# ---- if_pipe_ctrl ----
<file path="src/rtl/if_pipe_ctrl.sv">
// if_pipe_ctrl: PC, IF/ID and ID/EX control registers applying hold/bubble/flush from the hazard unit.
// Latency: every input takes effect on the next rising clk edge; async active-high reset.
// Backpressure: pcwrite/ifdwrite hold their stage; redirect and squash override the holds.
// Optional: define PIPE_PERF_EN to add saturating stall/bubble/flush event counters.
module if_pipe_ctrl #(
  parameter logic [31:0] RESET_PC  = 32'h0000_0000,
  parameter int          CTRL_W    = 9,
  parameter logic [31:0] NOP_INSTR = 32'h0000_0000
) (
  input  logic              clk,
  input  logic              reset,
  input  logic              pcwrite,
  input  logic              ifdwrite,
  input  logic              bubble,
  input  logic              flush,
  input  logic              branch_taken,
  input  logic [31:0]       branch_target,
  input  logic [31:0]       imem_instr,
  input  logic [CTRL_W-1:0] id_ctrl,
  output logic [31:0]       imem_addr,
  output logic [31:0]       ifid_instr,
  output logic [31:0]       ifid_pc4,
  output logic              ifid_valid,
  output logic [CTRL_W-1:0] idex_ctrl,
  output logic              idex_valid
`ifdef PIPE_PERF_EN
  ,
  output logic [31:0]       stall_cnt,
  output logic [31:0]       bubble_cnt,
  output logic [31:0]       flush_cnt
`endif
);

  logic [31:0]       pc_q, pc_d;
  logic [31:0]       ifid_instr_q, ifid_instr_d;
  logic [31:0]       ifid_pc4_q, ifid_pc4_d;
  logic              ifid_valid_q, ifid_valid_d;
  logic [CTRL_W-1:0] idex_ctrl_q, idex_ctrl_d;
  logic              idex_valid_q, idex_valid_d;
  logic [31:0]       pc_plus4;
  logic              squash;

  // Sequential PC wraps naturally in 32 bits; a taken branch also squashes the fetched slot.
  assign pc_plus4 = pc_q + 32'd4;
  assign squash   = flush | branch_taken;

  // PC next-state: redirect beats stall, stall beats sequential advance
  always_comb begin
    pc_d = pc_q;
    if (branch_taken) begin
      pc_d = {branch_target[31:2], 2'b00};
    end else if (!pcwrite) begin
      pc_d = pc_plus4;
    end
  end

  // IF/ID next-state: squash beats hold, hold beats load
  always_comb begin
    ifid_instr_d = ifid_instr_q;
    ifid_pc4_d   = ifid_pc4_q;
    ifid_valid_d = ifid_valid_q;
    if (squash) begin
      ifid_instr_d = NOP_INSTR;
      ifid_pc4_d   = 32'd0;
      ifid_valid_d = 1'b0;
    end else if (!ifdwrite) begin
      ifid_instr_d = imem_instr;
      ifid_pc4_d   = pc_plus4;
      ifid_valid_d = 1'b1;
    end
  end

  // ID/EX next-state: a bubble zeroes the control bundle and marks the slot empty
  always_comb begin
    idex_ctrl_d  = id_ctrl;
    idex_valid_d = ifid_valid_q;
    if (bubble) begin
      idex_ctrl_d  = '0;
      idex_valid_d = 1'b0;
    end
  end

  // Pipeline register bank
  always_ff @(posedge clk or posedge reset) begin
    if (reset) begin
      pc_q         <= RESET_PC;
      ifid_instr_q <= NOP_INSTR;
      ifid_pc4_q   <= 32'd0;
      ifid_valid_q <= 1'b0;
      idex_ctrl_q  <= '0;
      idex_valid_q <= 1'b0;
    end else begin
      pc_q         <= pc_d;
      ifid_instr_q <= ifid_instr_d;
      ifid_pc4_q   <= ifid_pc4_d;
      ifid_valid_q <= ifid_valid_d;
      idex_ctrl_q  <= idex_ctrl_d;
      idex_valid_q <= idex_valid_d;
    end
  end

  assign imem_addr  = pc_q;
  assign ifid_instr = ifid_instr_q;
  assign ifid_pc4   = ifid_pc4_q;
  assign ifid_valid = ifid_valid_q;
  assign idex_ctrl  = idex_ctrl_q;
  assign idex_valid = idex_valid_q;

`ifdef PIPE_PERF_EN
  logic [31:0] stall_cnt_q, stall_cnt_d;
  logic [31:0] bubble_cnt_q, bubble_cnt_d;
  logic [31:0] flush_cnt_q, flush_cnt_d;

  // Event counters; each sticks at all-ones instead of wrapping
  always_comb begin
    stall_cnt_d  = stall_cnt_q;
    bubble_cnt_d = bubble_cnt_q;
    flush_cnt_d  = flush_cnt_q;
    if (pcwrite && !branch_taken && (stall_cnt_q != 32'hFFFF_FFFF)) begin
      stall_cnt_d = stall_cnt_q + 32'd1;
    end
    if (bubble && (bubble_cnt_q != 32'hFFFF_FFFF)) begin
      bubble_cnt_d = bubble_cnt_q + 32'd1;
    end
    if (squash && (flush_cnt_q != 32'hFFFF_FFFF)) begin
      flush_cnt_d = flush_cnt_q + 32'd1;
    end
  end

  // Counter registers
  always_ff @(posedge clk or posedge reset) begin
    if (reset) begin
      stall_cnt_q  <= 32'd0;
      bubble_cnt_q <= 32'd0;
      flush_cnt_q  <= 32'd0;
    end else begin
      stall_cnt_q  <= stall_cnt_d;
      bubble_cnt_q <= bubble_cnt_d;
      flush_cnt_q  <= flush_cnt_d;
    end
  end

  assign stall_cnt  = stall_cnt_q;
  assign bubble_cnt = bubble_cnt_q;
  assign flush_cnt  = flush_cnt_q;
`endif

endmodule

</file>
<file path="config.mk">
export PLATFORM = sky130hd
export DESIGN_NAME = if_pipe_ctrl
export DESIGN_NICKNAME = d
export VERILOG_FILES = /design/src/rtl/if_pipe_ctrl.sv
export SDC_FILE = /design/constraint.sdc
export NUM_CORES = 1
export LEC_CHECK = 0
export ABC_AREA = 1
export CAP_MARGIN = 25
export CORE_UTILIZATION = 68
export DETAILED_ROUTE_END_ITERATION = 12
export DONT_BUFFER_PORTS = 1
export GPL_ROUTABILITY_DRIVEN = 0
export PLACE_DENSITY_LB_ADDON = 0.3
export REMOVE_ABC_BUFFERS = 1
export SKIP_CTS_REPAIR_TIMING = 1
export SYNTH_ARGS = -nofsm -noshare
export SYNTH_HDL_FRONTEND = slang
export SYNTH_SLANG_ARGS = --single-unit
</file>
<file path="constraint.sdc">
create_clock -name clk -period 4.9 [get_ports clk]
set_input_delay 0.49 -clock clk [delete_from_list [all_inputs] [get_ports clk]]
set_output_delay 0.49 -clock clk [all_outputs]
set_load 0.05 [all_outputs]
</file>
# ---- divide_unit ----
### src/rtl/divide_unit_pkg.sv
// Shared types and sizing for the iterative restoring divider.
package divide_unit_pkg;

    localparam int unsigned WORD_LENGTH = 32;
    localparam int unsigned DIV_CNT_W   = $clog2(WORD_LENGTH);

    typedef enum logic [2:0] {
        DIV_ST_IDLE = 3'd0,
        DIV_ST_PREP = 3'd1,
        DIV_ST_ITER = 3'd2,
        DIV_ST_FIX  = 3'd3,
        DIV_ST_DONE = 3'd4
    } div_state_t;

endpackage

### src/rtl/divide_unit_adder.sv
// Ripple-style adder with carry in/out, used for the trial subtraction.
module divide_unit_adder #(
    parameter int unsigned WIDTH = 33
) (
    input  logic [WIDTH-1:0] a,
    input  logic [WIDTH-1:0] b,
    input  logic             cin,
    output logic [WIDTH-1:0] sum_c,
    output logic             cout_c
);
    localparam int unsigned SUM_W = WIDTH + 1;

    always_comb begin
        {cout_c, sum_c} = SUM_W'(a) + SUM_W'(b) + SUM_W'(cin);
    end

endmodule

### src/rtl/divide_unit.sv
// Radix-2 restoring divider: signed/unsigned quotient and remainder, one bit per cycle.
module divide_unit
    import divide_unit_pkg::*;
#(
    parameter int unsigned WIDTH = WORD_LENGTH
) (
    input  logic             clk,
    input  logic             rst_n,
    input  logic             start,
    input  logic             sgn,
    input  logic [0:WIDTH-1] a,
    input  logic [0:WIDTH-1] b,
    output logic             busy,
    output logic             done,
    output logic [0:WIDTH-1] q,
    output logic [0:WIDTH-1] r,
    output logic             err
);
    localparam int unsigned CNT_W = (WIDTH > 1) ? $clog2(WIDTH) : 1;
    localparam int unsigned EXT_W = WIDTH + 1;
    localparam logic [WIDTH-1:0] MIN_NEG = {1'b1, {(WIDTH-1){1'b0}}};

    div_state_t       state, state_nxt;
    logic [WIDTH-1:0] op_a, op_a_nxt, op_b, op_b_nxt;
    logic             op_sgn, op_sgn_nxt;
    logic [WIDTH-1:0] dvd, dvd_nxt, dvs, dvs_nxt;
    logic [EXT_W-1:0] rem, rem_nxt;
    logic [CNT_W-1:0] cnt, cnt_nxt;
    logic             q_neg, q_neg_nxt, r_neg, r_neg_nxt;
    logic [WIDTH-1:0] q_nxt, r_nxt;
    logic             err_nxt, busy_nxt, done_nxt;

    logic             div_zero_c, ovf_c, last_c, a_neg_c, b_neg_c;
    logic [EXT_W-1:0] rem_sh_c, diff_c;
    logic             no_borrow_c;

    assign div_zero_c = (op_b == '0);
    assign ovf_c      = op_sgn && (op_a == MIN_NEG) && (&op_b);
    assign last_c     = (cnt == CNT_W'(WIDTH - 1));
    assign a_neg_c    = op_sgn && op_a[WIDTH-1];
    assign b_neg_c    = op_sgn && op_b[WIDTH-1];
    assign rem_sh_c   = (rem << 1) | EXT_W'(dvd[WIDTH-1]);

    // Trial subtraction: rem_sh - |b| as rem_sh + ~|b| + 1; carry out means no borrow.
    divide_unit_adder #(.WIDTH(EXT_W)) u_trial_sub (
        .a      (rem_sh_c),
        .b      (~{1'b0, dvs}),
        .cin    (1'b1),
        .sum_c  (diff_c),
        .cout_c (no_borrow_c)
    );

    always_ff @(posedge clk or negedge rst_n) begin
        if (!rst_n) begin
            state <= DIV_ST_IDLE;
        end else begin
            state <= state_nxt;
        end
    end

    always_comb begin
        state_nxt = state;
        unique case (state)
            DIV_ST_IDLE: if (start) state_nxt = DIV_ST_PREP;
            DIV_ST_PREP: state_nxt = (div_zero_c || ovf_c) ? DIV_ST_DONE : DIV_ST_ITER;
            DIV_ST_ITER: if (last_c) state_nxt = DIV_ST_FIX;
            DIV_ST_FIX:  state_nxt = DIV_ST_DONE;
            DIV_ST_DONE: state_nxt = start ? DIV_ST_PREP : DIV_ST_IDLE;
            default:     state_nxt = DIV_ST_IDLE;
        endcase
    end

    always_comb begin
        op_a_nxt   = op_a;
        op_b_nxt   = op_b;
        op_sgn_nxt = op_sgn;
        dvd_nxt    = dvd;
        dvs_nxt    = dvs;
        rem_nxt    = rem;
        cnt_nxt    = cnt;
        q_neg_nxt  = q_neg;
        r_neg_nxt  = r_neg;
        q_nxt      = q;
        r_nxt      = r;
        err_nxt    = err;
        busy_nxt   = (state_nxt == DIV_ST_PREP) || (state_nxt == DIV_ST_ITER) ||
                     (state_nxt == DIV_ST_FIX);
        done_nxt   = (state_nxt == DIV_ST_DONE);
        unique case (state)
            DIV_ST_IDLE, DIV_ST_DONE: begin
                if (start) begin
                    op_a_nxt   = a;
                    op_b_nxt   = b;
                    op_sgn_nxt = sgn;
                end
            end
            DIV_ST_PREP: begin
                if (div_zero_c) begin
                    q_nxt   = '1;
                    r_nxt   = op_a;
                    err_nxt = 1'b1;
                end else if (ovf_c) begin
                    q_nxt   = MIN_NEG;
                    r_nxt   = '0;
                    err_nxt = 1'b1;
                end else begin
                    dvd_nxt   = a_neg_c ? (~op_a + WIDTH'(1)) : op_a;
                    dvs_nxt   = b_neg_c ? (~op_b + WIDTH'(1)) : op_b;
                    q_neg_nxt = a_neg_c ^ b_neg_c;
                    r_neg_nxt = a_neg_c;
                    rem_nxt   = '0;
                    cnt_nxt   = '0;
                end
            end
            DIV_ST_ITER: begin
                rem_nxt = no_borrow_c ? diff_c : rem_sh_c;
                dvd_nxt = (dvd << 1) | WIDTH'(no_borrow_c);
                cnt_nxt = cnt + CNT_W'(1);
            end
            DIV_ST_FIX: begin
                q_nxt   = q_neg ? (~dvd + WIDTH'(1)) : dvd;
                r_nxt   = r_neg ? (~rem[WIDTH-1:0] + WIDTH'(1)) : rem[WIDTH-1:0];
                err_nxt = 1'b0;
            end
            default: ;
        endcase
    end

    always_ff @(posedge clk or negedge rst_n) begin
        if (!rst_n) begin
            op_a   <= '0;
            op_b   <= '0;
            op_sgn <= 1'b0;
            dvd    <= '0;
            dvs    <= '0;
            rem    <= '0;
            cnt    <= '0;
            q_neg  <= 1'b0;
            r_neg  <= 1'b0;
            q      <= '0;
            r      <= '0;
            err    <= 1'b0;
            busy   <= 1'b0;
            done   <= 1'b0;
        end else begin
            op_a   <= op_a_nxt;
            op_b   <= op_b_nxt;
            op_sgn <= op_sgn_nxt;
            dvd    <= dvd_nxt;
            dvs    <= dvs_nxt;
            rem    <= rem_nxt;
            cnt    <= cnt_nxt;
            q_neg  <= q_neg_nxt;
            r_neg  <= r_neg_nxt;
            q      <= q_nxt;
            r      <= r_nxt;
            err    <= err_nxt;
            busy   <= busy_nxt;
            done   <= done_nxt;
        end
    end

endmodule

### config.mk
export PLATFORM = sky130hd
export DESIGN_NAME = divide_unit
export DESIGN_NICKNAME = d
export VERILOG_FILES = /design/src/rtl/divide_unit_pkg.sv /design/src/rtl/divide_unit_adder.sv /design/src/rtl/divide_unit.sv
export SDC_FILE = /design/constraint.sdc
export NUM_CORES = 1
export LEC_CHECK = 0
export ABC_AREA = 1
export CAP_MARGIN = 10
export CORE_MARGIN = 2
export CORE_UTILIZATION = 55
export DETAILED_ROUTE_END_ITERATION = 7
export GPL_TIMING_DRIVEN = 0
export PLACE_DENSITY = 0.83
export SLEW_MARGIN = 10
export SYNTH_ARGS = -nofsm -noshare
export SYNTH_HDL_FRONTEND = slang
export SYNTH_SLANG_ARGS = --single-unit
### constraint.sdc
create_clock -name clk -period 3.67 [get_ports clk]
set_clock_uncertainty 0.05 [all_clocks]
set_input_delay 0.9175 -clock clk [delete_from_list [all_inputs] [get_ports clk]]
set_output_delay 0.9175 -clock clk [all_outputs]
set_load 0.02 [all_outputs]
# ---- pmem_arbiter ----
--- src/rtl/pmem_arbiter.sv ---
// Arbitrates the single physical-memory port between the I-cache and D-cache miss paths.
// D-cache wins by default; a starvation counter forces an I grant after STARVE_MAX D wins.
module pmem_arbiter #(
    parameter int unsigned ADDR_W     = 16,
    parameter int unsigned LINE_W     = 128,
    parameter int unsigned STARVE_MAX = 4
) (
    input  logic              clk,
    input  logic              reset,
    input  logic              i_pmem_read,
    input  logic [ADDR_W-1:0] i_pmem_address,
    output logic              i_pmem_resp,
    output logic [LINE_W-1:0] i_pmem_rdata,
    input  logic              d_pmem_read,
    input  logic              d_pmem_write,
    input  logic [ADDR_W-1:0] d_pmem_address,
    input  logic [LINE_W-1:0] d_pmem_wdata,
    output logic              d_pmem_resp,
    output logic [LINE_W-1:0] d_pmem_rdata,
    output logic              pmem_read,
    output logic              pmem_write,
    output logic [ADDR_W-1:0] pmem_address,
    output logic [LINE_W-1:0] pmem_wdata,
    input  logic              pmem_resp,
    input  logic [LINE_W-1:0] pmem_rdata
);

    typedef enum logic [1:0] {IDLE, I_BUSY, D_BUSY} state_t;

    localparam logic [3:0] STARVE_LIM = 4'(STARVE_MAX);

    state_t            state, state_nxt;
    logic [3:0]        starve_cnt;
    logic [ADDR_W-1:0] addr_q;
    logic [LINE_W-1:0] wdata_q;
    logic              write_q;
    logic              d_req, grant_i, grant_d, busy;

    assign d_req = d_pmem_read | d_pmem_write;

    always_comb begin
        state_nxt = state;
        grant_i   = 1'b0;
        grant_d   = 1'b0;
        case (state)
            IDLE: begin
                if (d_req && i_pmem_read && starve_cnt == STARVE_LIM) grant_i = 1'b1;
                else if (d_req)                                     grant_d = 1'b1;
                else if (i_pmem_read)                               grant_i = 1'b1;
                if (grant_i)      state_nxt = I_BUSY;
                else if (grant_d) state_nxt = D_BUSY;
            end
            I_BUSY, D_BUSY: if (pmem_resp) state_nxt = IDLE;
            default: state_nxt = IDLE;
        endcase
    end

    always_ff @(posedge clk or negedge reset) begin
        if (!reset) begin
            state      <= IDLE;
            starve_cnt <= '0;
            addr_q     <= '0;
            wdata_q    <= '0;
            write_q    <= 1'b0;
        end else begin
            state <= state_nxt;
            if (grant_i) begin
                addr_q     <= i_pmem_address;
                wdata_q    <= '0;
                write_q    <= 1'b0;
                starve_cnt <= '0;
            end else if (grant_d) begin
                addr_q  <= d_pmem_address;
                wdata_q <= d_pmem_wdata;
                write_q <= d_pmem_write;
                // Count only D wins that actually kept a waiting I-cache out.
                if (!i_pmem_read)                starve_cnt <= '0;
                else if (starve_cnt >= STARVE_LIM) starve_cnt <= STARVE_LIM;
                else                             starve_cnt <= 4'(starve_cnt + 4'd1);
            end
        end
    end

    assign busy         = (state != IDLE);
    assign pmem_read    = busy & ~write_q;
    assign pmem_write   = busy & write_q;
    assign pmem_address = busy ? addr_q  : '0;
    assign pmem_wdata   = busy ? wdata_q : '0;

    assign i_pmem_resp  = (state == I_BUSY) & pmem_resp;
    assign d_pmem_resp  = (state == D_BUSY) & pmem_resp;
    assign i_pmem_rdata = i_pmem_resp ? pmem_rdata : '0;
    assign d_pmem_rdata = d_pmem_resp ? pmem_rdata : '0;

    // Simultaneous fill and writeback requests are a D-cache bug; write is taken.
    a_no_rd_wr: assert property (@(posedge clk) disable iff (!reset)
        !(state == IDLE && d_pmem_read && d_pmem_write));

endmodule

--- config.mk ---
export PLATFORM = sky130hd
export DESIGN_NAME = pmem_arbiter
export DESIGN_NICKNAME = d
export VERILOG_FILES = /design/src/rtl/pmem_arbiter.sv
export SDC_FILE = /design/constraint.sdc
export NUM_CORES = 1
export LEC_CHECK = 0
export CAP_MARGIN = 20
export CORE_AREA = 3 3 274 276
export CTS_BUF_LIST = sky130_fd_sc_hd__clkbuf_8
export DETAILED_ROUTE_END_ITERATION = 6
export DIE_AREA = 0 0 277 279
export PLACE_DENSITY_LB_ADDON = 0.25
export SKIP_LAST_GASP = 1
export SLEW_MARGIN = 40
export SYNTH_ARGS = -nofsm -noshare
export SYNTH_HDL_FRONTEND = slang
export SYNTH_SLANG_ARGS = --single-unit
--- constraint.sdc ---
create_clock -name clk -period 2.8 [get_ports clk]
set_input_delay 0.56 -clock clk [delete_from_list [all_inputs] [get_ports clk]]
set_output_delay 0.56 -clock clk [all_outputs]
set_load 0.01 [all_outputs]
# ---- mult32x32_stream_ctrl ----
[config.mk]
export PLATFORM = sky130hd
export DESIGN_NAME = mult32x32_stream_ctrl
export DESIGN_NICKNAME = d
export VERILOG_FILES = /design/src/rtl/mult_stream_pkg.sv /design/src/rtl/stream_fifo.sv /design/src/rtl/mult32x32_stream_ctrl.sv
export SDC_FILE = /design/constraint.sdc
export NUM_CORES = 1
export LEC_CHECK = 0
export CORE_AREA = 4 4 147 290
export CTS_CLUSTER_DIAMETER = 120
export DETAILED_ROUTE_END_ITERATION = 6
export DIE_AREA = 0 0 151 294
export HOLD_SLACK_MARGIN = 0.05
export PLACE_DENSITY_LB_ADDON = 0.25
export REMOVE_ABC_BUFFERS = 1
export SKIP_LAST_GASP = 1
export SLEW_MARGIN = 20
export SYNTH_ARGS = -nofsm -noshare
export SYNTH_HDL_FRONTEND = slang
export SYNTH_HIERARCHICAL = 1
export SYNTH_SLANG_ARGS = --single-unit
[constraint.sdc]
create_clock -name clk -period 4.65 [get_ports clk]
set_input_delay 0.6975 -clock clk [delete_from_list [all_inputs] [get_ports clk]]
set_output_delay 0.6975 -clock clk [all_outputs]
set_load 0.05 [all_outputs]
[src/rtl/mult_stream_pkg.sv]
// Shared types and constants for the multiplier stream controller.
package mult_stream_pkg;

    // Number of cycles after the start pulse that busy is allowed to take to rise.
    localparam int WAIT_HI_LIMIT = 2;

    // Widest tag a job entry can carry. The top keeps only its TAG_W low bits.
    localparam int JOB_TAG_MAX = 16;

    typedef enum logic [2:0] {
        IDLE,
        LAUNCH,
        WAIT_HI,
        RUN,
        DONE
    } state_t;

    typedef struct packed {
        logic [31:0]            a;
        logic [31:0]            b;
        logic [JOB_TAG_MAX-1:0] tag;
    } job_t;

    localparam int JOB_W = $bits(job_t);

endpackage

[src/rtl/stream_fifo.sv]
// Small first-word-fall-through FIFO: the head entry is readable
// combinationally, so a pop and the use of its data happen in one cycle.
module stream_fifo #(
    parameter  int WIDTH = 8,
    parameter  int DEPTH = 4,
    localparam int AW    = $clog2(DEPTH),
    localparam int LVL_W = $clog2(DEPTH) + 1
) (
    input  logic             clk,
    input  logic             reset,
    input  logic             push,
    input  logic [WIDTH-1:0] push_data,
    input  logic             pop,
    output logic [WIDTH-1:0] pop_data,
    output logic             empty,
    output logic [LVL_W-1:0] level
);

    logic [WIDTH-1:0] r_mem [DEPTH];
    logic [AW-1:0]    r_wr_ptr;
    logic [AW-1:0]    r_rd_ptr;
    logic [LVL_W-1:0] r_level;
    logic             w_do_push;
    logic             w_do_pop;
    logic             w_full;
    logic             w_empty;

    assign w_full    = (r_level == LVL_W'(DEPTH));
    assign w_empty   = (r_level == '0);
    // At full, a push is still accepted when the head leaves in the same cycle.
    assign w_do_push = push && (!w_full || pop);
    assign w_do_pop  = pop && !w_empty;

    assign pop_data  = r_mem[r_rd_ptr];
    assign empty     = w_empty;
    assign level     = r_level;

    // Storage write; contents need no reset since level gates every read.
    always_ff @(posedge clk) begin
        if (w_do_push) begin
            r_mem[r_wr_ptr] <= push_data;
        end
    end

    // Pointer and occupancy bookkeeping; pointers wrap since DEPTH is a power of two.
    always_ff @(posedge clk or negedge reset) begin
        if (!reset) begin
            r_wr_ptr <= '0;
            r_rd_ptr <= '0;
            r_level  <= '0;
        end else begin
            if (w_do_push) begin
                r_wr_ptr <= r_wr_ptr + AW'(1);
            end
            if (w_do_pop) begin
                r_rd_ptr <= r_rd_ptr + AW'(1);
            end
            case ({w_do_push, w_do_pop})
                2'b10:   r_level <= r_level + LVL_W'(1);
                2'b01:   r_level <= r_level - LVL_W'(1);
                default: r_level <= r_level;
            endcase
        end
    end

endmodule

[src/rtl/mult32x32_stream_ctrl.sv]
// Valid/ready wrapper around the iterative 32x32 multiplier: buffers operand
// pairs, launches one job at a time, watches busy with a timeout and returns
// tagged 64-bit products in input order.
module mult32x32_stream_ctrl
    import mult_stream_pkg::*;
#(
    parameter  int DEPTH   = 4,
    parameter  int TAG_W   = 4,    // must not exceed JOB_TAG_MAX
    parameter  int TIMEOUT = 64,
    localparam int LVL_W   = $clog2(DEPTH) + 1,
    localparam int CNT_W   = $clog2(TIMEOUT + 1)
) (
    input  logic             clk,
    input  logic             reset,
    input  logic             in_valid,
    output logic             in_ready,
    input  logic [31:0]      in_a,
    input  logic [31:0]      in_b,
    input  logic [TAG_W-1:0] in_tag,
    output logic             mul_start,
    output logic [31:0]      mul_a,
    output logic [31:0]      mul_b,
    input  logic             mul_busy,
    input  logic [63:0]      mul_product,
    output logic             out_valid,
    input  logic             out_ready,
    output logic [63:0]      out_product,
    output logic [TAG_W-1:0] out_tag,
    output logic             out_err,
    output logic [LVL_W-1:0] level
);

    state_t           r_state;
    state_t           w_state_next;
    logic [CNT_W-1:0] r_cnt;
    logic [CNT_W-1:0] w_cnt_next;
    logic             r_err;
    logic             w_err_next;
    logic [31:0]      r_mul_a;
    logic [31:0]      r_mul_b;
    logic [TAG_W-1:0] r_tag;
    logic             r_out_valid;
    logic [63:0]      r_out_product;
    logic [TAG_W-1:0] r_out_tag;
    logic             r_out_err;

    job_t             w_push_job;
    job_t             w_head;
    logic             w_fifo_push;
    logic             w_fifo_pop;
    logic             w_fifo_empty;
    logic [LVL_W-1:0] w_level;
    logic             w_load_out;
    logic             w_unused_tag;

    // Operand pairs are widened into a job entry before buffering.
    always_comb begin
        w_push_job     = '0;
        w_push_job.a   = in_a;
        w_push_job.b   = in_b;
        w_push_job.tag = JOB_TAG_MAX'(in_tag);
    end

    assign in_ready     = (w_level < LVL_W'(DEPTH));
    assign w_fifo_push  = in_valid && in_ready;
    assign level        = w_level;
    assign w_unused_tag = ^w_head.tag;

    stream_fifo #(
        .WIDTH (JOB_W),
        .DEPTH (DEPTH)
    ) u_fifo (
        .clk       (clk),
        .reset     (reset),
        .push      (w_fifo_push),
        .push_data (w_push_job),
        .pop       (w_fifo_pop),
        .pop_data  (w_head),
        .empty     (w_fifo_empty),
        .level     (w_level)
    );

    // Start is a pure decode of LAUNCH, so it lasts exactly one cycle.
    assign mul_start   = (r_state == LAUNCH);
    assign mul_a       = r_mul_a;
    assign mul_b       = r_mul_b;
    assign out_valid   = r_out_valid;
    assign out_product = r_out_product;
    assign out_tag     = r_out_tag;
    assign out_err     = r_out_err;

    // Job sequencing: pop, launch, wait for busy to rise then fall, deliver.
    // r_cnt counts busy-high cycles, so a job errors once busy exceeds TIMEOUT.
    always_comb begin
        w_state_next = r_state;
        w_cnt_next   = r_cnt;
        w_err_next   = r_err;
        w_fifo_pop   = 1'b0;
        w_load_out   = 1'b0;
        case (r_state)
            IDLE: begin
                if (!w_fifo_empty) begin
                    w_fifo_pop   = 1'b1;
                    w_state_next = LAUNCH;
                end
            end
            LAUNCH: begin
                w_cnt_next   = '0;
                w_err_next   = 1'b0;
                w_state_next = WAIT_HI;
            end
            WAIT_HI: begin
                if (mul_busy) begin
                    w_cnt_next   = CNT_W'(1);
                    w_state_next = RUN;
                end else if (r_cnt >= CNT_W'(WAIT_HI_LIMIT - 1)) begin
                    w_err_next   = 1'b1;
                    w_state_next = DONE;
                end else begin
                    w_cnt_next = r_cnt + CNT_W'(1);
                end
            end
            RUN: begin
                if (!mul_busy) begin
                    w_state_next = DONE;
                end else if (r_cnt >= CNT_W'(TIMEOUT)) begin
                    w_err_next   = 1'b1;
                    w_state_next = DONE;
                end else begin
                    w_cnt_next = r_cnt + CNT_W'(1);
                end
            end
            DONE: begin
                if (!r_out_valid || out_ready) begin
                    w_load_out   = 1'b1;
                    w_state_next = IDLE;
                end
            end
            default: begin
                w_state_next = IDLE;
            end
        endcase
    end

    // FSM state, cycle counter and error flag.
    always_ff @(posedge clk or negedge reset) begin
        if (!reset) begin
            r_state <= IDLE;
            r_cnt   <= '0;
            r_err   <= 1'b0;
        end else begin
            r_state <= w_state_next;
            r_cnt   <= w_cnt_next;
            r_err   <= w_err_next;
        end
    end

    // Operands and tag are captured only on the pop, keeping them stable for the job.
    always_ff @(posedge clk or negedge reset) begin
        if (!reset) begin
            r_mul_a <= '0;
            r_mul_b <= '0;
            r_tag   <= '0;
        end else if (w_fifo_pop) begin
            r_mul_a <= w_head.a;
            r_mul_b <= w_head.b;
            r_tag   <= w_head.tag[TAG_W-1:0];
        end
    end

    // Output register: a reload on the accept edge wins over clearing valid.
    always_ff @(posedge clk or negedge reset) begin
        if (!reset) begin
            r_out_valid   <= 1'b0;
            r_out_product <= '0;
            r_out_tag     <= '0;
            r_out_err     <= 1'b0;
        end else if (w_load_out) begin
            r_out_valid   <= 1'b1;
            r_out_product <= r_err ? 64'd0 : mul_product;
            r_out_tag     <= r_tag;
            r_out_err     <= r_err;
        end else if (out_ready) begin
            r_out_valid   <= 1'b0;
        end
    end

endmodule

**mult32x32_stream_ctrl: floorplan with the power grid**

Bar = 50 um. Pins as bars on the die edge.
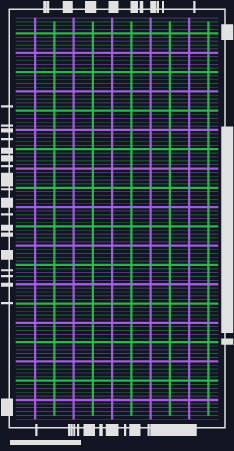
| net | colour |
|---|---|
| VSS | purple |
| VDD | green |
signal pins: 276
rows: 104
met1 rails: 105
met4 straps: 10

**mult32x32_stream_ctrl: the clock network**

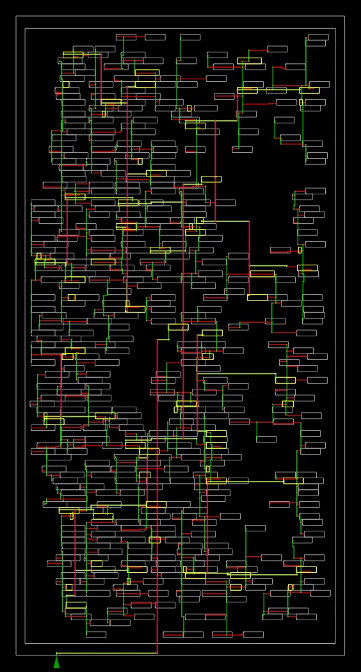
Num CTS Buffers: 38
clk sinks: 428
Clk power: 0.00321 W
number of sequential cells: 428
clock skew: 18.7 ps

==> results.toml, mult32x32_stream_ctrl <==
# yosys + openroad results
[status]
status = "completed"

[place]
dp_slack_ps = 1500
place.gp.congestion = 0.790
hpwl_um = 23100

[global_routing]
use_met2_pct = 29.9
grt_pass1_wl_um = 54000
grt-ovfl-total = 0
use_met1_pct = 18.1
grt_max_degree = 72

[clocking]
post-cts-setup-buffer-count = 0
cts_tree = "yes"
clk_pin_slew_ps = 60
htreeDepth = 2

[setup_path]
worstSetupPathDepth = 2
max_stage_delay_ps = 870
critPathTopFamily = "buffers and inverters"

[timing]
finalHoldViolations = 0

[routing]
totalWireLength_um = 35300
wl_met3_um = 1780
routed-via-count = 8614

[layout]
diodes = 4
fillCellCount = 3341

[floorplan]
core_um2 = 40300
fp_util_pct = 40.1

[power]
leakagePower_nw = 7.59
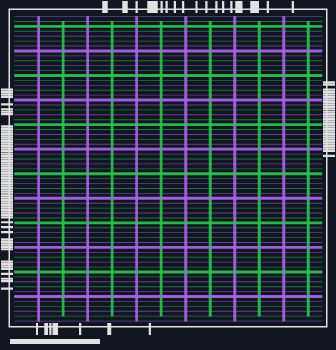
**Above:** divide_unit (floorplan with the power grid).
Bar = 50 um. Pins as bars on the die edge.
| net | colour |
|---|---|
| VSS | purple |
| VDD | green |
met4 straps: 12
met5 straps: 12

==> results.toml, divide_unit <==
# yosys + openroad results
[layout]
sh_comb_area_pct = 45.3
comb_area_um2 = 8550
signal_buffer_area_fraction_pct = 9.32

[setup_path]
end_kind = "register"
start_kind = "register"

[synth]
synthTopCellsByCount = "nand2_1 (779), inv_1 (314), nor2_1 (300)"
mux_area_share_pct = 1.11
ys_sh_adder_pct = 3.16
synth-main-ff-cell = "dfrtp_1"
top_cells_by_area = "dfrtp_1 (37%), nand2_1 (18%), nand3_1 (7.9%)"
syn_area_per_cell_um2 = 6.55

[clocking]
clk_pin_slew_ps = 60
cts_tree = "yes"

[routing]
route.met2.wl_um = 24000
totalWireLength_um = 57500

[global_routing]
grt_pass1_wl_um = 90500

[power]
powerDensity_nw_per_um2 = 1030
pg_seq_w = 0.00510

[status]
status = "completed"

[timing]
fin_ws_ps = 619
max_slew_margin_pct = 41.9
grt_setup_unrepaired = "false"
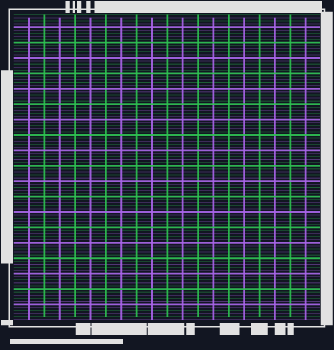
**Above:** pmem_arbiter (floorplan with the power grid).
Bar = 100 um. Pins as bars on the die edge.
| net | colour |
|---|---|
| VDD | green |
| VSS | purple |
rows: 99
met5 straps: 19

**pmem_arbiter: clock distribution**

Bar = 100 um.
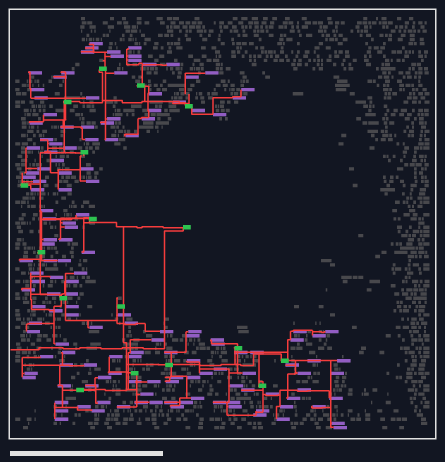
[flip-flops] purple | count: 151
[clock wires] red | length: 2860 um
[clock drivers] green | count: 17
routed clock nets: 18

==> results.toml, pmem_arbiter <==
# yosys + openroad results
[synth]
synth-compound-area-share_pct = 13.7
synth_stat.cells = 1200
ys_seq_share_pct = 38.7
top_cell = "and3_1"
async_flop_share_pct = 100

[status]
status = "finished with violations"
violations = "negative setup slack"

[timing]
setup_viol = 14
fin_ws_ps = -34.4
finalHoldViolations = 0
period_used_pct = 101

[global_routing]
grt_most_used_layer = "met2"

[layout]
clockBufferCount = 17

[worst_hold_path]
hp-class = "register to register"

[clocking]
cts-buffers-inserted = 17
**if_pipe_ctrl: the clock network**

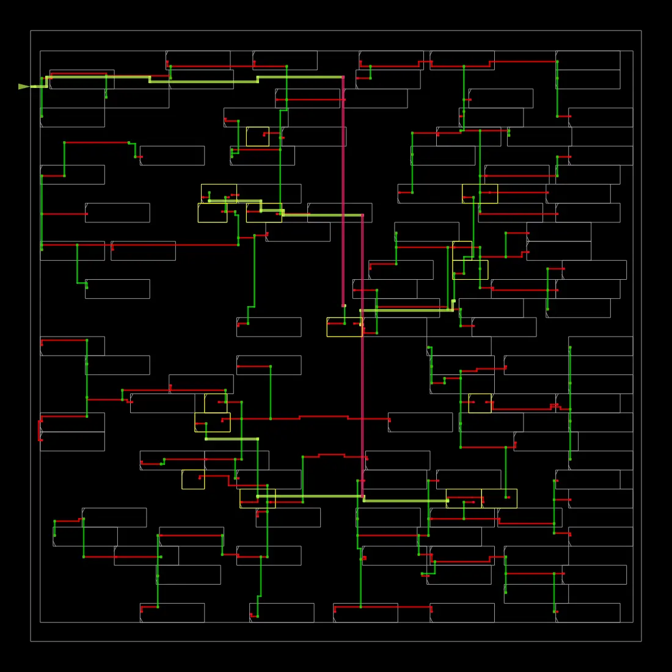
Num CTS Buffers: 9
clock buf count: 9
Skew-Pair Late Insertion Delay: 370 ps
clock skew: 13.0 ps
Clk power: 0.000500 W

==> results.toml, if_pipe_ctrl <==
# yosys + openroad results
[status]
status = "completed"

[synth]
ys.flops = 103
ys_warn_count = 0
top_cells_by_area = "dfrtp_1 (52%), nand2_1 (16%), a22o_1 (7.6%)"
syn_area_um2 = 4940
logic_family = "simple AND/OR/NAND/NOR gates"

[layout]
n_all_inverters = 61
fillCellCount = 524

[routing]
wl_met3_um = 1170
final_antenna_net_count = 0
drt_iter0_drc = 242
drcViolationCount = 0

[timing]
max_clock_freq_mhz = 494
fin_ws_ps = 2880
drv_slew = 0

[floorplan]
fp.dieW_um = 87.2
well_tap_count = 96

[setup_path]
path_cells = "ha_1 > nand2_2 > nor2_4 > nand2_4 > nor2_4 > nand2_1 > nand2_1 > nand2_1 > nand2_1 > nand2_1"
worstSetupPathDepth = 10

[flow_run]
log.warning_count = 27

[place]
portBuffers = 0
post-place-cells = 653

# ---- gfsk_demodulation ----
**gfsk_demodulation: floorplan with the power grid**

Bar = 50 um. Pins as bars on the die edge.
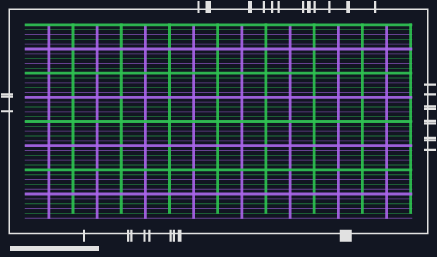

## src/rtl/gfsk_demodulation_pkg.sv

```systemverilog
// Shared configuration for the GFSK receive path: default widths (common with
// the modulator) and the symbol FSM state encoding.
package gfsk_demodulation_pkg;

   // Samples per bit, shared with the modulator so TX and RX agree on the symbol length.
   localparam int SAMPLE_PER_SYMBOL_DEF = 8;
   // Signed I/Q sample width.
   localparam int IQ_BIT_WIDTH_DEF      = 8;
   // log2(SAMPLE_PER_SYMBOL_DEF).
   localparam int PHASE_BIT_WIDTH_DEF   = 3;

   // Symbol FSM states.
   typedef enum logic [1:0] {
      ST_IDLE = 2'd0,
      ST_SKIP = 2'd1,
      ST_ACC  = 2'd2
   } state_t;

   // Width of a full-precision cross product of two IQ samples.
   function automatic int disc_width(input int iq_width);
      return 2 * iq_width + 1;
   endfunction

endpackage

```

## src/rtl/gfsk_demodulation_fm_discriminator.sv

```systemverilog
// FM discriminator: cross product of consecutive I/Q samples, one register
// stage. The first sample of a packet only primes the previous-sample registers.
module fm_discriminator
   import gfsk_demodulation_pkg::*;
#(
   parameter int  IQ_BIT_WIDTH   = IQ_BIT_WIDTH_DEF,
   localparam int DISC_BIT_WIDTH = disc_width(IQ_BIT_WIDTH)
) (
   input  logic                             clk,
   input  logic                             rst,
   input  logic signed [IQ_BIT_WIDTH-1:0]   i_in,
   input  logic signed [IQ_BIT_WIDTH-1:0]   q_in,
   input  logic                             iq_valid,
   input  logic                             iq_valid_last,
   output logic                             first_sample,
   output logic signed [DISC_BIT_WIDTH-1:0] disc_out,
   output logic                             disc_valid,
   output logic                             disc_valid_last
);

   localparam int EXT_BITS = DISC_BIT_WIDTH - IQ_BIT_WIDTH;

   logic signed [IQ_BIT_WIDTH-1:0]   i_prev_reg;
   logic signed [IQ_BIT_WIDTH-1:0]   q_prev_reg;
   logic                             have_prev_reg;
   logic signed [DISC_BIT_WIDTH-1:0] disc_reg;
   logic                             disc_valid_reg;
   logic                             disc_last_reg;

   logic signed [DISC_BIT_WIDTH-1:0] i_prev_ext;
   logic signed [DISC_BIT_WIDTH-1:0] q_prev_ext;
   logic signed [DISC_BIT_WIDTH-1:0] i_in_ext;
   logic signed [DISC_BIT_WIDTH-1:0] q_in_ext;
   logic signed [DISC_BIT_WIDTH-1:0] cross_next;

   // Sign-extend to the discriminator width so the products and their
   // difference are exact (the true result always fits DISC_BIT_WIDTH).
   always_comb begin
      i_prev_ext = {{EXT_BITS{i_prev_reg[IQ_BIT_WIDTH-1]}}, i_prev_reg};
      q_prev_ext = {{EXT_BITS{q_prev_reg[IQ_BIT_WIDTH-1]}}, q_prev_reg};
      i_in_ext   = {{EXT_BITS{i_in[IQ_BIT_WIDTH-1]}}, i_in};
      q_in_ext   = {{EXT_BITS{q_in[IQ_BIT_WIDTH-1]}}, q_in};
      cross_next = (i_prev_ext * q_in_ext) - (q_prev_ext * i_in_ext);
   end

   // Previous-sample storage, packet tracking and the registered cross product.
   always_ff @(posedge clk) begin
      if (!rst) begin
         i_prev_reg     <= '0;
         q_prev_reg     <= '0;
         have_prev_reg  <= 1'b0;
         disc_reg       <= '0;
         disc_valid_reg <= 1'b0;
         disc_last_reg  <= 1'b0;
      end else begin
         disc_valid_reg <= 1'b0;
         disc_last_reg  <= 1'b0;
         if (iq_valid) begin
            i_prev_reg    <= i_in;
            q_prev_reg    <= q_in;
            // The last sample closes the packet; the next one starts fresh.
            have_prev_reg <= !iq_valid_last;
            if (have_prev_reg) begin
               disc_reg       <= cross_next;
               disc_valid_reg <= 1'b1;
               disc_last_reg  <= iq_valid_last;
            end
         end
      end
   end

   assign first_sample    = !have_prev_reg;
   assign disc_out        = disc_reg;
   assign disc_valid      = disc_valid_reg;
   assign disc_valid_last = disc_last_reg;

endmodule

```

## src/rtl/gfsk_demodulation.sv

```systemverilog
// GFSK demodulator top: FM discriminator followed by an integrate-and-dump
// symbol FSM with a programmable sampling-phase offset.
module gfsk_demodulation
   import gfsk_demodulation_pkg::*;
#(
   parameter int  SAMPLE_PER_SYMBOL = SAMPLE_PER_SYMBOL_DEF,
   parameter int  IQ_BIT_WIDTH      = IQ_BIT_WIDTH_DEF,
   parameter int  PHASE_BIT_WIDTH   = PHASE_BIT_WIDTH_DEF,
   localparam int DISC_BIT_WIDTH    = disc_width(IQ_BIT_WIDTH)
) (
   input  logic                             clk,
   input  logic                             rst,
   input  logic [PHASE_BIT_WIDTH-1:0]       sample_phase,
   input  logic signed [IQ_BIT_WIDTH-1:0]   i_in,
   input  logic signed [IQ_BIT_WIDTH-1:0]   q_in,
   input  logic                             iq_valid,
   input  logic                             iq_valid_last,
   output logic signed [DISC_BIT_WIDTH-1:0] disc_out,
   output logic                             disc_valid,
   output logic                             disc_valid_last,
   output logic                             phy_bit,
   output logic                             bit_valid,
   output logic                             bit_valid_last
);

   localparam int ACC_BIT_WIDTH = DISC_BIT_WIDTH + PHASE_BIT_WIDTH;
   // One extra bit so cnt+1 can be compared against SAMPLE_PER_SYMBOL directly.
   localparam int CNT_BIT_WIDTH = PHASE_BIT_WIDTH + 1;
   localparam logic [CNT_BIT_WIDTH-1:0] SYMBOL_LEN = CNT_BIT_WIDTH'(SAMPLE_PER_SYMBOL);

   logic                             first_sample;
   logic signed [DISC_BIT_WIDTH-1:0] disc_val;
   logic                             disc_strobe;
   logic                             disc_last;

   fm_discriminator #(
      .IQ_BIT_WIDTH (IQ_BIT_WIDTH)
   ) u_fm_discriminator (
      .clk             (clk),
      .rst             (rst),
      .i_in            (i_in),
      .q_in            (q_in),
      .iq_valid        (iq_valid),
      .iq_valid_last   (iq_valid_last),
      .first_sample    (first_sample),
      .disc_out        (disc_val),
      .disc_valid      (disc_strobe),
      .disc_valid_last (disc_last)
   );

   logic [PHASE_BIT_WIDTH-1:0] phase_reg;

   state_t                     state_reg,   state_next;
   logic [ACC_BIT_WIDTH-1:0]   acc_reg,     acc_next;
   logic [CNT_BIT_WIDTH-1:0]   cnt_reg,     cnt_next;
   logic [PHASE_BIT_WIDTH-1:0] skip_reg,    skip_next;
   logic                       phy_bit_reg, phy_bit_next;
   logic                       bit_valid_reg, bit_valid_next;
   logic                       bit_last_reg,  bit_last_next;

   logic [ACC_BIT_WIDTH-1:0]   disc_ext;
   logic [ACC_BIT_WIDTH-1:0]   acc_base;
   logic [CNT_BIT_WIDTH-1:0]   cnt_base;
   logic [ACC_BIT_WIDTH-1:0]   sum;
   logic [CNT_BIT_WIDTH-1:0]   cnt_inc;
   logic                       sum_pos;
   logic                       integrate;

   assign disc_ext = {{PHASE_BIT_WIDTH{disc_val[DISC_BIT_WIDTH-1]}}, disc_val};

   // Latch the sampling phase on the first sample of each packet only.
   always_ff @(posedge clk) begin
      if (!rst) begin
         phase_reg <= '0;
      end else if (iq_valid && first_sample) begin
         phase_reg <= sample_phase;
      end
   end

   // FSM state, integrator and output registers.
   always_ff @(posedge clk) begin
      if (!rst) begin
         state_reg     <= ST_IDLE;
         acc_reg       <= '0;
         cnt_reg       <= '0;
         skip_reg      <= '0;
         phy_bit_reg   <= 1'b0;
         bit_valid_reg <= 1'b0;
         bit_last_reg  <= 1'b0;
      end else begin
         state_reg     <= state_next;
         acc_reg       <= acc_next;
         cnt_reg       <= cnt_next;
         skip_reg      <= skip_next;
         phy_bit_reg   <= phy_bit_next;
         bit_valid_reg <= bit_valid_next;
         bit_last_reg  <= bit_last_next;
      end
   end

   // Next-state logic: skip the phase offset, then integrate and dump per symbol.
   always_comb begin
      state_next     = state_reg;
      acc_next       = acc_reg;
      cnt_next       = cnt_reg;
      skip_next      = skip_reg;
      phy_bit_next   = phy_bit_reg;
      bit_valid_next = 1'b0;
      bit_last_next  = 1'b0;
      integrate      = 1'b0;

      // IDLE with zero phase integrates as if it were ACC with an empty window.
      acc_base = (state_reg == ST_ACC) ? acc_reg : '0;
      cnt_base = (state_reg == ST_ACC) ? cnt_reg : '0;
      sum      = acc_base + disc_ext;
      cnt_inc  = cnt_base + CNT_BIT_WIDTH'(1);
      // Strictly positive sum means counter-clockwise rotation; zero decides 0.
      sum_pos  = !sum[ACC_BIT_WIDTH-1] && (|sum);

      if (disc_strobe) begin
         case (state_reg)
            ST_IDLE: begin
               if (phase_reg == '0) begin
                  integrate = 1'b1;
               end else if (disc_last) begin
                  state_next = ST_IDLE;
               end else if (phase_reg == PHASE_BIT_WIDTH'(1)) begin
                  state_next = ST_ACC;
                  acc_next   = '0;
                  cnt_next   = '0;
               end else begin
                  skip_next  = PHASE_BIT_WIDTH'(1);
                  state_next = ST_SKIP;
               end
            end
            ST_SKIP: begin
               if (disc_last) begin
                  state_next = ST_IDLE;
                  skip_next  = '0;
               end else if ((skip_reg + PHASE_BIT_WIDTH'(1)) == phase_reg) begin
                  state_next = ST_ACC;
                  skip_next  = '0;
                  acc_next   = '0;
                  cnt_next   = '0;
               end else begin
                  skip_next  = skip_reg + PHASE_BIT_WIDTH'(1);
               end
            end
            ST_ACC: begin
               integrate = 1'b1;
            end
            default: begin
               state_next = ST_IDLE;
               acc_next   = '0;
               cnt_next   = '0;
               skip_next  = '0;
            end
         endcase

         if (integrate) begin
            if (disc_last) begin
               // End of packet: decide on whatever has been integrated so far.
               phy_bit_next   = sum_pos;
               bit_valid_next = 1'b1;
               bit_last_next  = 1'b1;
               acc_next       = '0;
               cnt_next       = '0;
               state_next     = ST_IDLE;
            end else if (cnt_inc == SYMBOL_LEN) begin
               phy_bit_next   = sum_pos;
               bit_valid_next = 1'b1;
               acc_next       = '0;
               cnt_next       = '0;
               state_next     = ST_ACC;
            end else begin
               acc_next   = sum;
               cnt_next   = cnt_inc;
               state_next = ST_ACC;
            end
         end
      end
   end

   assign disc_out        = disc_val;
   assign disc_valid      = disc_strobe;
   assign disc_valid_last = disc_last;
   assign phy_bit         = phy_bit_reg;
   assign bit_valid       = bit_valid_reg;
   assign bit_valid_last  = bit_last_reg;

endmodule

```

## config.mk

```make
export PLATFORM = sky130hd
export DESIGN_NAME = gfsk_demodulation
export DESIGN_NICKNAME = d
export VERILOG_FILES = /design/src/rtl/gfsk_demodulation_pkg.sv /design/src/rtl/gfsk_demodulation_fm_discriminator.sv /design/src/rtl/gfsk_demodulation.sv
export SDC_FILE = /design/constraint.sdc
export NUM_CORES = 1
export LEC_CHECK = 0
export CAP_MARGIN = 0
export CORE_ASPECT_RATIO = 0.5
export CORE_MARGIN = 8
export CORE_UTILIZATION = 40
export DETAILED_ROUTE_END_ITERATION = 7
export SETUP_SLACK_MARGIN = 0.2
export SLEW_MARGIN = 10
export SYNTH_ARGS = -nofsm -noshare
export SYNTH_HDL_FRONTEND = slang
export SYNTH_SLANG_ARGS = --single-unit
```

## constraint.sdc

```tcl
create_clock -name clk -period 7.2 [get_ports clk]
set_input_delay 1.44 -clock clk [delete_from_list [all_inputs] [get_ports clk]]
set_output_delay 1.44 -clock clk [all_outputs]
set_load 0.02 [all_outputs]
```

# ---- mc_main_ctrl ----
==> src/rtl/mc_main_ctrl.sv <==
// mc_main_ctrl: multi-cycle CPU main controller.
// Sequences fetch/decode/execute/memory/writeback, drives the datapath
// enables and mux selects, waits on the memory ready handshake and counts
// retired instructions.
//
// state    | code | meaning
// ---------+------+------------------------------------------------------
// IDLE     |  0   | first cycle after reset, no datapath activity
// FETCH    |  1   | read instruction at PC, PC+4 on memory ready
// DECODE   |  2   | read registers, precompute branch target
// MEM_ADDR |  3   | effective address rs + imm for lw/sw
// MEM_RD   |  4   | data read at ALUOut, wait for memory ready
// MEM_WB   |  5   | write MDR into rt
// MEM_WR   |  6   | data write at ALUOut, wait for memory ready
// R_EXE    |  7   | R-type ALU operation selected by funct
// R_WB     |  8   | write ALUOut into rd
// BR       |  9   | beq compare, PC <= ALUOut when zero
// JMP      | 10   | PC <= jump target
// I_EXE    | 11   | addi/slti ALU operation with sign-extended imm
// I_WB     | 12   | write ALUOut into rt
// TRAP     | 13   | unsupported opcode, parked until reset
module mc_main_ctrl #(
    parameter int CNT_W = 16,
    parameter int OP_W  = 6
) (
    input  logic             clk_i,
    input  logic             rst_i,
    input  logic [OP_W-1:0]  op_i,
    input  logic [OP_W-1:0]  funct_i,
    input  logic             zero_i,
    input  logic             mem_ready_i,
    output logic             pc_write_o,
    output logic             pc_write_cond_o,
    output logic             ir_write_o,
    output logic             mem_read_o,
    output logic             mem_write_o,
    output logic             iord_o,
    output logic             reg_write_o,
    output logic             reg_dst_o,
    output logic             mem_to_reg_o,
    output logic             alu_src_a_o,
    output logic [1:0]       alu_src_b_o,
    output logic [1:0]       alu_op_o,
    output logic [1:0]       pc_src_o,
    output logic [3:0]       state_o,
    output logic             instr_done_o,
    output logic             illegal_o,
    output logic [CNT_W-1:0] retired_o
);

    typedef enum logic [3:0] {
        S_IDLE     = 4'd0,
        S_FETCH    = 4'd1,
        S_DECODE   = 4'd2,
        S_MEM_ADDR = 4'd3,
        S_MEM_RD   = 4'd4,
        S_MEM_WB   = 4'd5,
        S_MEM_WR   = 4'd6,
        S_R_EXE    = 4'd7,
        S_R_WB     = 4'd8,
        S_BR       = 4'd9,
        S_JMP      = 4'd10,
        S_I_EXE    = 4'd11,
        S_I_WB     = 4'd12,
        S_TRAP     = 4'd13
    } state_t;

    localparam logic [OP_W-1:0] OP_RTYPE = OP_W'(6'h00);
    localparam logic [OP_W-1:0] OP_J     = OP_W'(6'h02);
    localparam logic [OP_W-1:0] OP_BEQ   = OP_W'(6'h04);
    localparam logic [OP_W-1:0] OP_ADDI  = OP_W'(6'h08);
    localparam logic [OP_W-1:0] OP_SLTI  = OP_W'(6'h0A);
    localparam logic [OP_W-1:0] OP_LW    = OP_W'(6'h23);
    localparam logic [OP_W-1:0] OP_SW    = OP_W'(6'h2B);

    state_t             state_q, state_d;
    logic [CNT_W-1:0]   retired_q, retired_d;
    logic               illegal_q, illegal_d;

    // funct is decoded by the ALU control and zero gates the PC in the
    // datapath; both are visible here for debug only.
    logic               debug_unused;
    assign debug_unused = ^{funct_i, zero_i};

    // State register.
    always_ff @(posedge clk_i or posedge rst_i) begin
        if (rst_i) begin
            state_q <= S_IDLE;
        end else begin
            state_q <= state_d;
        end
    end

    // Next-state decode.
    always_comb begin
        state_d = state_q;
        case (state_q)
            S_IDLE:     state_d = S_FETCH;
            S_FETCH:    if (mem_ready_i) state_d = S_DECODE;
            S_DECODE: begin
                case (op_i)
                    OP_RTYPE:        state_d = S_R_EXE;
                    OP_LW, OP_SW:    state_d = S_MEM_ADDR;
                    OP_BEQ:          state_d = S_BR;
                    OP_J:            state_d = S_JMP;
                    OP_ADDI, OP_SLTI: state_d = S_I_EXE;
                    default:         state_d = S_TRAP;
                endcase
            end
            S_MEM_ADDR: state_d = (op_i == OP_LW) ? S_MEM_RD : S_MEM_WR;
            S_MEM_RD:   if (mem_ready_i) state_d = S_MEM_WB;
            S_MEM_WB:   state_d = S_FETCH;
            S_MEM_WR:   if (mem_ready_i) state_d = S_FETCH;
            S_R_EXE:    state_d = S_R_WB;
            S_R_WB:     state_d = S_FETCH;
            S_BR:       state_d = S_FETCH;
            S_JMP:      state_d = S_FETCH;
            S_I_EXE:    state_d = S_I_WB;
            S_I_WB:     state_d = S_FETCH;
            S_TRAP:     state_d = S_TRAP;
            default:    state_d = S_IDLE;
        endcase
    end

    // Control outputs from the registered state; only the FETCH/MEM_WR
    // handshake qualifies the load and done strobes with mem_ready_i.
    always_comb begin
        pc_write_o      = 1'b0;
        pc_write_cond_o = 1'b0;
        ir_write_o      = 1'b0;
        mem_read_o      = 1'b0;
        mem_write_o     = 1'b0;
        iord_o          = 1'b0;
        reg_write_o     = 1'b0;
        reg_dst_o       = 1'b0;
        mem_to_reg_o    = 1'b0;
        alu_src_a_o     = 1'b0;
        alu_src_b_o     = 2'd0;
        alu_op_o        = 2'd0;
        pc_src_o        = 2'd0;
        instr_done_o    = 1'b0;
        case (state_q)
            S_FETCH: begin
                mem_read_o  = 1'b1;
                alu_src_b_o = 2'd1;
                ir_write_o  = mem_ready_i;
                pc_write_o  = mem_ready_i;
            end
            S_DECODE: begin
                alu_src_b_o = 2'd3;
            end
            S_MEM_ADDR: begin
                alu_src_a_o = 1'b1;
                alu_src_b_o = 2'd2;
            end
            S_MEM_RD: begin
                mem_read_o = 1'b1;
                iord_o     = 1'b1;
            end
            S_MEM_WB: begin
                reg_write_o  = 1'b1;
                mem_to_reg_o = 1'b1;
                instr_done_o = 1'b1;
            end
            S_MEM_WR: begin
                mem_write_o  = 1'b1;
                iord_o       = 1'b1;
                instr_done_o = mem_ready_i;
            end
            S_R_EXE: begin
                alu_src_a_o = 1'b1;
                alu_op_o    = 2'd2;
            end
            S_R_WB: begin
                reg_write_o  = 1'b1;
                reg_dst_o    = 1'b1;
                instr_done_o = 1'b1;
            end
            S_BR: begin
                alu_src_a_o     = 1'b1;
                alu_op_o        = 2'd1;
                pc_write_cond_o = 1'b1;
                pc_src_o        = 2'd1;
                instr_done_o    = 1'b1;
            end
            S_JMP: begin
                pc_write_o   = 1'b1;
                pc_src_o     = 2'd2;
                instr_done_o = 1'b1;
            end
            S_I_EXE: begin
                alu_src_a_o = 1'b1;
                alu_src_b_o = 2'd2;
                alu_op_o    = (op_i == OP_SLTI) ? 2'd3 : 2'd0;
            end
            S_I_WB: begin
                reg_write_o  = 1'b1;
                instr_done_o = 1'b1;
            end
            default: begin
            end
        endcase
    end

    // Retired count and sticky illegal flag; illegal rises together with
    // the entry into TRAP so both are visible in the same cycle.
    always_comb begin
        retired_d = retired_q;
        illegal_d = illegal_q;
        if (instr_done_o) begin
            retired_d = retired_q + CNT_W'(1);
        end
        if (state_d == S_TRAP) begin
            illegal_d = 1'b1;
        end
    end

    // Status registers.
    always_ff @(posedge clk_i or posedge rst_i) begin
        if (rst_i) begin
            retired_q <= '0;
            illegal_q <= 1'b0;
        end else begin
            retired_q <= retired_d;
            illegal_q <= illegal_d;
        end
    end

    assign state_o   = state_q;
    assign illegal_o = illegal_q;
    assign retired_o = retired_q;

endmodule

==> config.mk <==
export PLATFORM = sky130hd
export DESIGN_NAME = mc_main_ctrl
export DESIGN_NICKNAME = d
export VERILOG_FILES = /design/src/rtl/mc_main_ctrl.sv
export SDC_FILE = /design/constraint.sdc
export NUM_CORES = 1
export LEC_CHECK = 0
export CAP_MARGIN = 20
export CORE_MARGIN = 2
export CORE_UTILIZATION = 42
export CTS_CLUSTER_SIZE = 25
export DETAILED_ROUTE_END_ITERATION = 8
export MAX_ROUTING_LAYER = met4
export PLACE_DENSITY = 0.91
export SLEW_MARGIN = 20
export SYNTH_ARGS = -nofsm -noshare
export SYNTH_HDL_FRONTEND = slang
export SYNTH_SLANG_ARGS = --single-unit
==> constraint.sdc <==
create_clock -name clk_i -period 1.8 [get_ports clk_i]
set_clock_uncertainty 0.1 [all_clocks]
set_input_delay 0.27 -clock clk_i [delete_from_list [all_inputs] [get_ports clk_i]]
set_output_delay 0.27 -clock clk_i [all_outputs]
set_load 0.02 [all_outputs]

==> layout pictures side by side <==
Clock distribution.
image #1
Bar = 50 um.
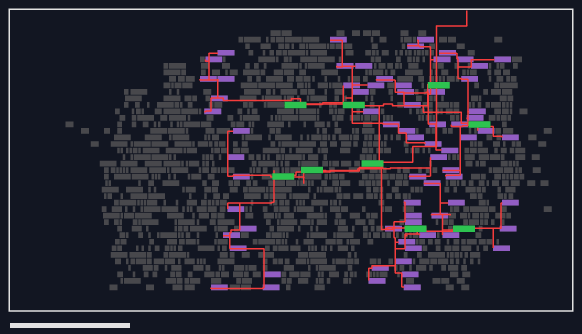
image #2
Bar = 20 um.
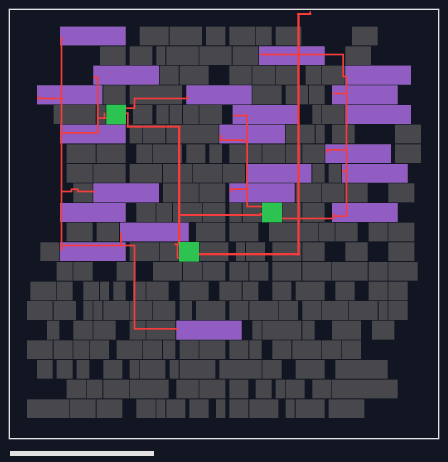
| picture | from |
|---|---|
| image #2 | mc_main_ctrl |
| image #1 | gfsk_demodulation |
- most sequential cells: image #1
- largest die: image #1

**gfsk_demodulation: the clock network**

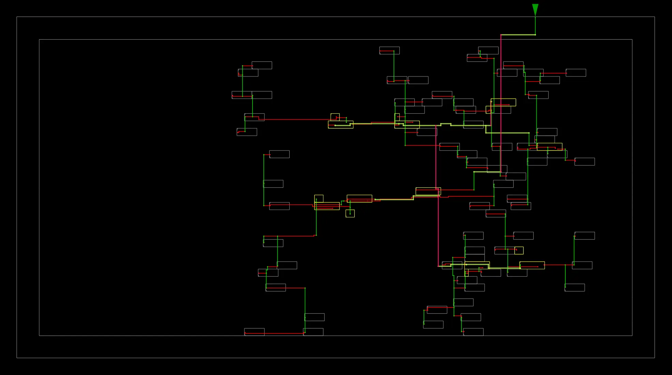
Clk power: 0.000424 W
clock buf count: 10

## Picture notes: 'floorplan with the power grid' of gfsk_demodulation
| net | colour |
|---|---|
| VSS | purple |
| VDD | green |
met5 straps: 8
met4 straps: 16
rows: 40
signal pins: 45
met1 rails: 41

==> results.toml, gfsk_demodulation <==
# yosys + openroad results
[status]
status = "completed"

[power]
intPower_w = 0.00157
seq_power_share_pct = 16.5

[timing]
max_clock_freq_mhz = 149
setup_viol = 0
finalCriticalPeriod_ps = 6730

[clocking]
cts.path.max_buffers = 2
htreeDepth = 3

[setup_path]
cp_slowest_cell = "clkdlybuf4s50_1"
cp.buffers_inverters = 5

[routing]
drt_iter0_drc = 282
dr.pass1.iters = 4

[layout]
fillCellCount = 2307
drive_above_1_share_pct = 6.79

[synth]
syn_area_um2 = 9560
ys.flops = 71
synthCells = 1107

[worst_hold_path]
whs_endpoint = "acc_reg[15]$_SDFFE_PN0P_"

[floorplan]
die_area_um2 = 29400

[place]
dp_slack_ps = -8.67
place.gp.congestion = 0.863

[global_routing]
grt-ovfl-total = 0

[flow_run]
log.warning_count = 27
**mc_main_ctrl: the clock network**

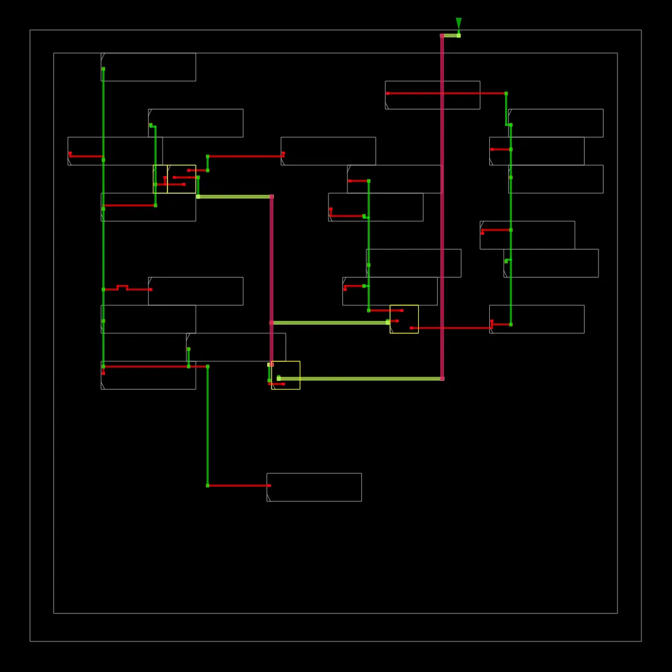
number of sequential cells: 21
Skew-Pair Late Insertion Delay: 310 ps
Num CTS Buffers: 3

**mc_main_ctrl: signal wires by layer**

Bar = 20 um.
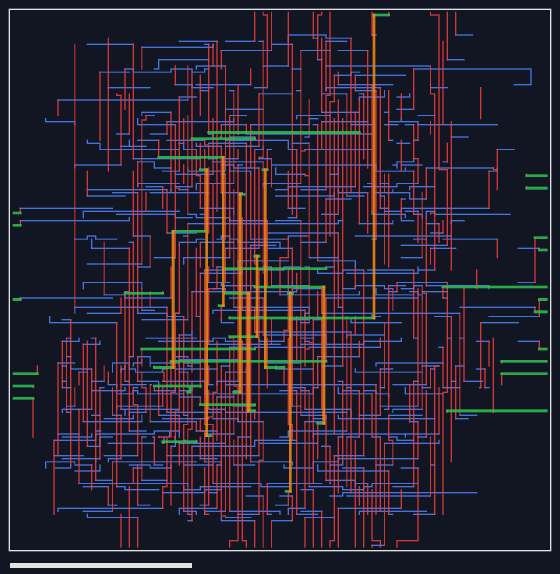
| layer | colour | wire length |
|---|---|---|
| metal 3 | green | 184 um |
| metal 2 | red | 2410 um |
| metal 1 | blue | 1790 um |
| metal 4 | orange | 196 um |

==> results.toml, mc_main_ctrl <==
# yosys + openroad results
[clocking]
htreeDepth = 1
clk_pin_slew_ps = 110

[status]
status = "finished with violations"
violations = "negative setup slack"

[timing]
fin_ws_ps = -269
grt_setup_unrepaired = "true"
finalHoldViolations = 0
max_slew_margin_pct = 74.6
setup_viol = 25

[power]
intPower_w = 0.00213
pg_seq_w = 0.000760
power_frac_clock_pct = 6.0

[routing]
drcViolationCount = 0
wl_met1_um = 1790
wl_met3_um = 183

[synth]
ys_seq_share_pct = 40.8
edf_count = 0
synth_stat.cells = 137
synth_cell_type_count = 46
synthCells = 137
logic_family = "simple AND/OR/NAND/NOR gates"

[floorplan]
ios = 54

[layout]
largest_class = "non-clock buffers"

[place]
portBuffers = 46

[setup_path]
r2r_cells = 9
critPathMaxFanout = 4

[global_routing]
grt_pass1_vias = 1344
gr-usage-all-layers_pct = 24.0
grt_antenna_before_repair = 0

# ---- reg_bank_alu ----
===== src/rtl/reg_bank_alu.sv =====
// reg_bank_alu: bank of NUM_REGS x WIDTH registers with per-cycle ALU ops and registered zero/carry flags.
// Optional macro TRISTATE_BUS_EN: bus_out goes high-impedance instead of 0 when enable is low.
module reg_bank_alu #(
    parameter  int WIDTH    = 8,
    parameter  int NUM_REGS = 4,
    localparam int SEL_W    = (NUM_REGS > 1) ? $clog2(NUM_REGS) : 1
) (
    input  logic             clk,
    input  logic             rst,
    input  logic [2:0]       op,
    input  logic [SEL_W-1:0] wr_sel,
    input  logic [SEL_W-1:0] rd_sel,
    input  logic             enable,
    input  logic [WIDTH-1:0] data_in_bus,
    output logic [WIDTH-1:0] bus_out,
    output logic             zero_flag,
    output logic             carry_flag
);

    typedef enum logic [2:0] {
        OP_NOP  = 3'd0,
        OP_LOAD = 3'd1,
        OP_CLR  = 3'd2,
        OP_INC  = 3'd3,
        OP_DEC  = 3'd4,
        OP_SHL  = 3'd5,
        OP_SHR  = 3'd6,
        OP_MOV  = 3'd7
    } op_e;

    logic [WIDTH-1:0] regs_q [NUM_REGS];
    logic             zero_q;
    logic             carry_q;

    logic [WIDTH-1:0] rd_val;
    logic [WIDTH-1:0] wr_cur;
    logic             wr_hit;
    logic [WIDTH-1:0] res_d;
    logic             carry_d;
    logic             do_wr;

    // Select decode by comparison so out-of-range indices simply match nothing.
    always_comb begin
        rd_val = '0;
        wr_cur = '0;
        wr_hit = 1'b0;
        for (int i = 0; i < NUM_REGS; i++) begin
            if (rd_sel == SEL_W'(i)) begin
                rd_val = regs_q[i];
            end
            if (wr_sel == SEL_W'(i)) begin
                wr_cur = regs_q[i];
                wr_hit = 1'b1;
            end
        end
    end

    always_comb begin
        res_d   = wr_cur;
        carry_d = carry_q;
        case (op_e'(op))
            OP_NOP: begin
                res_d   = wr_cur;
                carry_d = carry_q;
            end
            OP_LOAD: begin
                res_d   = data_in_bus;
                carry_d = 1'b0;
            end
            OP_CLR: begin
                res_d   = '0;
                carry_d = 1'b0;
            end
            OP_INC: begin
                res_d   = wr_cur + WIDTH'(1);
                carry_d = &wr_cur;
            end
            OP_DEC: begin
                res_d   = wr_cur - WIDTH'(1);
                carry_d = ~|wr_cur;
            end
            OP_SHL: begin
                res_d   = {wr_cur[WIDTH-2:0], 1'b0};
                carry_d = wr_cur[WIDTH-1];
            end
            OP_SHR: begin
                res_d   = {1'b0, wr_cur[WIDTH-1:1]};
                carry_d = wr_cur[0];
            end
            OP_MOV: begin
                res_d   = rd_val;
                carry_d = 1'b0;
            end
            default: begin
                res_d   = wr_cur;
                carry_d = carry_q;
            end
        endcase
    end

    assign do_wr = wr_hit && (op_e'(op) != OP_NOP);

    always_ff @(posedge clk or negedge rst) begin
        if (!rst) begin
            for (int i = 0; i < NUM_REGS; i++) begin
                regs_q[i] <= '0;
            end
            zero_q  <= 1'b0;
            carry_q <= 1'b0;
        end else if (do_wr) begin
            for (int i = 0; i < NUM_REGS; i++) begin
                if (wr_sel == SEL_W'(i)) begin
                    regs_q[i] <= res_d;
                end
            end
            zero_q  <= (res_d == '0);
            carry_q <= carry_d;
        end
    end

    assign zero_flag  = zero_q;
    assign carry_flag = carry_q;

`ifdef TRISTATE_BUS_EN
    assign bus_out = enable ? rd_val : 'z;
`else
    assign bus_out = enable ? rd_val : '0;
`endif

endmodule


===== config.mk =====
export PLATFORM = sky130hd
export DESIGN_NAME = reg_bank_alu
export DESIGN_NICKNAME = d
export VERILOG_FILES = /design/src/rtl/reg_bank_alu.sv
export SDC_FILE = /design/constraint.sdc
export NUM_CORES = 1
export LEC_CHECK = 0
export ABC_AREA = 1
export CAP_MARGIN = 20
export CORE_MARGIN = 2
export CORE_UTILIZATION = 45
export DETAILED_ROUTE_END_ITERATION = 7
export PLACE_DENSITY = 0.73
export SLEW_MARGIN = 10
export SYNTH_ARGS = -nofsm -noshare
export SYNTH_HDL_FRONTEND = slang
export SYNTH_SLANG_ARGS = --single-unit
export TNS_END_PERCENT = 5

===== constraint.sdc =====
create_clock -name clk -period 2.8 [get_ports clk]
set_clock_uncertainty 0.15 [all_clocks]
set_input_delay 0.42 -clock clk [delete_from_list [all_inputs] [get_ports clk]]
set_output_delay 0.42 -clock clk [all_outputs]
set_load 0.01 [all_outputs]

# ---- hazard_sequencer ----
<file path="src/rtl/hazard_sequencer.sv">
// Fetch/decode hazard sequencer: load stalls, branch-resolution waits, memory freeze, branch timeout.
// Optional stall statistics counter enabled by defining HAZARD_STATS_EN.
module hazard_sequencer #(
    parameter int unsigned LOAD_STALL_CYCLES = 1,
    parameter int unsigned BRANCH_WAIT_MAX   = 3
) (
    input  logic        clk,
    input  logic        rst_n,
    input  logic        load_bubble,
    input  logic        branch_bubble,
    input  logic        branch_resolved,
    input  logic        branch_taken,
    input  logic        mem_wait,
    output logic        fetch_stall,
    output logic        decode_bubble,
    output logic        pc_redirect,
    output logic        fetch_flush,
    output logic        pipe_freeze,
    output logic        hazard_error,
    output logic [0:15] stall_count
);

    typedef enum logic [1:0] {
        RUN    = 2'd0,
        LSTALL = 2'd1,
        BWAIT  = 2'd2
    } state_t;

    localparam logic [0:3] LOAD_INIT = (LOAD_STALL_CYCLES > 1) ? 4'(LOAD_STALL_CYCLES - 2) : 4'd0;
    localparam logic [0:3] BWAIT_MAX = 4'(BRANCH_WAIT_MAX);

    state_t     state, state_nx;
    logic [0:3] cnt, cnt_nx;
    logic       err_set;

    always_ff @(posedge clk or negedge rst_n) begin
        if (!rst_n) begin
            state <= RUN;
            cnt   <= '0;
        end else begin
            state <= state_nx;
            cnt   <= cnt_nx;
        end
    end

    always_ff @(posedge clk or negedge rst_n) begin
        if (!rst_n) begin
            hazard_error <= 1'b0;
        end else if (err_set) begin
            hazard_error <= 1'b1;
        end
    end

    // mem_wait holds state, counter and timeout tracking; a coincident resolve is dropped.
    always_comb begin
        state_nx = state;
        cnt_nx   = cnt;
        err_set  = 1'b0;
        if (!mem_wait) begin
            case (state)
                RUN: begin
                    if (load_bubble) begin
                        if (LOAD_STALL_CYCLES > 1) begin
                            state_nx = LSTALL;
                            cnt_nx   = LOAD_INIT;
                        end
                    end else if (branch_bubble) begin
                        state_nx = BWAIT;
                        cnt_nx   = '0;
                    end
                end
                LSTALL: begin
                    if (cnt == '0) begin
                        state_nx = RUN;
                    end else begin
                        cnt_nx = cnt - 4'd1;
                    end
                end
                BWAIT: begin
                    if (branch_resolved) begin
                        state_nx = RUN;
                        cnt_nx   = '0;
                    end else if (cnt == BWAIT_MAX) begin
                        state_nx = RUN;
                        cnt_nx   = '0;
                        err_set  = 1'b1;
                    end else begin
                        cnt_nx = cnt + 4'd1;
                    end
                end
                default: begin
                    state_nx = RUN;
                    cnt_nx   = '0;
                end
            endcase
        end
    end

    // Mealy outputs are gated by rst_n so they read 0 throughout reset.
    always_comb begin
        fetch_stall   = 1'b0;
        decode_bubble = 1'b0;
        pc_redirect   = 1'b0;
        fetch_flush   = 1'b0;
        pipe_freeze   = 1'b0;
        if (!rst_n) begin
            fetch_stall = 1'b0;
        end else if (mem_wait) begin
            pipe_freeze = 1'b1;
            fetch_stall = 1'b1;
        end else begin
            case (state)
                RUN: begin
                    if (load_bubble || branch_bubble) begin
                        fetch_stall   = 1'b1;
                        decode_bubble = 1'b1;
                    end
                end
                LSTALL: begin
                    fetch_stall   = 1'b1;
                    decode_bubble = 1'b1;
                end
                BWAIT: begin
                    if (branch_resolved) begin
                        if (branch_taken) begin
                            pc_redirect   = 1'b1;
                            fetch_flush   = 1'b1;
                            decode_bubble = 1'b1;
                        end
                    end else if (cnt == BWAIT_MAX) begin
                        fetch_flush = 1'b1;
                    end else begin
                        fetch_stall   = 1'b1;
                        decode_bubble = 1'b1;
                    end
                end
                default: begin
                    fetch_stall = 1'b0;
                end
            endcase
        end
    end

`ifdef HAZARD_STATS_EN
    always_ff @(posedge clk or negedge rst_n) begin
        if (!rst_n) begin
            stall_count <= '0;
        end else if (fetch_stall && (stall_count != '1)) begin
            stall_count <= stall_count + 16'd1;
        end
    end
`else
    assign stall_count = '0;
`endif

endmodule

</file>
<file path="config.mk">
export PLATFORM = sky130hd
export DESIGN_NAME = hazard_sequencer
export DESIGN_NICKNAME = d
export VERILOG_FILES = /design/src/rtl/hazard_sequencer.sv
export SDC_FILE = /design/constraint.sdc
export NUM_CORES = 1
export LEC_CHECK = 0
export ABC_AREA = 1
export CAP_MARGIN = 20
export CORE_MARGIN = 2
export CORE_UTILIZATION = 34
export CTS_CLUSTER_DIAMETER = 120
export DETAILED_ROUTE_END_ITERATION = 10
export PLACE_DENSITY = 0.83
export SLEW_MARGIN = 20
export SYNTH_ARGS = -nofsm -noshare
export SYNTH_HDL_FRONTEND = slang
export SYNTH_SLANG_ARGS = --single-unit
</file>
<file path="constraint.sdc">
create_clock -name clk -period 2.88 [get_ports clk]
set_input_delay 0.576 -clock clk [delete_from_list [all_inputs] [get_ports clk]]
set_output_delay 0.576 -clock clk [all_outputs]
set_load 0.005 [all_outputs]
</file>
# ---- cpu_run_ctrl_flat ----
File: src/rtl/cpu_run_ctrl_if.sv
// Bus between the CPU execution controller and its surroundings: run/stop/step
// commands, program-load port, breakpoint setup and the CPU-facing pc/inst/tick.
interface cpu_run_ctrl_if #(parameter int DIV_W = 24);
  logic             cmd_run;
  logic             cmd_stop;
  logic             cmd_step;
  logic [DIV_W-1:0] div;
  logic             prog_we;
  logic [3:0]       prog_addr;
  logic [7:0]       prog_data;
  logic             prog_ack;
  logic             bp_en;
  logic [3:0]       bp_addr;
  logic [3:0]       pc;
  logic [7:0]       inst;
  logic             cpu_tick;
  logic [1:0]       state;
  logic             halted;
  logic [7:0]       tick_count;

  modport master (
    output cmd_run, cmd_stop, cmd_step, div, prog_we, prog_addr, prog_data,
           bp_en, bp_addr, pc,
    input  prog_ack, inst, cpu_tick, state, halted, tick_count
  );

  modport slave (
    input  cmd_run, cmd_stop, cmd_step, div, prog_we, prog_addr, prog_data,
           bp_en, bp_addr, pc,
    output prog_ack, inst, cpu_tick, state, halted, tick_count
  );
endinterface

File: src/rtl/cpu_run_ctrl.sv
// Execution controller for the 4-bit CPU: program memory, tick generation, step/halt/breakpoint.
// Define CPU_RUN_CTRL_BP_EN to build the pc breakpoint logic.
//
// state | meaning
// STOP  | idle; program memory writable
// RUN   | free-running, one tick every div+1 cycles
// STEP  | one tick, then post-tick check, then back to STOP
// HALT  | self-loop detected; only cmd_stop leaves
module cpu_run_ctrl #(
  parameter int DIV_W = 24
) (
  input logic           clk_cpu_i,
  input logic           reset_i,
  cpu_run_ctrl_if.slave bus
);

  typedef enum logic [1:0] {
    ST_STOP = 2'd0,
    ST_RUN  = 2'd1,
    ST_STEP = 2'd2,
    ST_HALT = 2'd3
  } state_e;

  state_e           state_q, state_d;
  logic [DIV_W-1:0] presc_q, presc_d;
  logic [3:0]       pc_prev_q, pc_prev_d;
  logic             chk_q;
  logic [7:0]       tick_count_q;
  logic             prog_ack_q;
  logic [7:0]       mem_q [16];

  logic tick;
  logic halt_hit;
  logic bp_hit;
  logic wr_ok;

  // chk_q marks the cycle right after a tick, when the CPU has moved to its new pc
  assign halt_hit = chk_q && (bus.pc == pc_prev_q);

`ifdef CPU_RUN_CTRL_BP_EN
  assign bp_hit = chk_q && bus.bp_en && (bus.pc == bus.bp_addr);
`else
  logic unused_bp;
  assign unused_bp = ^{bus.bp_en, bus.bp_addr};
  assign bp_hit    = 1'b0;
`endif

  assign wr_ok = bus.prog_we && (state_q == ST_STOP);

  always_comb begin
    state_d = state_q;
    presc_d = presc_q;
    tick    = 1'b0;
    case (state_q)
      ST_STOP: begin
        if (bus.cmd_stop) begin
          state_d = ST_STOP;
        end else if (bus.cmd_step) begin
          state_d = ST_STEP;
        end else if (bus.cmd_run) begin
          state_d = ST_RUN;
          presc_d = '0;
        end
      end
      ST_RUN: begin
        if (bus.cmd_stop) begin
          state_d = ST_STOP;
        end else if (halt_hit) begin
          state_d = ST_HALT;
        end else if (bp_hit) begin
          state_d = ST_STOP;
        end else if (presc_q >= bus.div) begin
          // a div lowered below the running count wraps without ticking
          presc_d = '0;
          tick    = (presc_q == bus.div);
        end else begin
          presc_d = presc_q + 1'b1;
        end
      end
      ST_STEP: begin
        if (bus.cmd_stop) begin
          state_d = ST_STOP;
        end else if (!chk_q) begin
          tick = 1'b1;
        end else if (halt_hit) begin
          state_d = ST_HALT;
        end else begin
          state_d = ST_STOP;
        end
      end
      ST_HALT: begin
        if (bus.cmd_stop) begin
          state_d = ST_STOP;
        end
      end
      default: state_d = ST_STOP;
    endcase
    if (reset_i) begin
      tick = 1'b0;
    end
  end

  assign pc_prev_d = tick ? bus.pc : pc_prev_q;

  always_ff @(posedge clk_cpu_i) begin
    if (reset_i) begin
      state_q      <= ST_STOP;
      presc_q      <= '0;
      pc_prev_q    <= 4'd0;
      chk_q        <= 1'b0;
      tick_count_q <= 8'd0;
      prog_ack_q   <= 1'b0;
      for (int i = 0; i < 16; i++) begin
        mem_q[i] <= 8'h00;
      end
    end else begin
      state_q    <= state_d;
      presc_q    <= presc_d;
      pc_prev_q  <= pc_prev_d;
      chk_q      <= tick;
      prog_ack_q <= wr_ok;
      if (tick && (tick_count_q != 8'hFF)) begin
        tick_count_q <= tick_count_q + 1'b1;
      end
      if (wr_ok) begin
        mem_q[bus.prog_addr] <= bus.prog_data;
      end
    end
  end

  assign bus.inst       = mem_q[bus.pc];
  assign bus.cpu_tick   = tick;
  assign bus.state      = state_q;
  assign bus.halted     = (state_q == ST_HALT);
  assign bus.tick_count = tick_count_q;
  assign bus.prog_ack   = prog_ack_q;

endmodule

File: src/flat_wrapper.sv
// flat-port wrapper written by rule: the top's interface ports become plain ports
module cpu_run_ctrl_flat 
#(
  parameter int DIV_W = 24
)
  (clk_cpu_i, reset_i, bus_cmd_run, bus_cmd_stop, bus_cmd_step, bus_div, bus_prog_we, bus_prog_addr, bus_prog_data, bus_bp_en, bus_bp_addr, bus_pc, bus_prog_ack, bus_inst, bus_cpu_tick, bus_state, bus_halted, bus_tick_count);
  cpu_run_ctrl_if #(.DIV_W(DIV_W)) bus_i ();
  input logic clk_cpu_i;
  input logic reset_i;
  input wire logic [$bits(bus_i.cmd_run)-1:0] bus_cmd_run;
  input wire logic [$bits(bus_i.cmd_stop)-1:0] bus_cmd_stop;
  input wire logic [$bits(bus_i.cmd_step)-1:0] bus_cmd_step;
  input wire logic [$bits(bus_i.div)-1:0] bus_div;
  input wire logic [$bits(bus_i.prog_we)-1:0] bus_prog_we;
  input wire logic [$bits(bus_i.prog_addr)-1:0] bus_prog_addr;
  input wire logic [$bits(bus_i.prog_data)-1:0] bus_prog_data;
  input wire logic [$bits(bus_i.bp_en)-1:0] bus_bp_en;
  input wire logic [$bits(bus_i.bp_addr)-1:0] bus_bp_addr;
  input wire logic [$bits(bus_i.pc)-1:0] bus_pc;
  output wire logic [$bits(bus_i.prog_ack)-1:0] bus_prog_ack;
  output wire logic [$bits(bus_i.inst)-1:0] bus_inst;
  output wire logic [$bits(bus_i.cpu_tick)-1:0] bus_cpu_tick;
  output wire logic [$bits(bus_i.state)-1:0] bus_state;
  output wire logic [$bits(bus_i.halted)-1:0] bus_halted;
  output wire logic [$bits(bus_i.tick_count)-1:0] bus_tick_count;
  assign bus_i.cmd_run = bus_cmd_run;
  assign bus_i.cmd_stop = bus_cmd_stop;
  assign bus_i.cmd_step = bus_cmd_step;
  assign bus_i.div = bus_div;
  assign bus_i.prog_we = bus_prog_we;
  assign bus_i.prog_addr = bus_prog_addr;
  assign bus_i.prog_data = bus_prog_data;
  assign bus_i.bp_en = bus_bp_en;
  assign bus_i.bp_addr = bus_bp_addr;
  assign bus_i.pc = bus_pc;
  assign bus_prog_ack = bus_i.prog_ack;
  assign bus_inst = bus_i.inst;
  assign bus_cpu_tick = bus_i.cpu_tick;
  assign bus_state = bus_i.state;
  assign bus_halted = bus_i.halted;
  assign bus_tick_count = bus_i.tick_count;
  cpu_run_ctrl #(.DIV_W(DIV_W)) u_core (.clk_cpu_i(clk_cpu_i), .reset_i(reset_i), .bus(bus_i));
endmodule
File: config.mk
export PLATFORM = sky130hd
export DESIGN_NAME = cpu_run_ctrl_flat
export DESIGN_NICKNAME = d
export VERILOG_FILES = /design/src/rtl/cpu_run_ctrl_if.sv /design/src/rtl/cpu_run_ctrl.sv /design/src/flat_wrapper.sv
export SDC_FILE = /design/constraint.sdc
export NUM_CORES = 1
export LEC_CHECK = 0
export CAP_MARGIN = 20
export CORE_MARGIN = 2
export CORE_UTILIZATION = 25
export DETAILED_ROUTE_END_ITERATION = 12
export PLACE_DENSITY = 0.4
export SYNTH_ARGS = -nofsm -noshare
export SYNTH_HDL_FRONTEND = slang
export SYNTH_SLANG_ARGS = --single-unit
File: constraint.sdc
create_clock -name clk_cpu_i -period 2.6 [get_ports clk_cpu_i]
set_input_delay 0.26 -clock clk_cpu_i [delete_from_list [all_inputs] [get_ports clk_cpu_i]]
set_output_delay 0.26 -clock clk_cpu_i [all_outputs]
set_load 0.01 [all_outputs]
**hazard_sequencer: floorplan with the power grid**

Bar = 10 um. Pins as bars on the die edge.
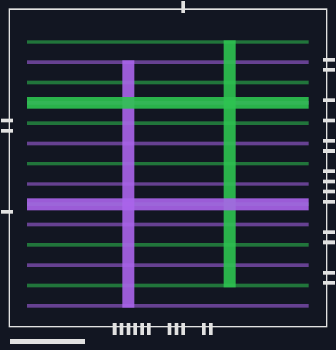
| net | colour |
|---|---|
| VSS | purple |
| VDD | green |
rows: 13
met1 rails: 14
signal pins: 29
met4 straps: 2
maximum vdd drop: 0.352 mV
Die Y: 42.4 um
die width: 42.4 um
Core ar.: 1330 um2

**hazard_sequencer: the clock network**

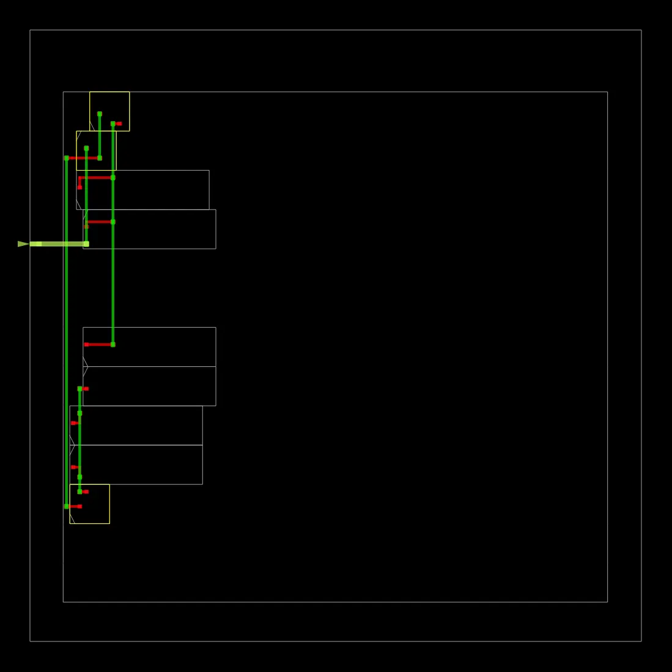
clock buf count: 3
Clk power: 0.0000729 W
number of sequential cells: 6
clock skew: 3.21 ps
clk sinks: 6

==> results.toml, hazard_sequencer <==
# yosys + openroad results
[place]
place_area_um2 = 583
post-place-cells = 98
portBuffers = 12

[routing]
routed-via-count = 465
drt_iter0_drc = 5

[power]
seq_power_share_pct = 37.6
intPower_w = 0.000203

[timing]
grt_setup_unrepaired = "false"

[status]
status = "completed"

[clocking]
cts_tree = "yes"
htreeDepth = 1
cts_resized = 0

[layout]
fillCellCount = 137
signal_buffer_area_fraction_pct = 21.1
n_all_inverters = 10

[global_routing]
use_met1_pct = 12.1

[synth]
synth-main-ff-cell = "dfrtp_1"
ys_seq_share_pct = 30.0

[setup_path]
path_class = "primary input to primary output"
crit_path_frequent_cell = "clkdlybuf4s50_1"
**reg_bank_alu: the clock network**

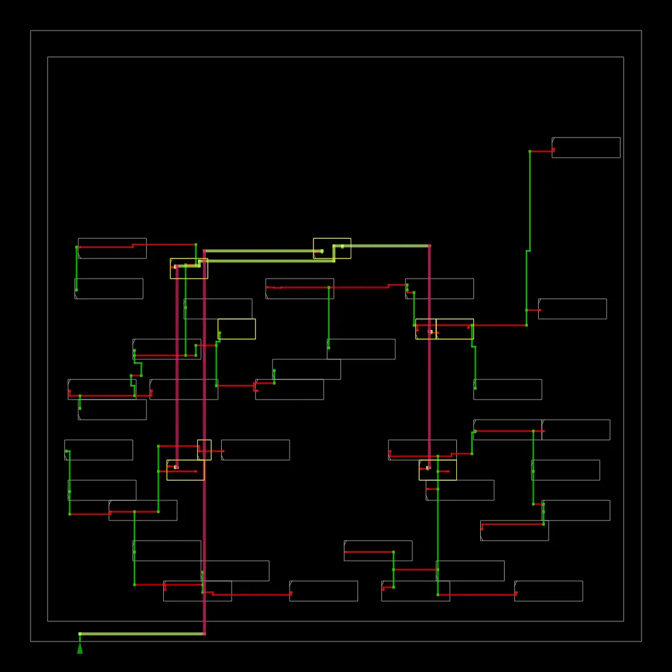
Clk power: 0.000399 W
clk sinks: 34
Num CTS Buffers: 5

==> results.toml, reg_bank_alu <==
# yosys + openroad results
[floorplan]
die_area_um2 = 6800
die_height_um = 82.4

[layout]
multiInputCombCellCount = 330
layout.cells.most_common_list = "nand2_1 (148), inv_1 (62), buf_4 (56)"
signal_buffer_area_fraction_pct = 20.4

[power]
power_w = 0.00190
comb_power_share_pct = 44.3
peakVddDrop_mv = 0.297

[timing]
period_used_pct = 95.3

[synth]
ys_warn_count = 0
synth_stat.cells = 444
simple_gate_area_share_pct = 37.6
top_cells_by_area = "dfrtp_1 (31%), nand2_1 (21%), inv_1 (8.8%)"

[setup_path]
critPathTopFamily = "buffers and inverters"

[worst_hold_path]
hp-class = "register to register"

[global_routing]
grt-ovfl-total = 0

[status]
status = "completed"
**cpu_run_ctrl_flat: the clock network**

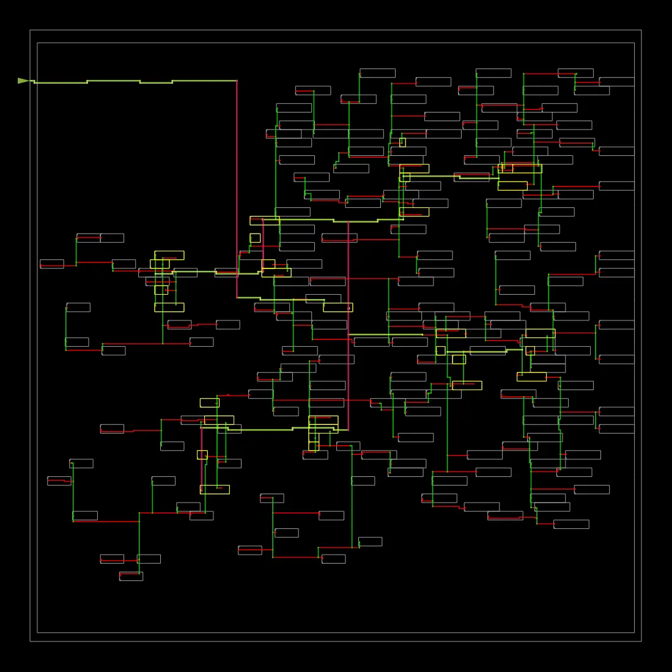
clock buf count: 18
number of sequential cells: 168
Skew-Pair Late Insertion Delay: 440 ps
clk sinks: 168
Num CTS Buffers: 17

==> results.toml, cpu_run_ctrl_flat <==
# yosys + openroad results
[layout]
clk_share_pct = 5.18
multiInputCombCellCount = 504
comb_area_um2 = 3880
largest_class = "sequential cells"

[synth]
top_area_cell = "edfxtp_1"
mux_area_share_pct = 10.6
synthCells = 743
logic_family = "simple AND/OR/NAND/NOR gates"
syn-num-nets = 824
synth-compound-area-share_pct = 6.31

[routing]
wl_met1_um = 11600
drcViolationCount = 0
totalWireLength_um = 24500
final_antenna_net_count = 0
highest_layer = "met4"

[setup_path]
start_kind = "register"
worstSetupPathDepth = 3
cp_slowest_cell = "mux4_2"

[power]
seq_power_share_pct = 48.1
p_switching_w = 0.00167

[timing]
fin_ws_ps = 188
tightest_slew_ps = 794

[status]
status = "completed"

==> gallery <==
Signal wires by layer.
(a)
Bar = 10 um.
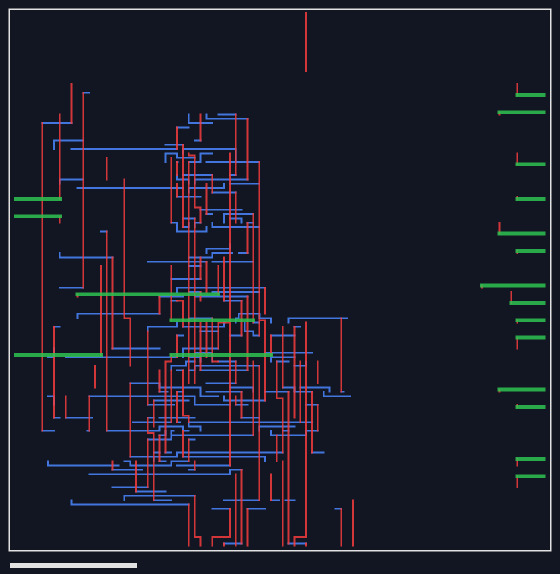
(b)
Bar = 50 um.
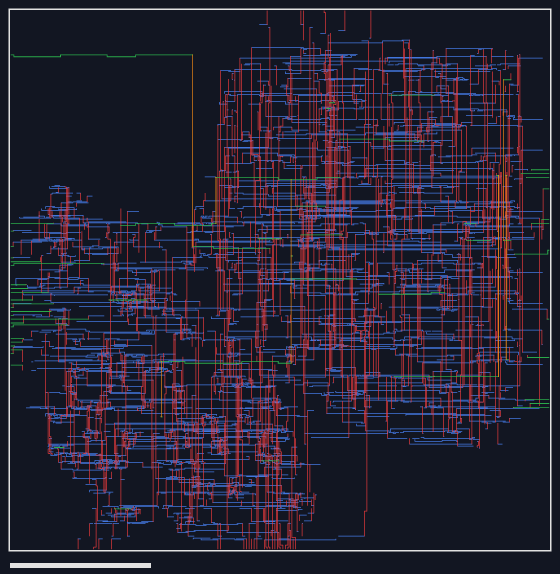
(c)
Bar = 20 um.
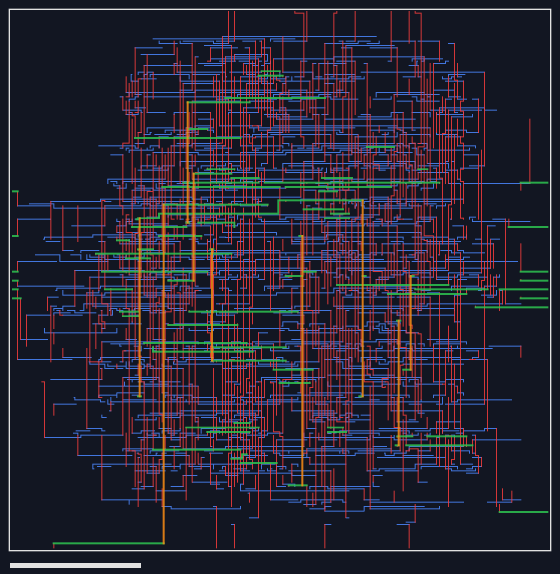
For cpu_run_ctrl_flat, see (b).
For reg_bank_alu, see (c).
For hazard_sequencer, see (a).


# ---- cpu_control_unit_flat ----
**cpu_control_unit_flat: the clock network**

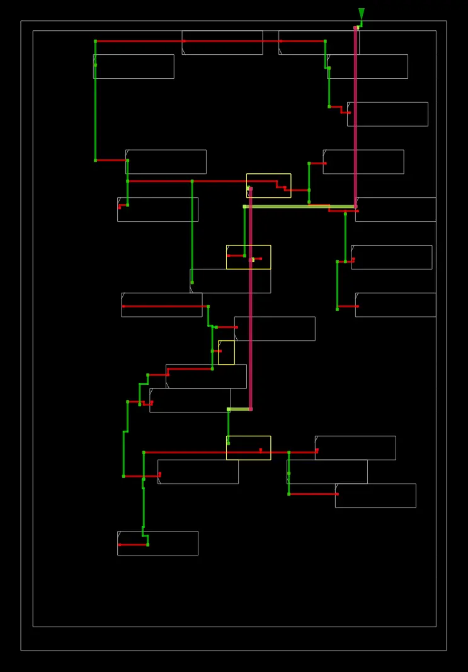

## config.mk

```make
export PLATFORM = sky130hd
export DESIGN_NAME = cpu_control_unit_flat
export DESIGN_NICKNAME = d
export VERILOG_FILES = /design/src/rtl/cpu_control_unit_if.sv /design/src/rtl/cpu_control_unit.sv /design/src/flat_wrapper.sv
export SDC_FILE = /design/constraint.sdc
export NUM_CORES = 1
export LEC_CHECK = 0
export ABC_AREA = 1
export CAP_MARGIN = 30
export CORE_ASPECT_RATIO = 1.5
export CORE_UTILIZATION = 49
export DETAILED_ROUTE_END_ITERATION = 6
export GPL_TIMING_DRIVEN = 1
export PLACE_DENSITY = 0.92
export SLEW_MARGIN = 0
export SYNTH_ARGS = -nofsm -noshare
export SYNTH_HDL_FRONTEND = slang
export SYNTH_SLANG_ARGS = --single-unit
```

## constraint.sdc

```tcl
create_clock -name clk -period 3.27 [get_ports clk]
set_input_delay 0.327 -clock clk [delete_from_list [all_inputs] [get_ports clk]]
set_output_delay 0.327 -clock clk [all_outputs]
set_load 0.05 [all_outputs]
```

## src/rtl/cpu_control_unit_if.sv

```systemverilog
// Control/status bundle between the CPU control unit and the accumulator datapath.
//   master (control unit): drives the load strobes, mux selects, ALU opcode and
//                          memory write enable; reads back IR contents and AC==0.
//   slave  (datapath)    : the opposite directions.
// Signals:
//   ir_in[15:0]  current IR contents            ac_zero   AC == 0
//   pc_inc       PC <= PC + 1                   pc_load   PC <= {4'b0, ir_in[11:0]}
//   mar_load     MAR load                       mar_sel   0 = PC, 1 = ir_in[11:0]
//   ir_load      IR <= memory data_out          mbr_load  MBR <= memory data_out
//   ac_load      AC load                        ac_sel    0 = ALU result, 1 = MBR
//   alu_op[3:0]  ALU opcode (AC op MBR)         mem_we    mem[MAR] <= AC
interface cpu_control_unit_if;
    logic [15:0] ir_in;
    logic        ac_zero;
    logic        pc_inc;
    logic        pc_load;
    logic        mar_load;
    logic        mar_sel;
    logic        ir_load;
    logic        mbr_load;
    logic        ac_load;
    logic        ac_sel;
    logic [3:0]  alu_op;
    logic        mem_we;

    modport master (
        input  ir_in, ac_zero,
        output pc_inc, pc_load, mar_load, mar_sel, ir_load, mbr_load,
               ac_load, ac_sel, alu_op, mem_we
    );

    modport slave (
        output ir_in, ac_zero,
        input  pc_inc, pc_load, mar_load, mar_sel, ir_load, mbr_load,
               ac_load, ac_sel, alu_op, mem_we
    );
endinterface

```

## src/rtl/cpu_control_unit.sv

```systemverilog
// Fetch/decode/execute sequencer for the 16-bit accumulator CPU.
// Ports:
//   clk          rising-edge clock
//   reset        asynchronous, active-high
//   start        level; begins/resumes fetch from IDLE or HALT
//   dp           datapath control bundle (master side)
//   halted       high while in HALT
//   illegal      sticky; last halt was caused by an undefined opcode
//   instr_count  retired-instruction counter (wraps)
//   state_dbg    current state encoding
//
// state | meaning
// ------+--------------------------------------------------
// IDLE  | after reset, waiting for start (or AUTO_START)
// F1    | MAR <= PC
// F2    | memory samples MAR
// F3    | IR <= memory, PC <= PC + 1
// DEC   | decode; set up operand address or finish short ops
// RD1   | memory samples operand address
// RD2   | MBR <= memory
// EXE   | AC <= MBR or ALU(AC, MBR)
// ST    | mem[MAR] <= AC
// HALT  | stopped; start resumes fetch at current PC
module cpu_control_unit #(
    parameter bit AUTO_START = 1'b0,
    parameter int COUNT_W    = 16
) (
    input  logic                   clk,
    input  logic                   reset,
    input  logic                   start,
    cpu_control_unit_if.master     dp,
    output logic                   halted,
    output logic                   illegal,
    output logic [COUNT_W-1:0]     instr_count,
    output logic [3:0]             state_dbg
);

    typedef enum logic [3:0] {
        S_IDLE = 4'd0,
        S_F1   = 4'd1,
        S_F2   = 4'd2,
        S_F3   = 4'd3,
        S_DEC  = 4'd4,
        S_RD1  = 4'd5,
        S_RD2  = 4'd6,
        S_EXE  = 4'd7,
        S_ST   = 4'd8,
        S_HALT = 4'd9
    } state_t;

    state_t     state, state_nxt;
    logic       retire;
    logic       set_illegal;
    logic       clr_illegal;
    logic [3:0] opcode;

    assign opcode    = dp.ir_in[15:12];
    assign state_dbg = state;

    always_ff @(posedge clk or posedge reset) begin
        if (reset) begin
            state       <= S_IDLE;
            illegal     <= 1'b0;
            instr_count <= '0;
        end else begin
            state <= state_nxt;
            if (set_illegal)
                illegal <= 1'b1;
            else if (clr_illegal)
                illegal <= 1'b0;
            if (retire)
                instr_count <= instr_count + COUNT_W'(1);
        end
    end

    always_comb begin
        state_nxt   = state;
        retire      = 1'b0;
        set_illegal = 1'b0;
        clr_illegal = 1'b0;
        halted      = 1'b0;
        dp.pc_inc   = 1'b0;
        dp.pc_load  = 1'b0;
        dp.mar_load = 1'b0;
        dp.mar_sel  = 1'b0;
        dp.ir_load  = 1'b0;
        dp.mbr_load = 1'b0;
        dp.ac_load  = 1'b0;
        dp.ac_sel   = 1'b0;
        dp.alu_op   = 4'b0000;
        dp.mem_we   = 1'b0;

        case (state)
            S_IDLE: begin
                if (start || AUTO_START)
                    state_nxt = S_F1;
            end
            S_F1: begin
                dp.mar_load = 1'b1;
                state_nxt   = S_F2;
            end
            S_F2: begin
                state_nxt = S_F3;
            end
            S_F3: begin
                dp.ir_load = 1'b1;
                dp.pc_inc  = 1'b1;
                state_nxt  = S_DEC;
            end
            S_DEC: begin
                case (opcode)
                    4'h0: begin
                        retire    = 1'b1;
                        state_nxt = S_F1;
                    end
                    4'h1, 4'h3, 4'h4, 4'h5, 4'h6, 4'h7: begin
                        dp.mar_load = 1'b1;
                        dp.mar_sel  = 1'b1;
                        state_nxt   = S_RD1;
                    end
                    4'h2: begin
                        dp.mar_load = 1'b1;
                        dp.mar_sel  = 1'b1;
                        state_nxt   = S_ST;
                    end
                    4'h8, 4'h9: begin
                        state_nxt = S_EXE;
                    end
                    4'hA: begin
                        dp.pc_load = 1'b1;
                        retire     = 1'b1;
                        state_nxt  = S_F1;
                    end
                    4'hB: begin
                        dp.pc_load = dp.ac_zero;
                        retire     = 1'b1;
                        state_nxt  = S_F1;
                    end
                    4'hF: begin
                        retire    = 1'b1;
                        state_nxt = S_HALT;
                    end
                    default: begin
                        // C/D/E are undefined: stop without retiring
                        set_illegal = 1'b1;
                        state_nxt   = S_HALT;
                    end
                endcase
            end
            S_RD1: begin
                state_nxt = S_RD2;
            end
            S_RD2: begin
                dp.mbr_load = 1'b1;
                state_nxt   = S_EXE;
            end
            S_EXE: begin
                dp.ac_load = 1'b1;
                retire     = 1'b1;
                state_nxt  = S_F1;
                // IR is only reloaded in F3, so ir_in still holds this opcode
                case (opcode)
                    4'h1:    dp.ac_sel = 1'b1;
                    4'h3:    dp.alu_op = 4'b0000;
                    4'h4:    dp.alu_op = 4'b0001;
                    4'h5:    dp.alu_op = 4'b1000;
                    4'h6:    dp.alu_op = 4'b1001;
                    4'h7:    dp.alu_op = 4'b1010;
                    4'h8:    dp.alu_op = 4'b0100;
                    4'h9:    dp.alu_op = 4'b0101;
                    default: dp.alu_op = 4'b0000;
                endcase
            end
            S_ST: begin
                dp.mem_we = 1'b1;
                retire    = 1'b1;
                state_nxt = S_F1;
            end
            S_HALT: begin
                halted = 1'b1;
                if (start) begin
                    clr_illegal = 1'b1;
                    state_nxt   = S_F1;
                end
            end
            default: begin
                state_nxt = S_IDLE;
            end
        endcase
    end

endmodule
```

## src/flat_wrapper.sv

```systemverilog
// flat-port wrapper written by rule: the top's interface ports become plain ports
module cpu_control_unit_flat 
#(
    parameter bit AUTO_START = 1'b0,
    parameter int COUNT_W    = 16
)
  (clk, reset, start, halted, illegal, instr_count, state_dbg, dp_ir_in, dp_ac_zero, dp_pc_inc, dp_pc_load, dp_mar_load, dp_mar_sel, dp_ir_load, dp_mbr_load, dp_ac_load, dp_ac_sel, dp_alu_op, dp_mem_we);
  cpu_control_unit_if dp_i ();
  input  logic clk;
  input  logic reset;
  input  logic start;
  output logic halted;
  output logic illegal;
  output logic [COUNT_W-1:0] instr_count;
  output logic [3:0] state_dbg;
  input wire logic [$bits(dp_i.ir_in)-1:0] dp_ir_in;
  input wire logic [$bits(dp_i.ac_zero)-1:0] dp_ac_zero;
  output wire logic [$bits(dp_i.pc_inc)-1:0] dp_pc_inc;
  output wire logic [$bits(dp_i.pc_load)-1:0] dp_pc_load;
  output wire logic [$bits(dp_i.mar_load)-1:0] dp_mar_load;
  output wire logic [$bits(dp_i.mar_sel)-1:0] dp_mar_sel;
  output wire logic [$bits(dp_i.ir_load)-1:0] dp_ir_load;
  output wire logic [$bits(dp_i.mbr_load)-1:0] dp_mbr_load;
  output wire logic [$bits(dp_i.ac_load)-1:0] dp_ac_load;
  output wire logic [$bits(dp_i.ac_sel)-1:0] dp_ac_sel;
  output wire logic [$bits(dp_i.alu_op)-1:0] dp_alu_op;
  output wire logic [$bits(dp_i.mem_we)-1:0] dp_mem_we;
  assign dp_i.ir_in = dp_ir_in;
  assign dp_i.ac_zero = dp_ac_zero;
  assign dp_pc_inc = dp_i.pc_inc;
  assign dp_pc_load = dp_i.pc_load;
  assign dp_mar_load = dp_i.mar_load;
  assign dp_mar_sel = dp_i.mar_sel;
  assign dp_ir_load = dp_i.ir_load;
  assign dp_mbr_load = dp_i.mbr_load;
  assign dp_ac_load = dp_i.ac_load;
  assign dp_ac_sel = dp_i.ac_sel;
  assign dp_alu_op = dp_i.alu_op;
  assign dp_mem_we = dp_i.mem_we;
  cpu_control_unit #(.AUTO_START(AUTO_START), .COUNT_W(COUNT_W)) u_core (.clk(clk), .reset(reset), .start(start), .dp(dp_i), .halted(halted), .illegal(illegal), .instr_count(instr_count), .state_dbg(state_dbg));
endmodule
```

# ---- operand_issue_ctrl ----
[config.mk]
export PLATFORM = sky130hd
export DESIGN_NAME = operand_issue_ctrl
export DESIGN_NICKNAME = d
export VERILOG_FILES = /design/src/rtl/operand_issue_ctrl.sv
export SDC_FILE = /design/constraint.sdc
export NUM_CORES = 1
export LEC_CHECK = 0
export CORE_MARGIN = 2
export CORE_UTILIZATION = 25
export CTS_CLUSTER_DIAMETER = 150
export DETAILED_ROUTE_END_ITERATION = 10
export GPL_ROUTABILITY_DRIVEN = 0
export GPL_TIMING_DRIVEN = 0
export PLACE_DENSITY = 0.46
export SETUP_SLACK_MARGIN = 0.3
export SLEW_MARGIN = 20
export SYNTH_ARGS = -nofsm -noshare
export SYNTH_HDL_FRONTEND = slang
export SYNTH_SLANG_ARGS = --single-unit
[constraint.sdc]
create_clock -name clk -period 2.2 [get_ports clk]
set_input_delay 0.22 -clock clk [delete_from_list [all_inputs] [get_ports clk]]
set_output_delay 0.22 -clock clk [all_outputs]
set_load 0.01 [all_outputs]
[src/rtl/operand_issue_ctrl.sv]
// Operand issue controller: buffers up to two commands and drives registered
// operands and a one-hot operation select per issue, with optional idle gaps.
module operand_issue_ctrl #(
  parameter  int unsigned GAP_CYCLES = 1,
  localparam int unsigned OP_W       = 2,
  localparam int unsigned D_W        = 4,
  localparam int unsigned LEN_W      = 3,
  localparam int unsigned SEL_W      = 4
) (
  input  logic             clk,
  input  logic             rst,
  input  logic             cmd_valid,
  output logic             cmd_ready,
  input  logic [OP_W-1:0]  cmd_op,
  input  logic [D_W-1:0]   cmd_a,
  input  logic [D_W-1:0]   cmd_b,
  input  logic [LEN_W-1:0] cmd_len,
  output logic [D_W-1:0]   a,
  output logic [D_W-1:0]   b,
  output logic             sel1,
  output logic             sel2,
  output logic             sel3,
  output logic             sel4,
  output logic             busy,
  output logic             done
);

  typedef enum logic [1:0] {
    S_IDLE  = 2'd0,
    S_ISSUE = 2'd1,
    S_GAP   = 2'd2
  } state_t;

  typedef struct packed {
    logic [OP_W-1:0]  op;
    logic [D_W-1:0]   a;
    logic [D_W-1:0]   b;
    logic [LEN_W-1:0] len;
  } cmd_t;

  localparam bit               HAS_GAP  = (GAP_CYCLES != 0);
  localparam logic [LEN_W-1:0] GAP_LOAD = LEN_W'(GAP_CYCLES - 1);

  state_t           r_state, w_state_nxt;
  cmd_t             r_fifo [2];
  cmd_t             w_head;
  logic             r_wptr, r_rptr;
  logic [1:0]       r_count, w_count_nxt;
  logic             r_ready;
  logic [LEN_W-1:0] r_hold, w_hold_nxt;
  logic [LEN_W-1:0] r_gap, w_gap_nxt;
  logic [SEL_W-1:0] r_sel, w_sel_nxt;
  logic [D_W-1:0]   r_a, r_b;
  logic             r_busy, w_busy_nxt;
  logic             r_done, w_done_nxt;
  logic             w_push, w_pop, w_fifo_ne;

  assign w_push    = cmd_valid & r_ready;
  assign w_fifo_ne = (r_count != 2'd0);
  assign w_head    = r_fifo[r_rptr];

  // FIFO storage; only entries below the count are ever read
  always_ff @(posedge clk) begin
    if (w_push) r_fifo[r_wptr] <= {cmd_op, cmd_a, cmd_b, cmd_len};
  end

  always_comb begin
    w_count_nxt = r_count;
    case ({w_push, w_pop})
      2'b10:   w_count_nxt = r_count + 2'd1;
      2'b01:   w_count_nxt = r_count - 2'd1;
      default: w_count_nxt = r_count;
    endcase
  end

  // Ready is a registered image of the post-edge count, so pops never bypass
  always_ff @(posedge clk or posedge rst) begin
    if (rst) begin
      r_wptr  <= 1'b0;
      r_rptr  <= 1'b0;
      r_count <= 2'd0;
      r_ready <= 1'b0;
    end else begin
      if (w_push) r_wptr <= ~r_wptr;
      if (w_pop)  r_rptr <= ~r_rptr;
      r_count <= w_count_nxt;
      r_ready <= (w_count_nxt < 2'd2);
    end
  end

  always_ff @(posedge clk or posedge rst) begin
    if (rst) r_state <= S_IDLE;
    else     r_state <= w_state_nxt;
  end

  // Next state; w_pop marks every edge that loads a new issue
  always_comb begin
    w_state_nxt = r_state;
    w_pop       = 1'b0;
    case (r_state)
      S_IDLE: begin
        if (w_fifo_ne) begin
          w_state_nxt = S_ISSUE;
          w_pop       = 1'b1;
        end
      end
      S_ISSUE: begin
        if (r_hold == '0) begin
          if (HAS_GAP) begin
            w_state_nxt = S_GAP;
          end else if (w_fifo_ne) begin
            w_state_nxt = S_ISSUE;
            w_pop       = 1'b1;
          end else begin
            w_state_nxt = S_IDLE;
          end
        end
      end
      S_GAP: begin
        if (r_gap == '0) begin
          if (w_fifo_ne) begin
            w_state_nxt = S_ISSUE;
            w_pop       = 1'b1;
          end else begin
            w_state_nxt = S_IDLE;
          end
        end
      end
      default: w_state_nxt = S_IDLE;
    endcase
  end

  // Next values for counters and registered outputs
  always_comb begin
    w_hold_nxt = r_hold;
    w_gap_nxt  = r_gap;
    w_sel_nxt  = '0;
    w_busy_nxt = (w_state_nxt != S_IDLE);
    w_done_nxt = 1'b0;
    if (w_pop) begin
      w_hold_nxt = w_head.len;
      w_sel_nxt  = SEL_W'(1) << w_head.op;
    end else if (w_state_nxt == S_ISSUE) begin
      w_hold_nxt = r_hold - LEN_W'(1);
      w_sel_nxt  = r_sel;
    end else if (w_state_nxt == S_GAP) begin
      w_gap_nxt = (r_state == S_ISSUE) ? GAP_LOAD : r_gap - LEN_W'(1);
    end
    w_done_nxt = (w_state_nxt == S_ISSUE) && (w_hold_nxt == '0);
  end

  // Operands move only on a load edge so the datapath sees no idle toggling
  always_ff @(posedge clk or posedge rst) begin
    if (rst) begin
      r_hold <= '0;
      r_gap  <= '0;
      r_sel  <= '0;
      r_busy <= 1'b0;
      r_done <= 1'b0;
      r_a    <= '0;
      r_b    <= '0;
    end else begin
      r_hold <= w_hold_nxt;
      r_gap  <= w_gap_nxt;
      r_sel  <= w_sel_nxt;
      r_busy <= w_busy_nxt;
      r_done <= w_done_nxt;
      if (w_pop) begin
        r_a <= w_head.a;
        r_b <= w_head.b;
      end
    end
  end

  assign cmd_ready                = r_ready;
  assign a                        = r_a;
  assign b                        = r_b;
  assign {sel4, sel3, sel2, sel1} = r_sel;
  assign busy                     = r_busy;
  assign done                     = r_done;

endmodule
**operand_issue_ctrl: signal wires by layer**

Bar = 20 um.
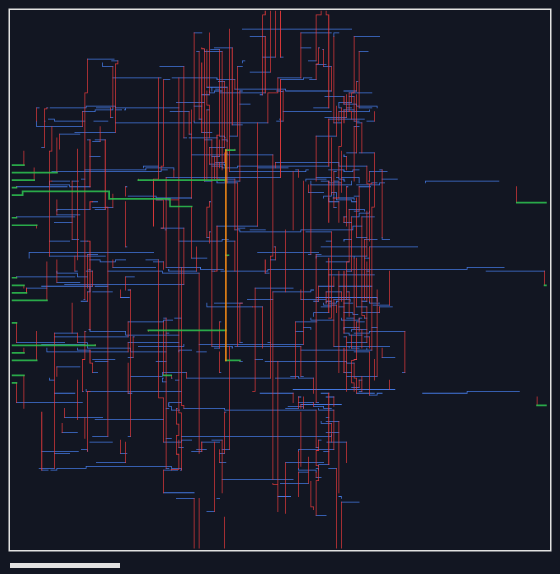
| layer | colour | wire length |
|---|---|---|
| metal 1 | blue | 1760 um |
| metal 4 | orange | 38.1 um |
| metal 2 | red | 2310 um |
| metal 3 | green | 135 um |
vias: 1247
gr usage total: 9.18%

**operand_issue_ctrl: cells coloured by class**

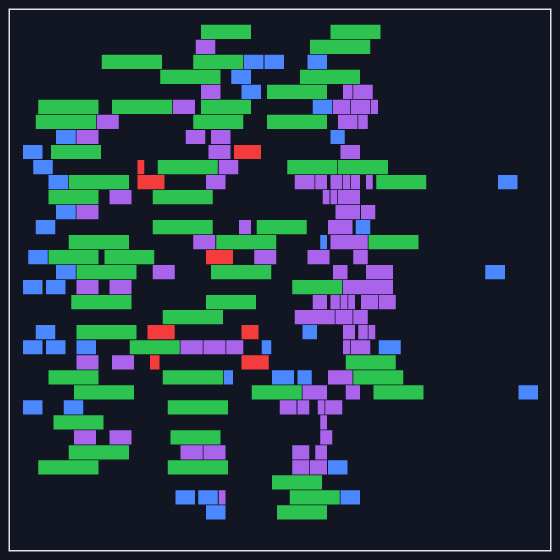
| class | colour | cells |
|---|---|---|
| clock drivers and dummy loads | red | 8 |
| flops | green | 53 |
| combinational and other logic | purple | 81 |
| other buffers and delay cells | blue | 39 |

==> results.toml, operand_issue_ctrl <==
# yosys + openroad results
[global_routing]
grt_max_degree = 28

[routing]
highest_layer = "met4"
drt_iter0_drc = 20
wl_met3_um = 134
drcViolationCount = 0

[timing]
tightest_slew_ps = 817

[synth]
logic_family = "multiplexers"
top_cells_by_area = "edfxtp_1 (35%), dfrtp_1 (31%), mux2_2 (10%)"
synth_cell_type_count = 37

[status]
status = "completed"

[setup_path]
path_cells = "inv_2 > ha_4 > nand2b_4 > a211oi_4 > buf_6 > ha_1 > nor2_2 > xor2_1"
worstSetupStartpoint = "r_gap[1]$_DFFE_PP0P_"
cp_slowest_cell = "dfrtp_1"
r2r-end = "r_count[1]$_DFF_PP0_"
cp.buffers_inverters = 2
start_kind = "register"

[clocking]
cts_resized = 1

[layout]
nFlopsAndLatches = 53
largest_register_ffs = 26

[place]
dp_slack_ps = -29.4
post-place-cells = 277

[power]
pg_seq_w = 0.00150

[worst_hold_path]
hp-class = "primary input to async pin"
**cpu_control_unit_flat: floorplan with the power grid**

Bar = 10 um. Pins as bars on the die edge.
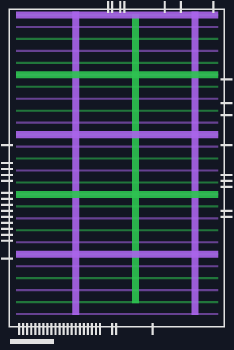
| net | colour |
|---|---|
| VDD | green |
| VSS | purple |
met1 rails: 26
rows: 25
met4 straps: 3

**cpu_control_unit_flat: clock distribution**

Bar = 10 um.
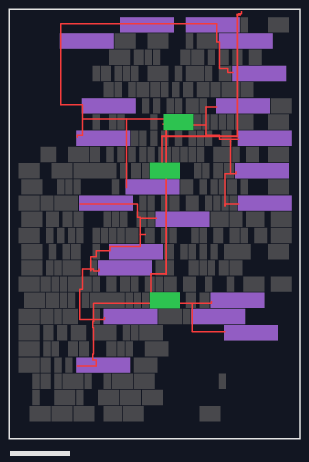
[clock wires] red | length: 294 um
[flip-flops] purple | count: 21
[clock drivers] green | count: 3
routed clock nets: 4

About 'the clock network' of cpu_control_unit_flat:
clk sinks: 21
number of sequential cells: 21

==> results.toml, cpu_control_unit_flat <==
# yosys + openroad results
[synth]
top_cells_by_area = "dfrtp_1 (33%), nand2_1 (16%), nand3_1 (8.5%)"
top_cell = "nand2_1"
synth_cell_type_count = 29

[routing]
post_drt_wl_per_cell_um = 12.1
dr.pass1.iters = 4
drt_iter0_drc = 42

[place]
place.gp.congestion = 0.882

[floorplan]
ios = 55
fp_util_pct = 51.0

[power]
intPower_w = 0.000655
leakagePower_nw = 1.00
clock_power_w = 0.000174

[layout]
sh_comb_area_pct = 44.5
largest_class = "combinational gates"
fillCellCount = 286
top_register = "u_core.instr_count"
area_delta_synth_final_pct = 29.6

[clocking]
cts_tree = "yes"
cts.path.max_buffers = 2
clockRootBuffer = "clkbuf_8"

[timing]
max_clock_freq_mhz = 377
drv_slew = 0
grt_setup_unrepaired = "false"
holdWs_ps = 523

[setup_path]
start_kind = "primary input"
r2r-end = "u_core.instr_count[10]$_DFFE_PP0P_"

[status]
status = "completed"


==> layout pictures side by side <==
The clock network.
panel A
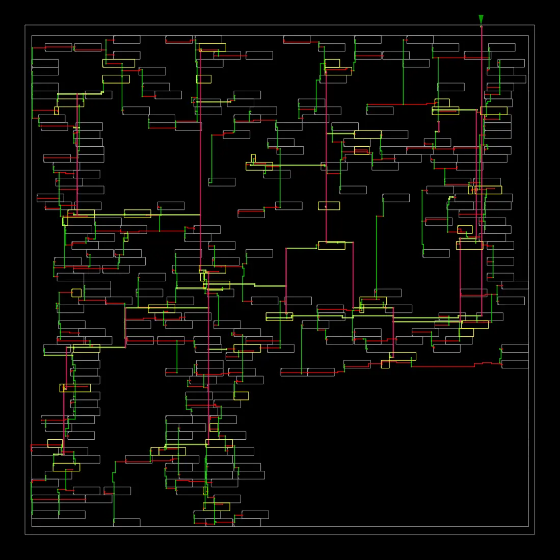
panel B
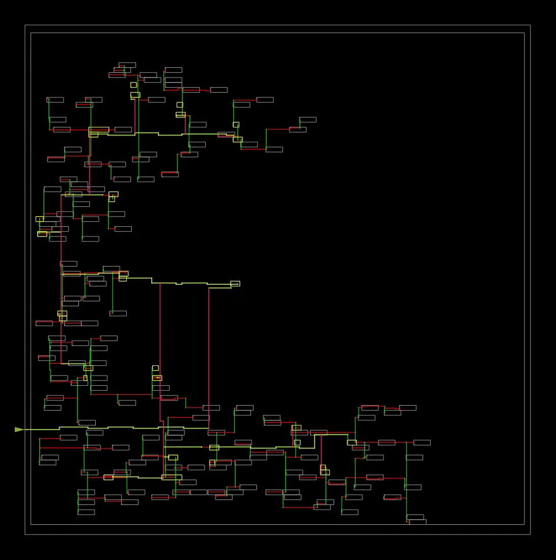
panel C
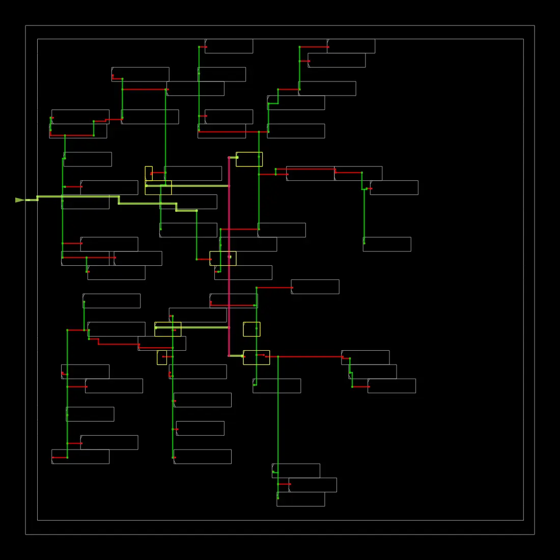
Of these, fewest clock buffers: panel C
pmem_arbiter is panel B.
divide_unit is panel A.
operand_issue_ctrl is panel C.


==> layout pictures side by side <==
Cells coloured by class.
shot_01.png
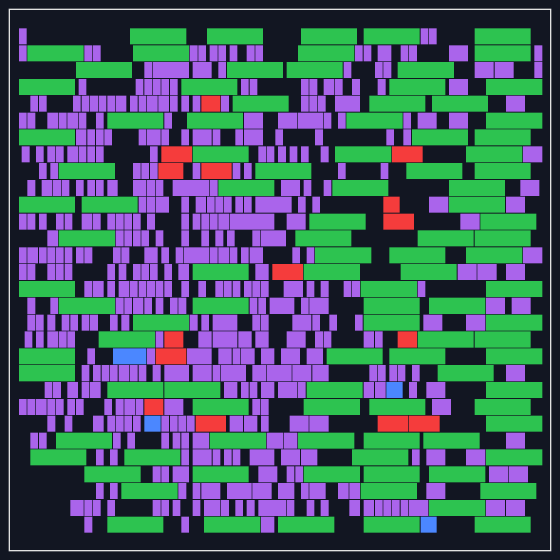
shot_02.png
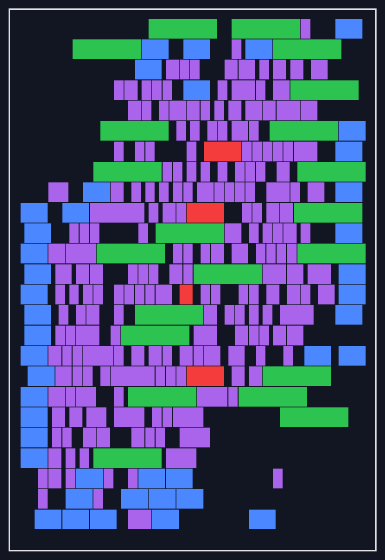
shot_03.png
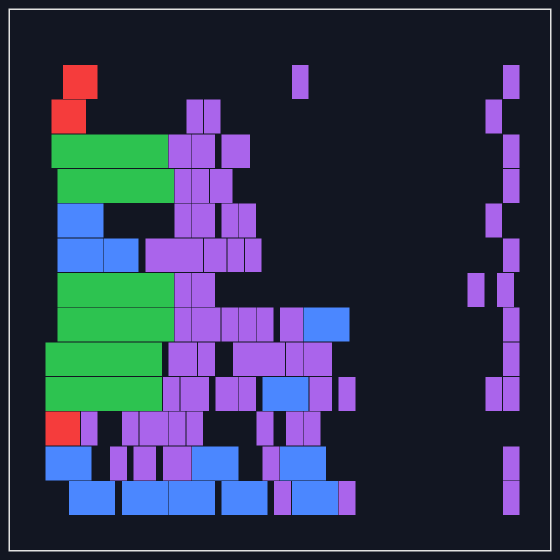
shot_04.png
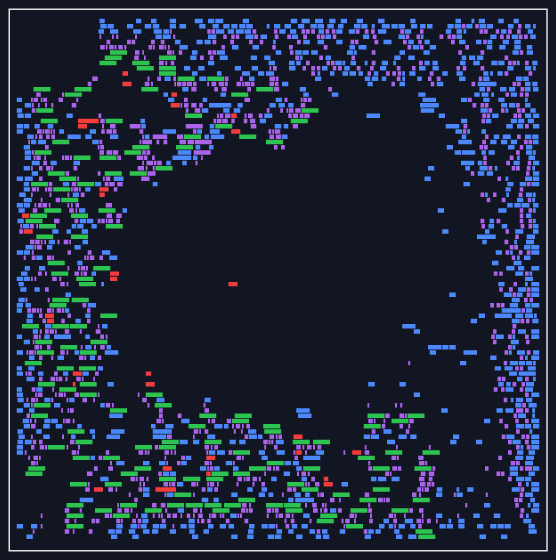
shot_05.png
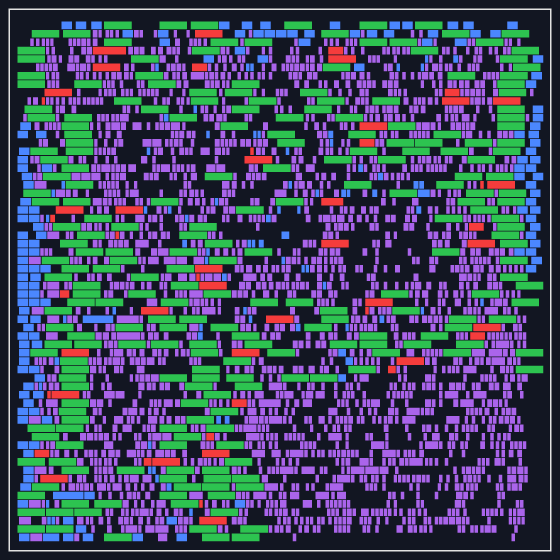
shot_06.png
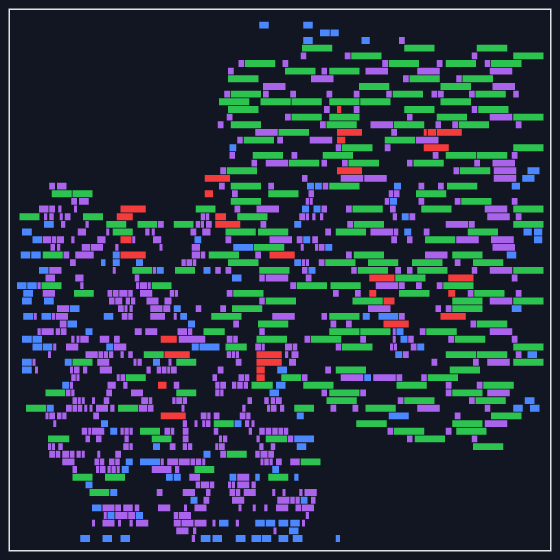
shot_01.png: if_pipe_ctrl
shot_02.png: cpu_control_unit_flat
shot_04.png: pmem_arbiter
shot_05.png: divide_unit
shot_03.png: hazard_sequencer
shot_06.png: cpu_run_ctrl_flat

Key to shot_06.png:
| class | colour | cells |
|---|---|---|
| other buffers and delay cells | blue | 126 |
| combinational and other logic | purple | 541 |
| flops | green | 168 |
| clock drivers and dummy loads | red | 32 |

Power figures rest on the tool's default switching activity, not on a simulated workload.
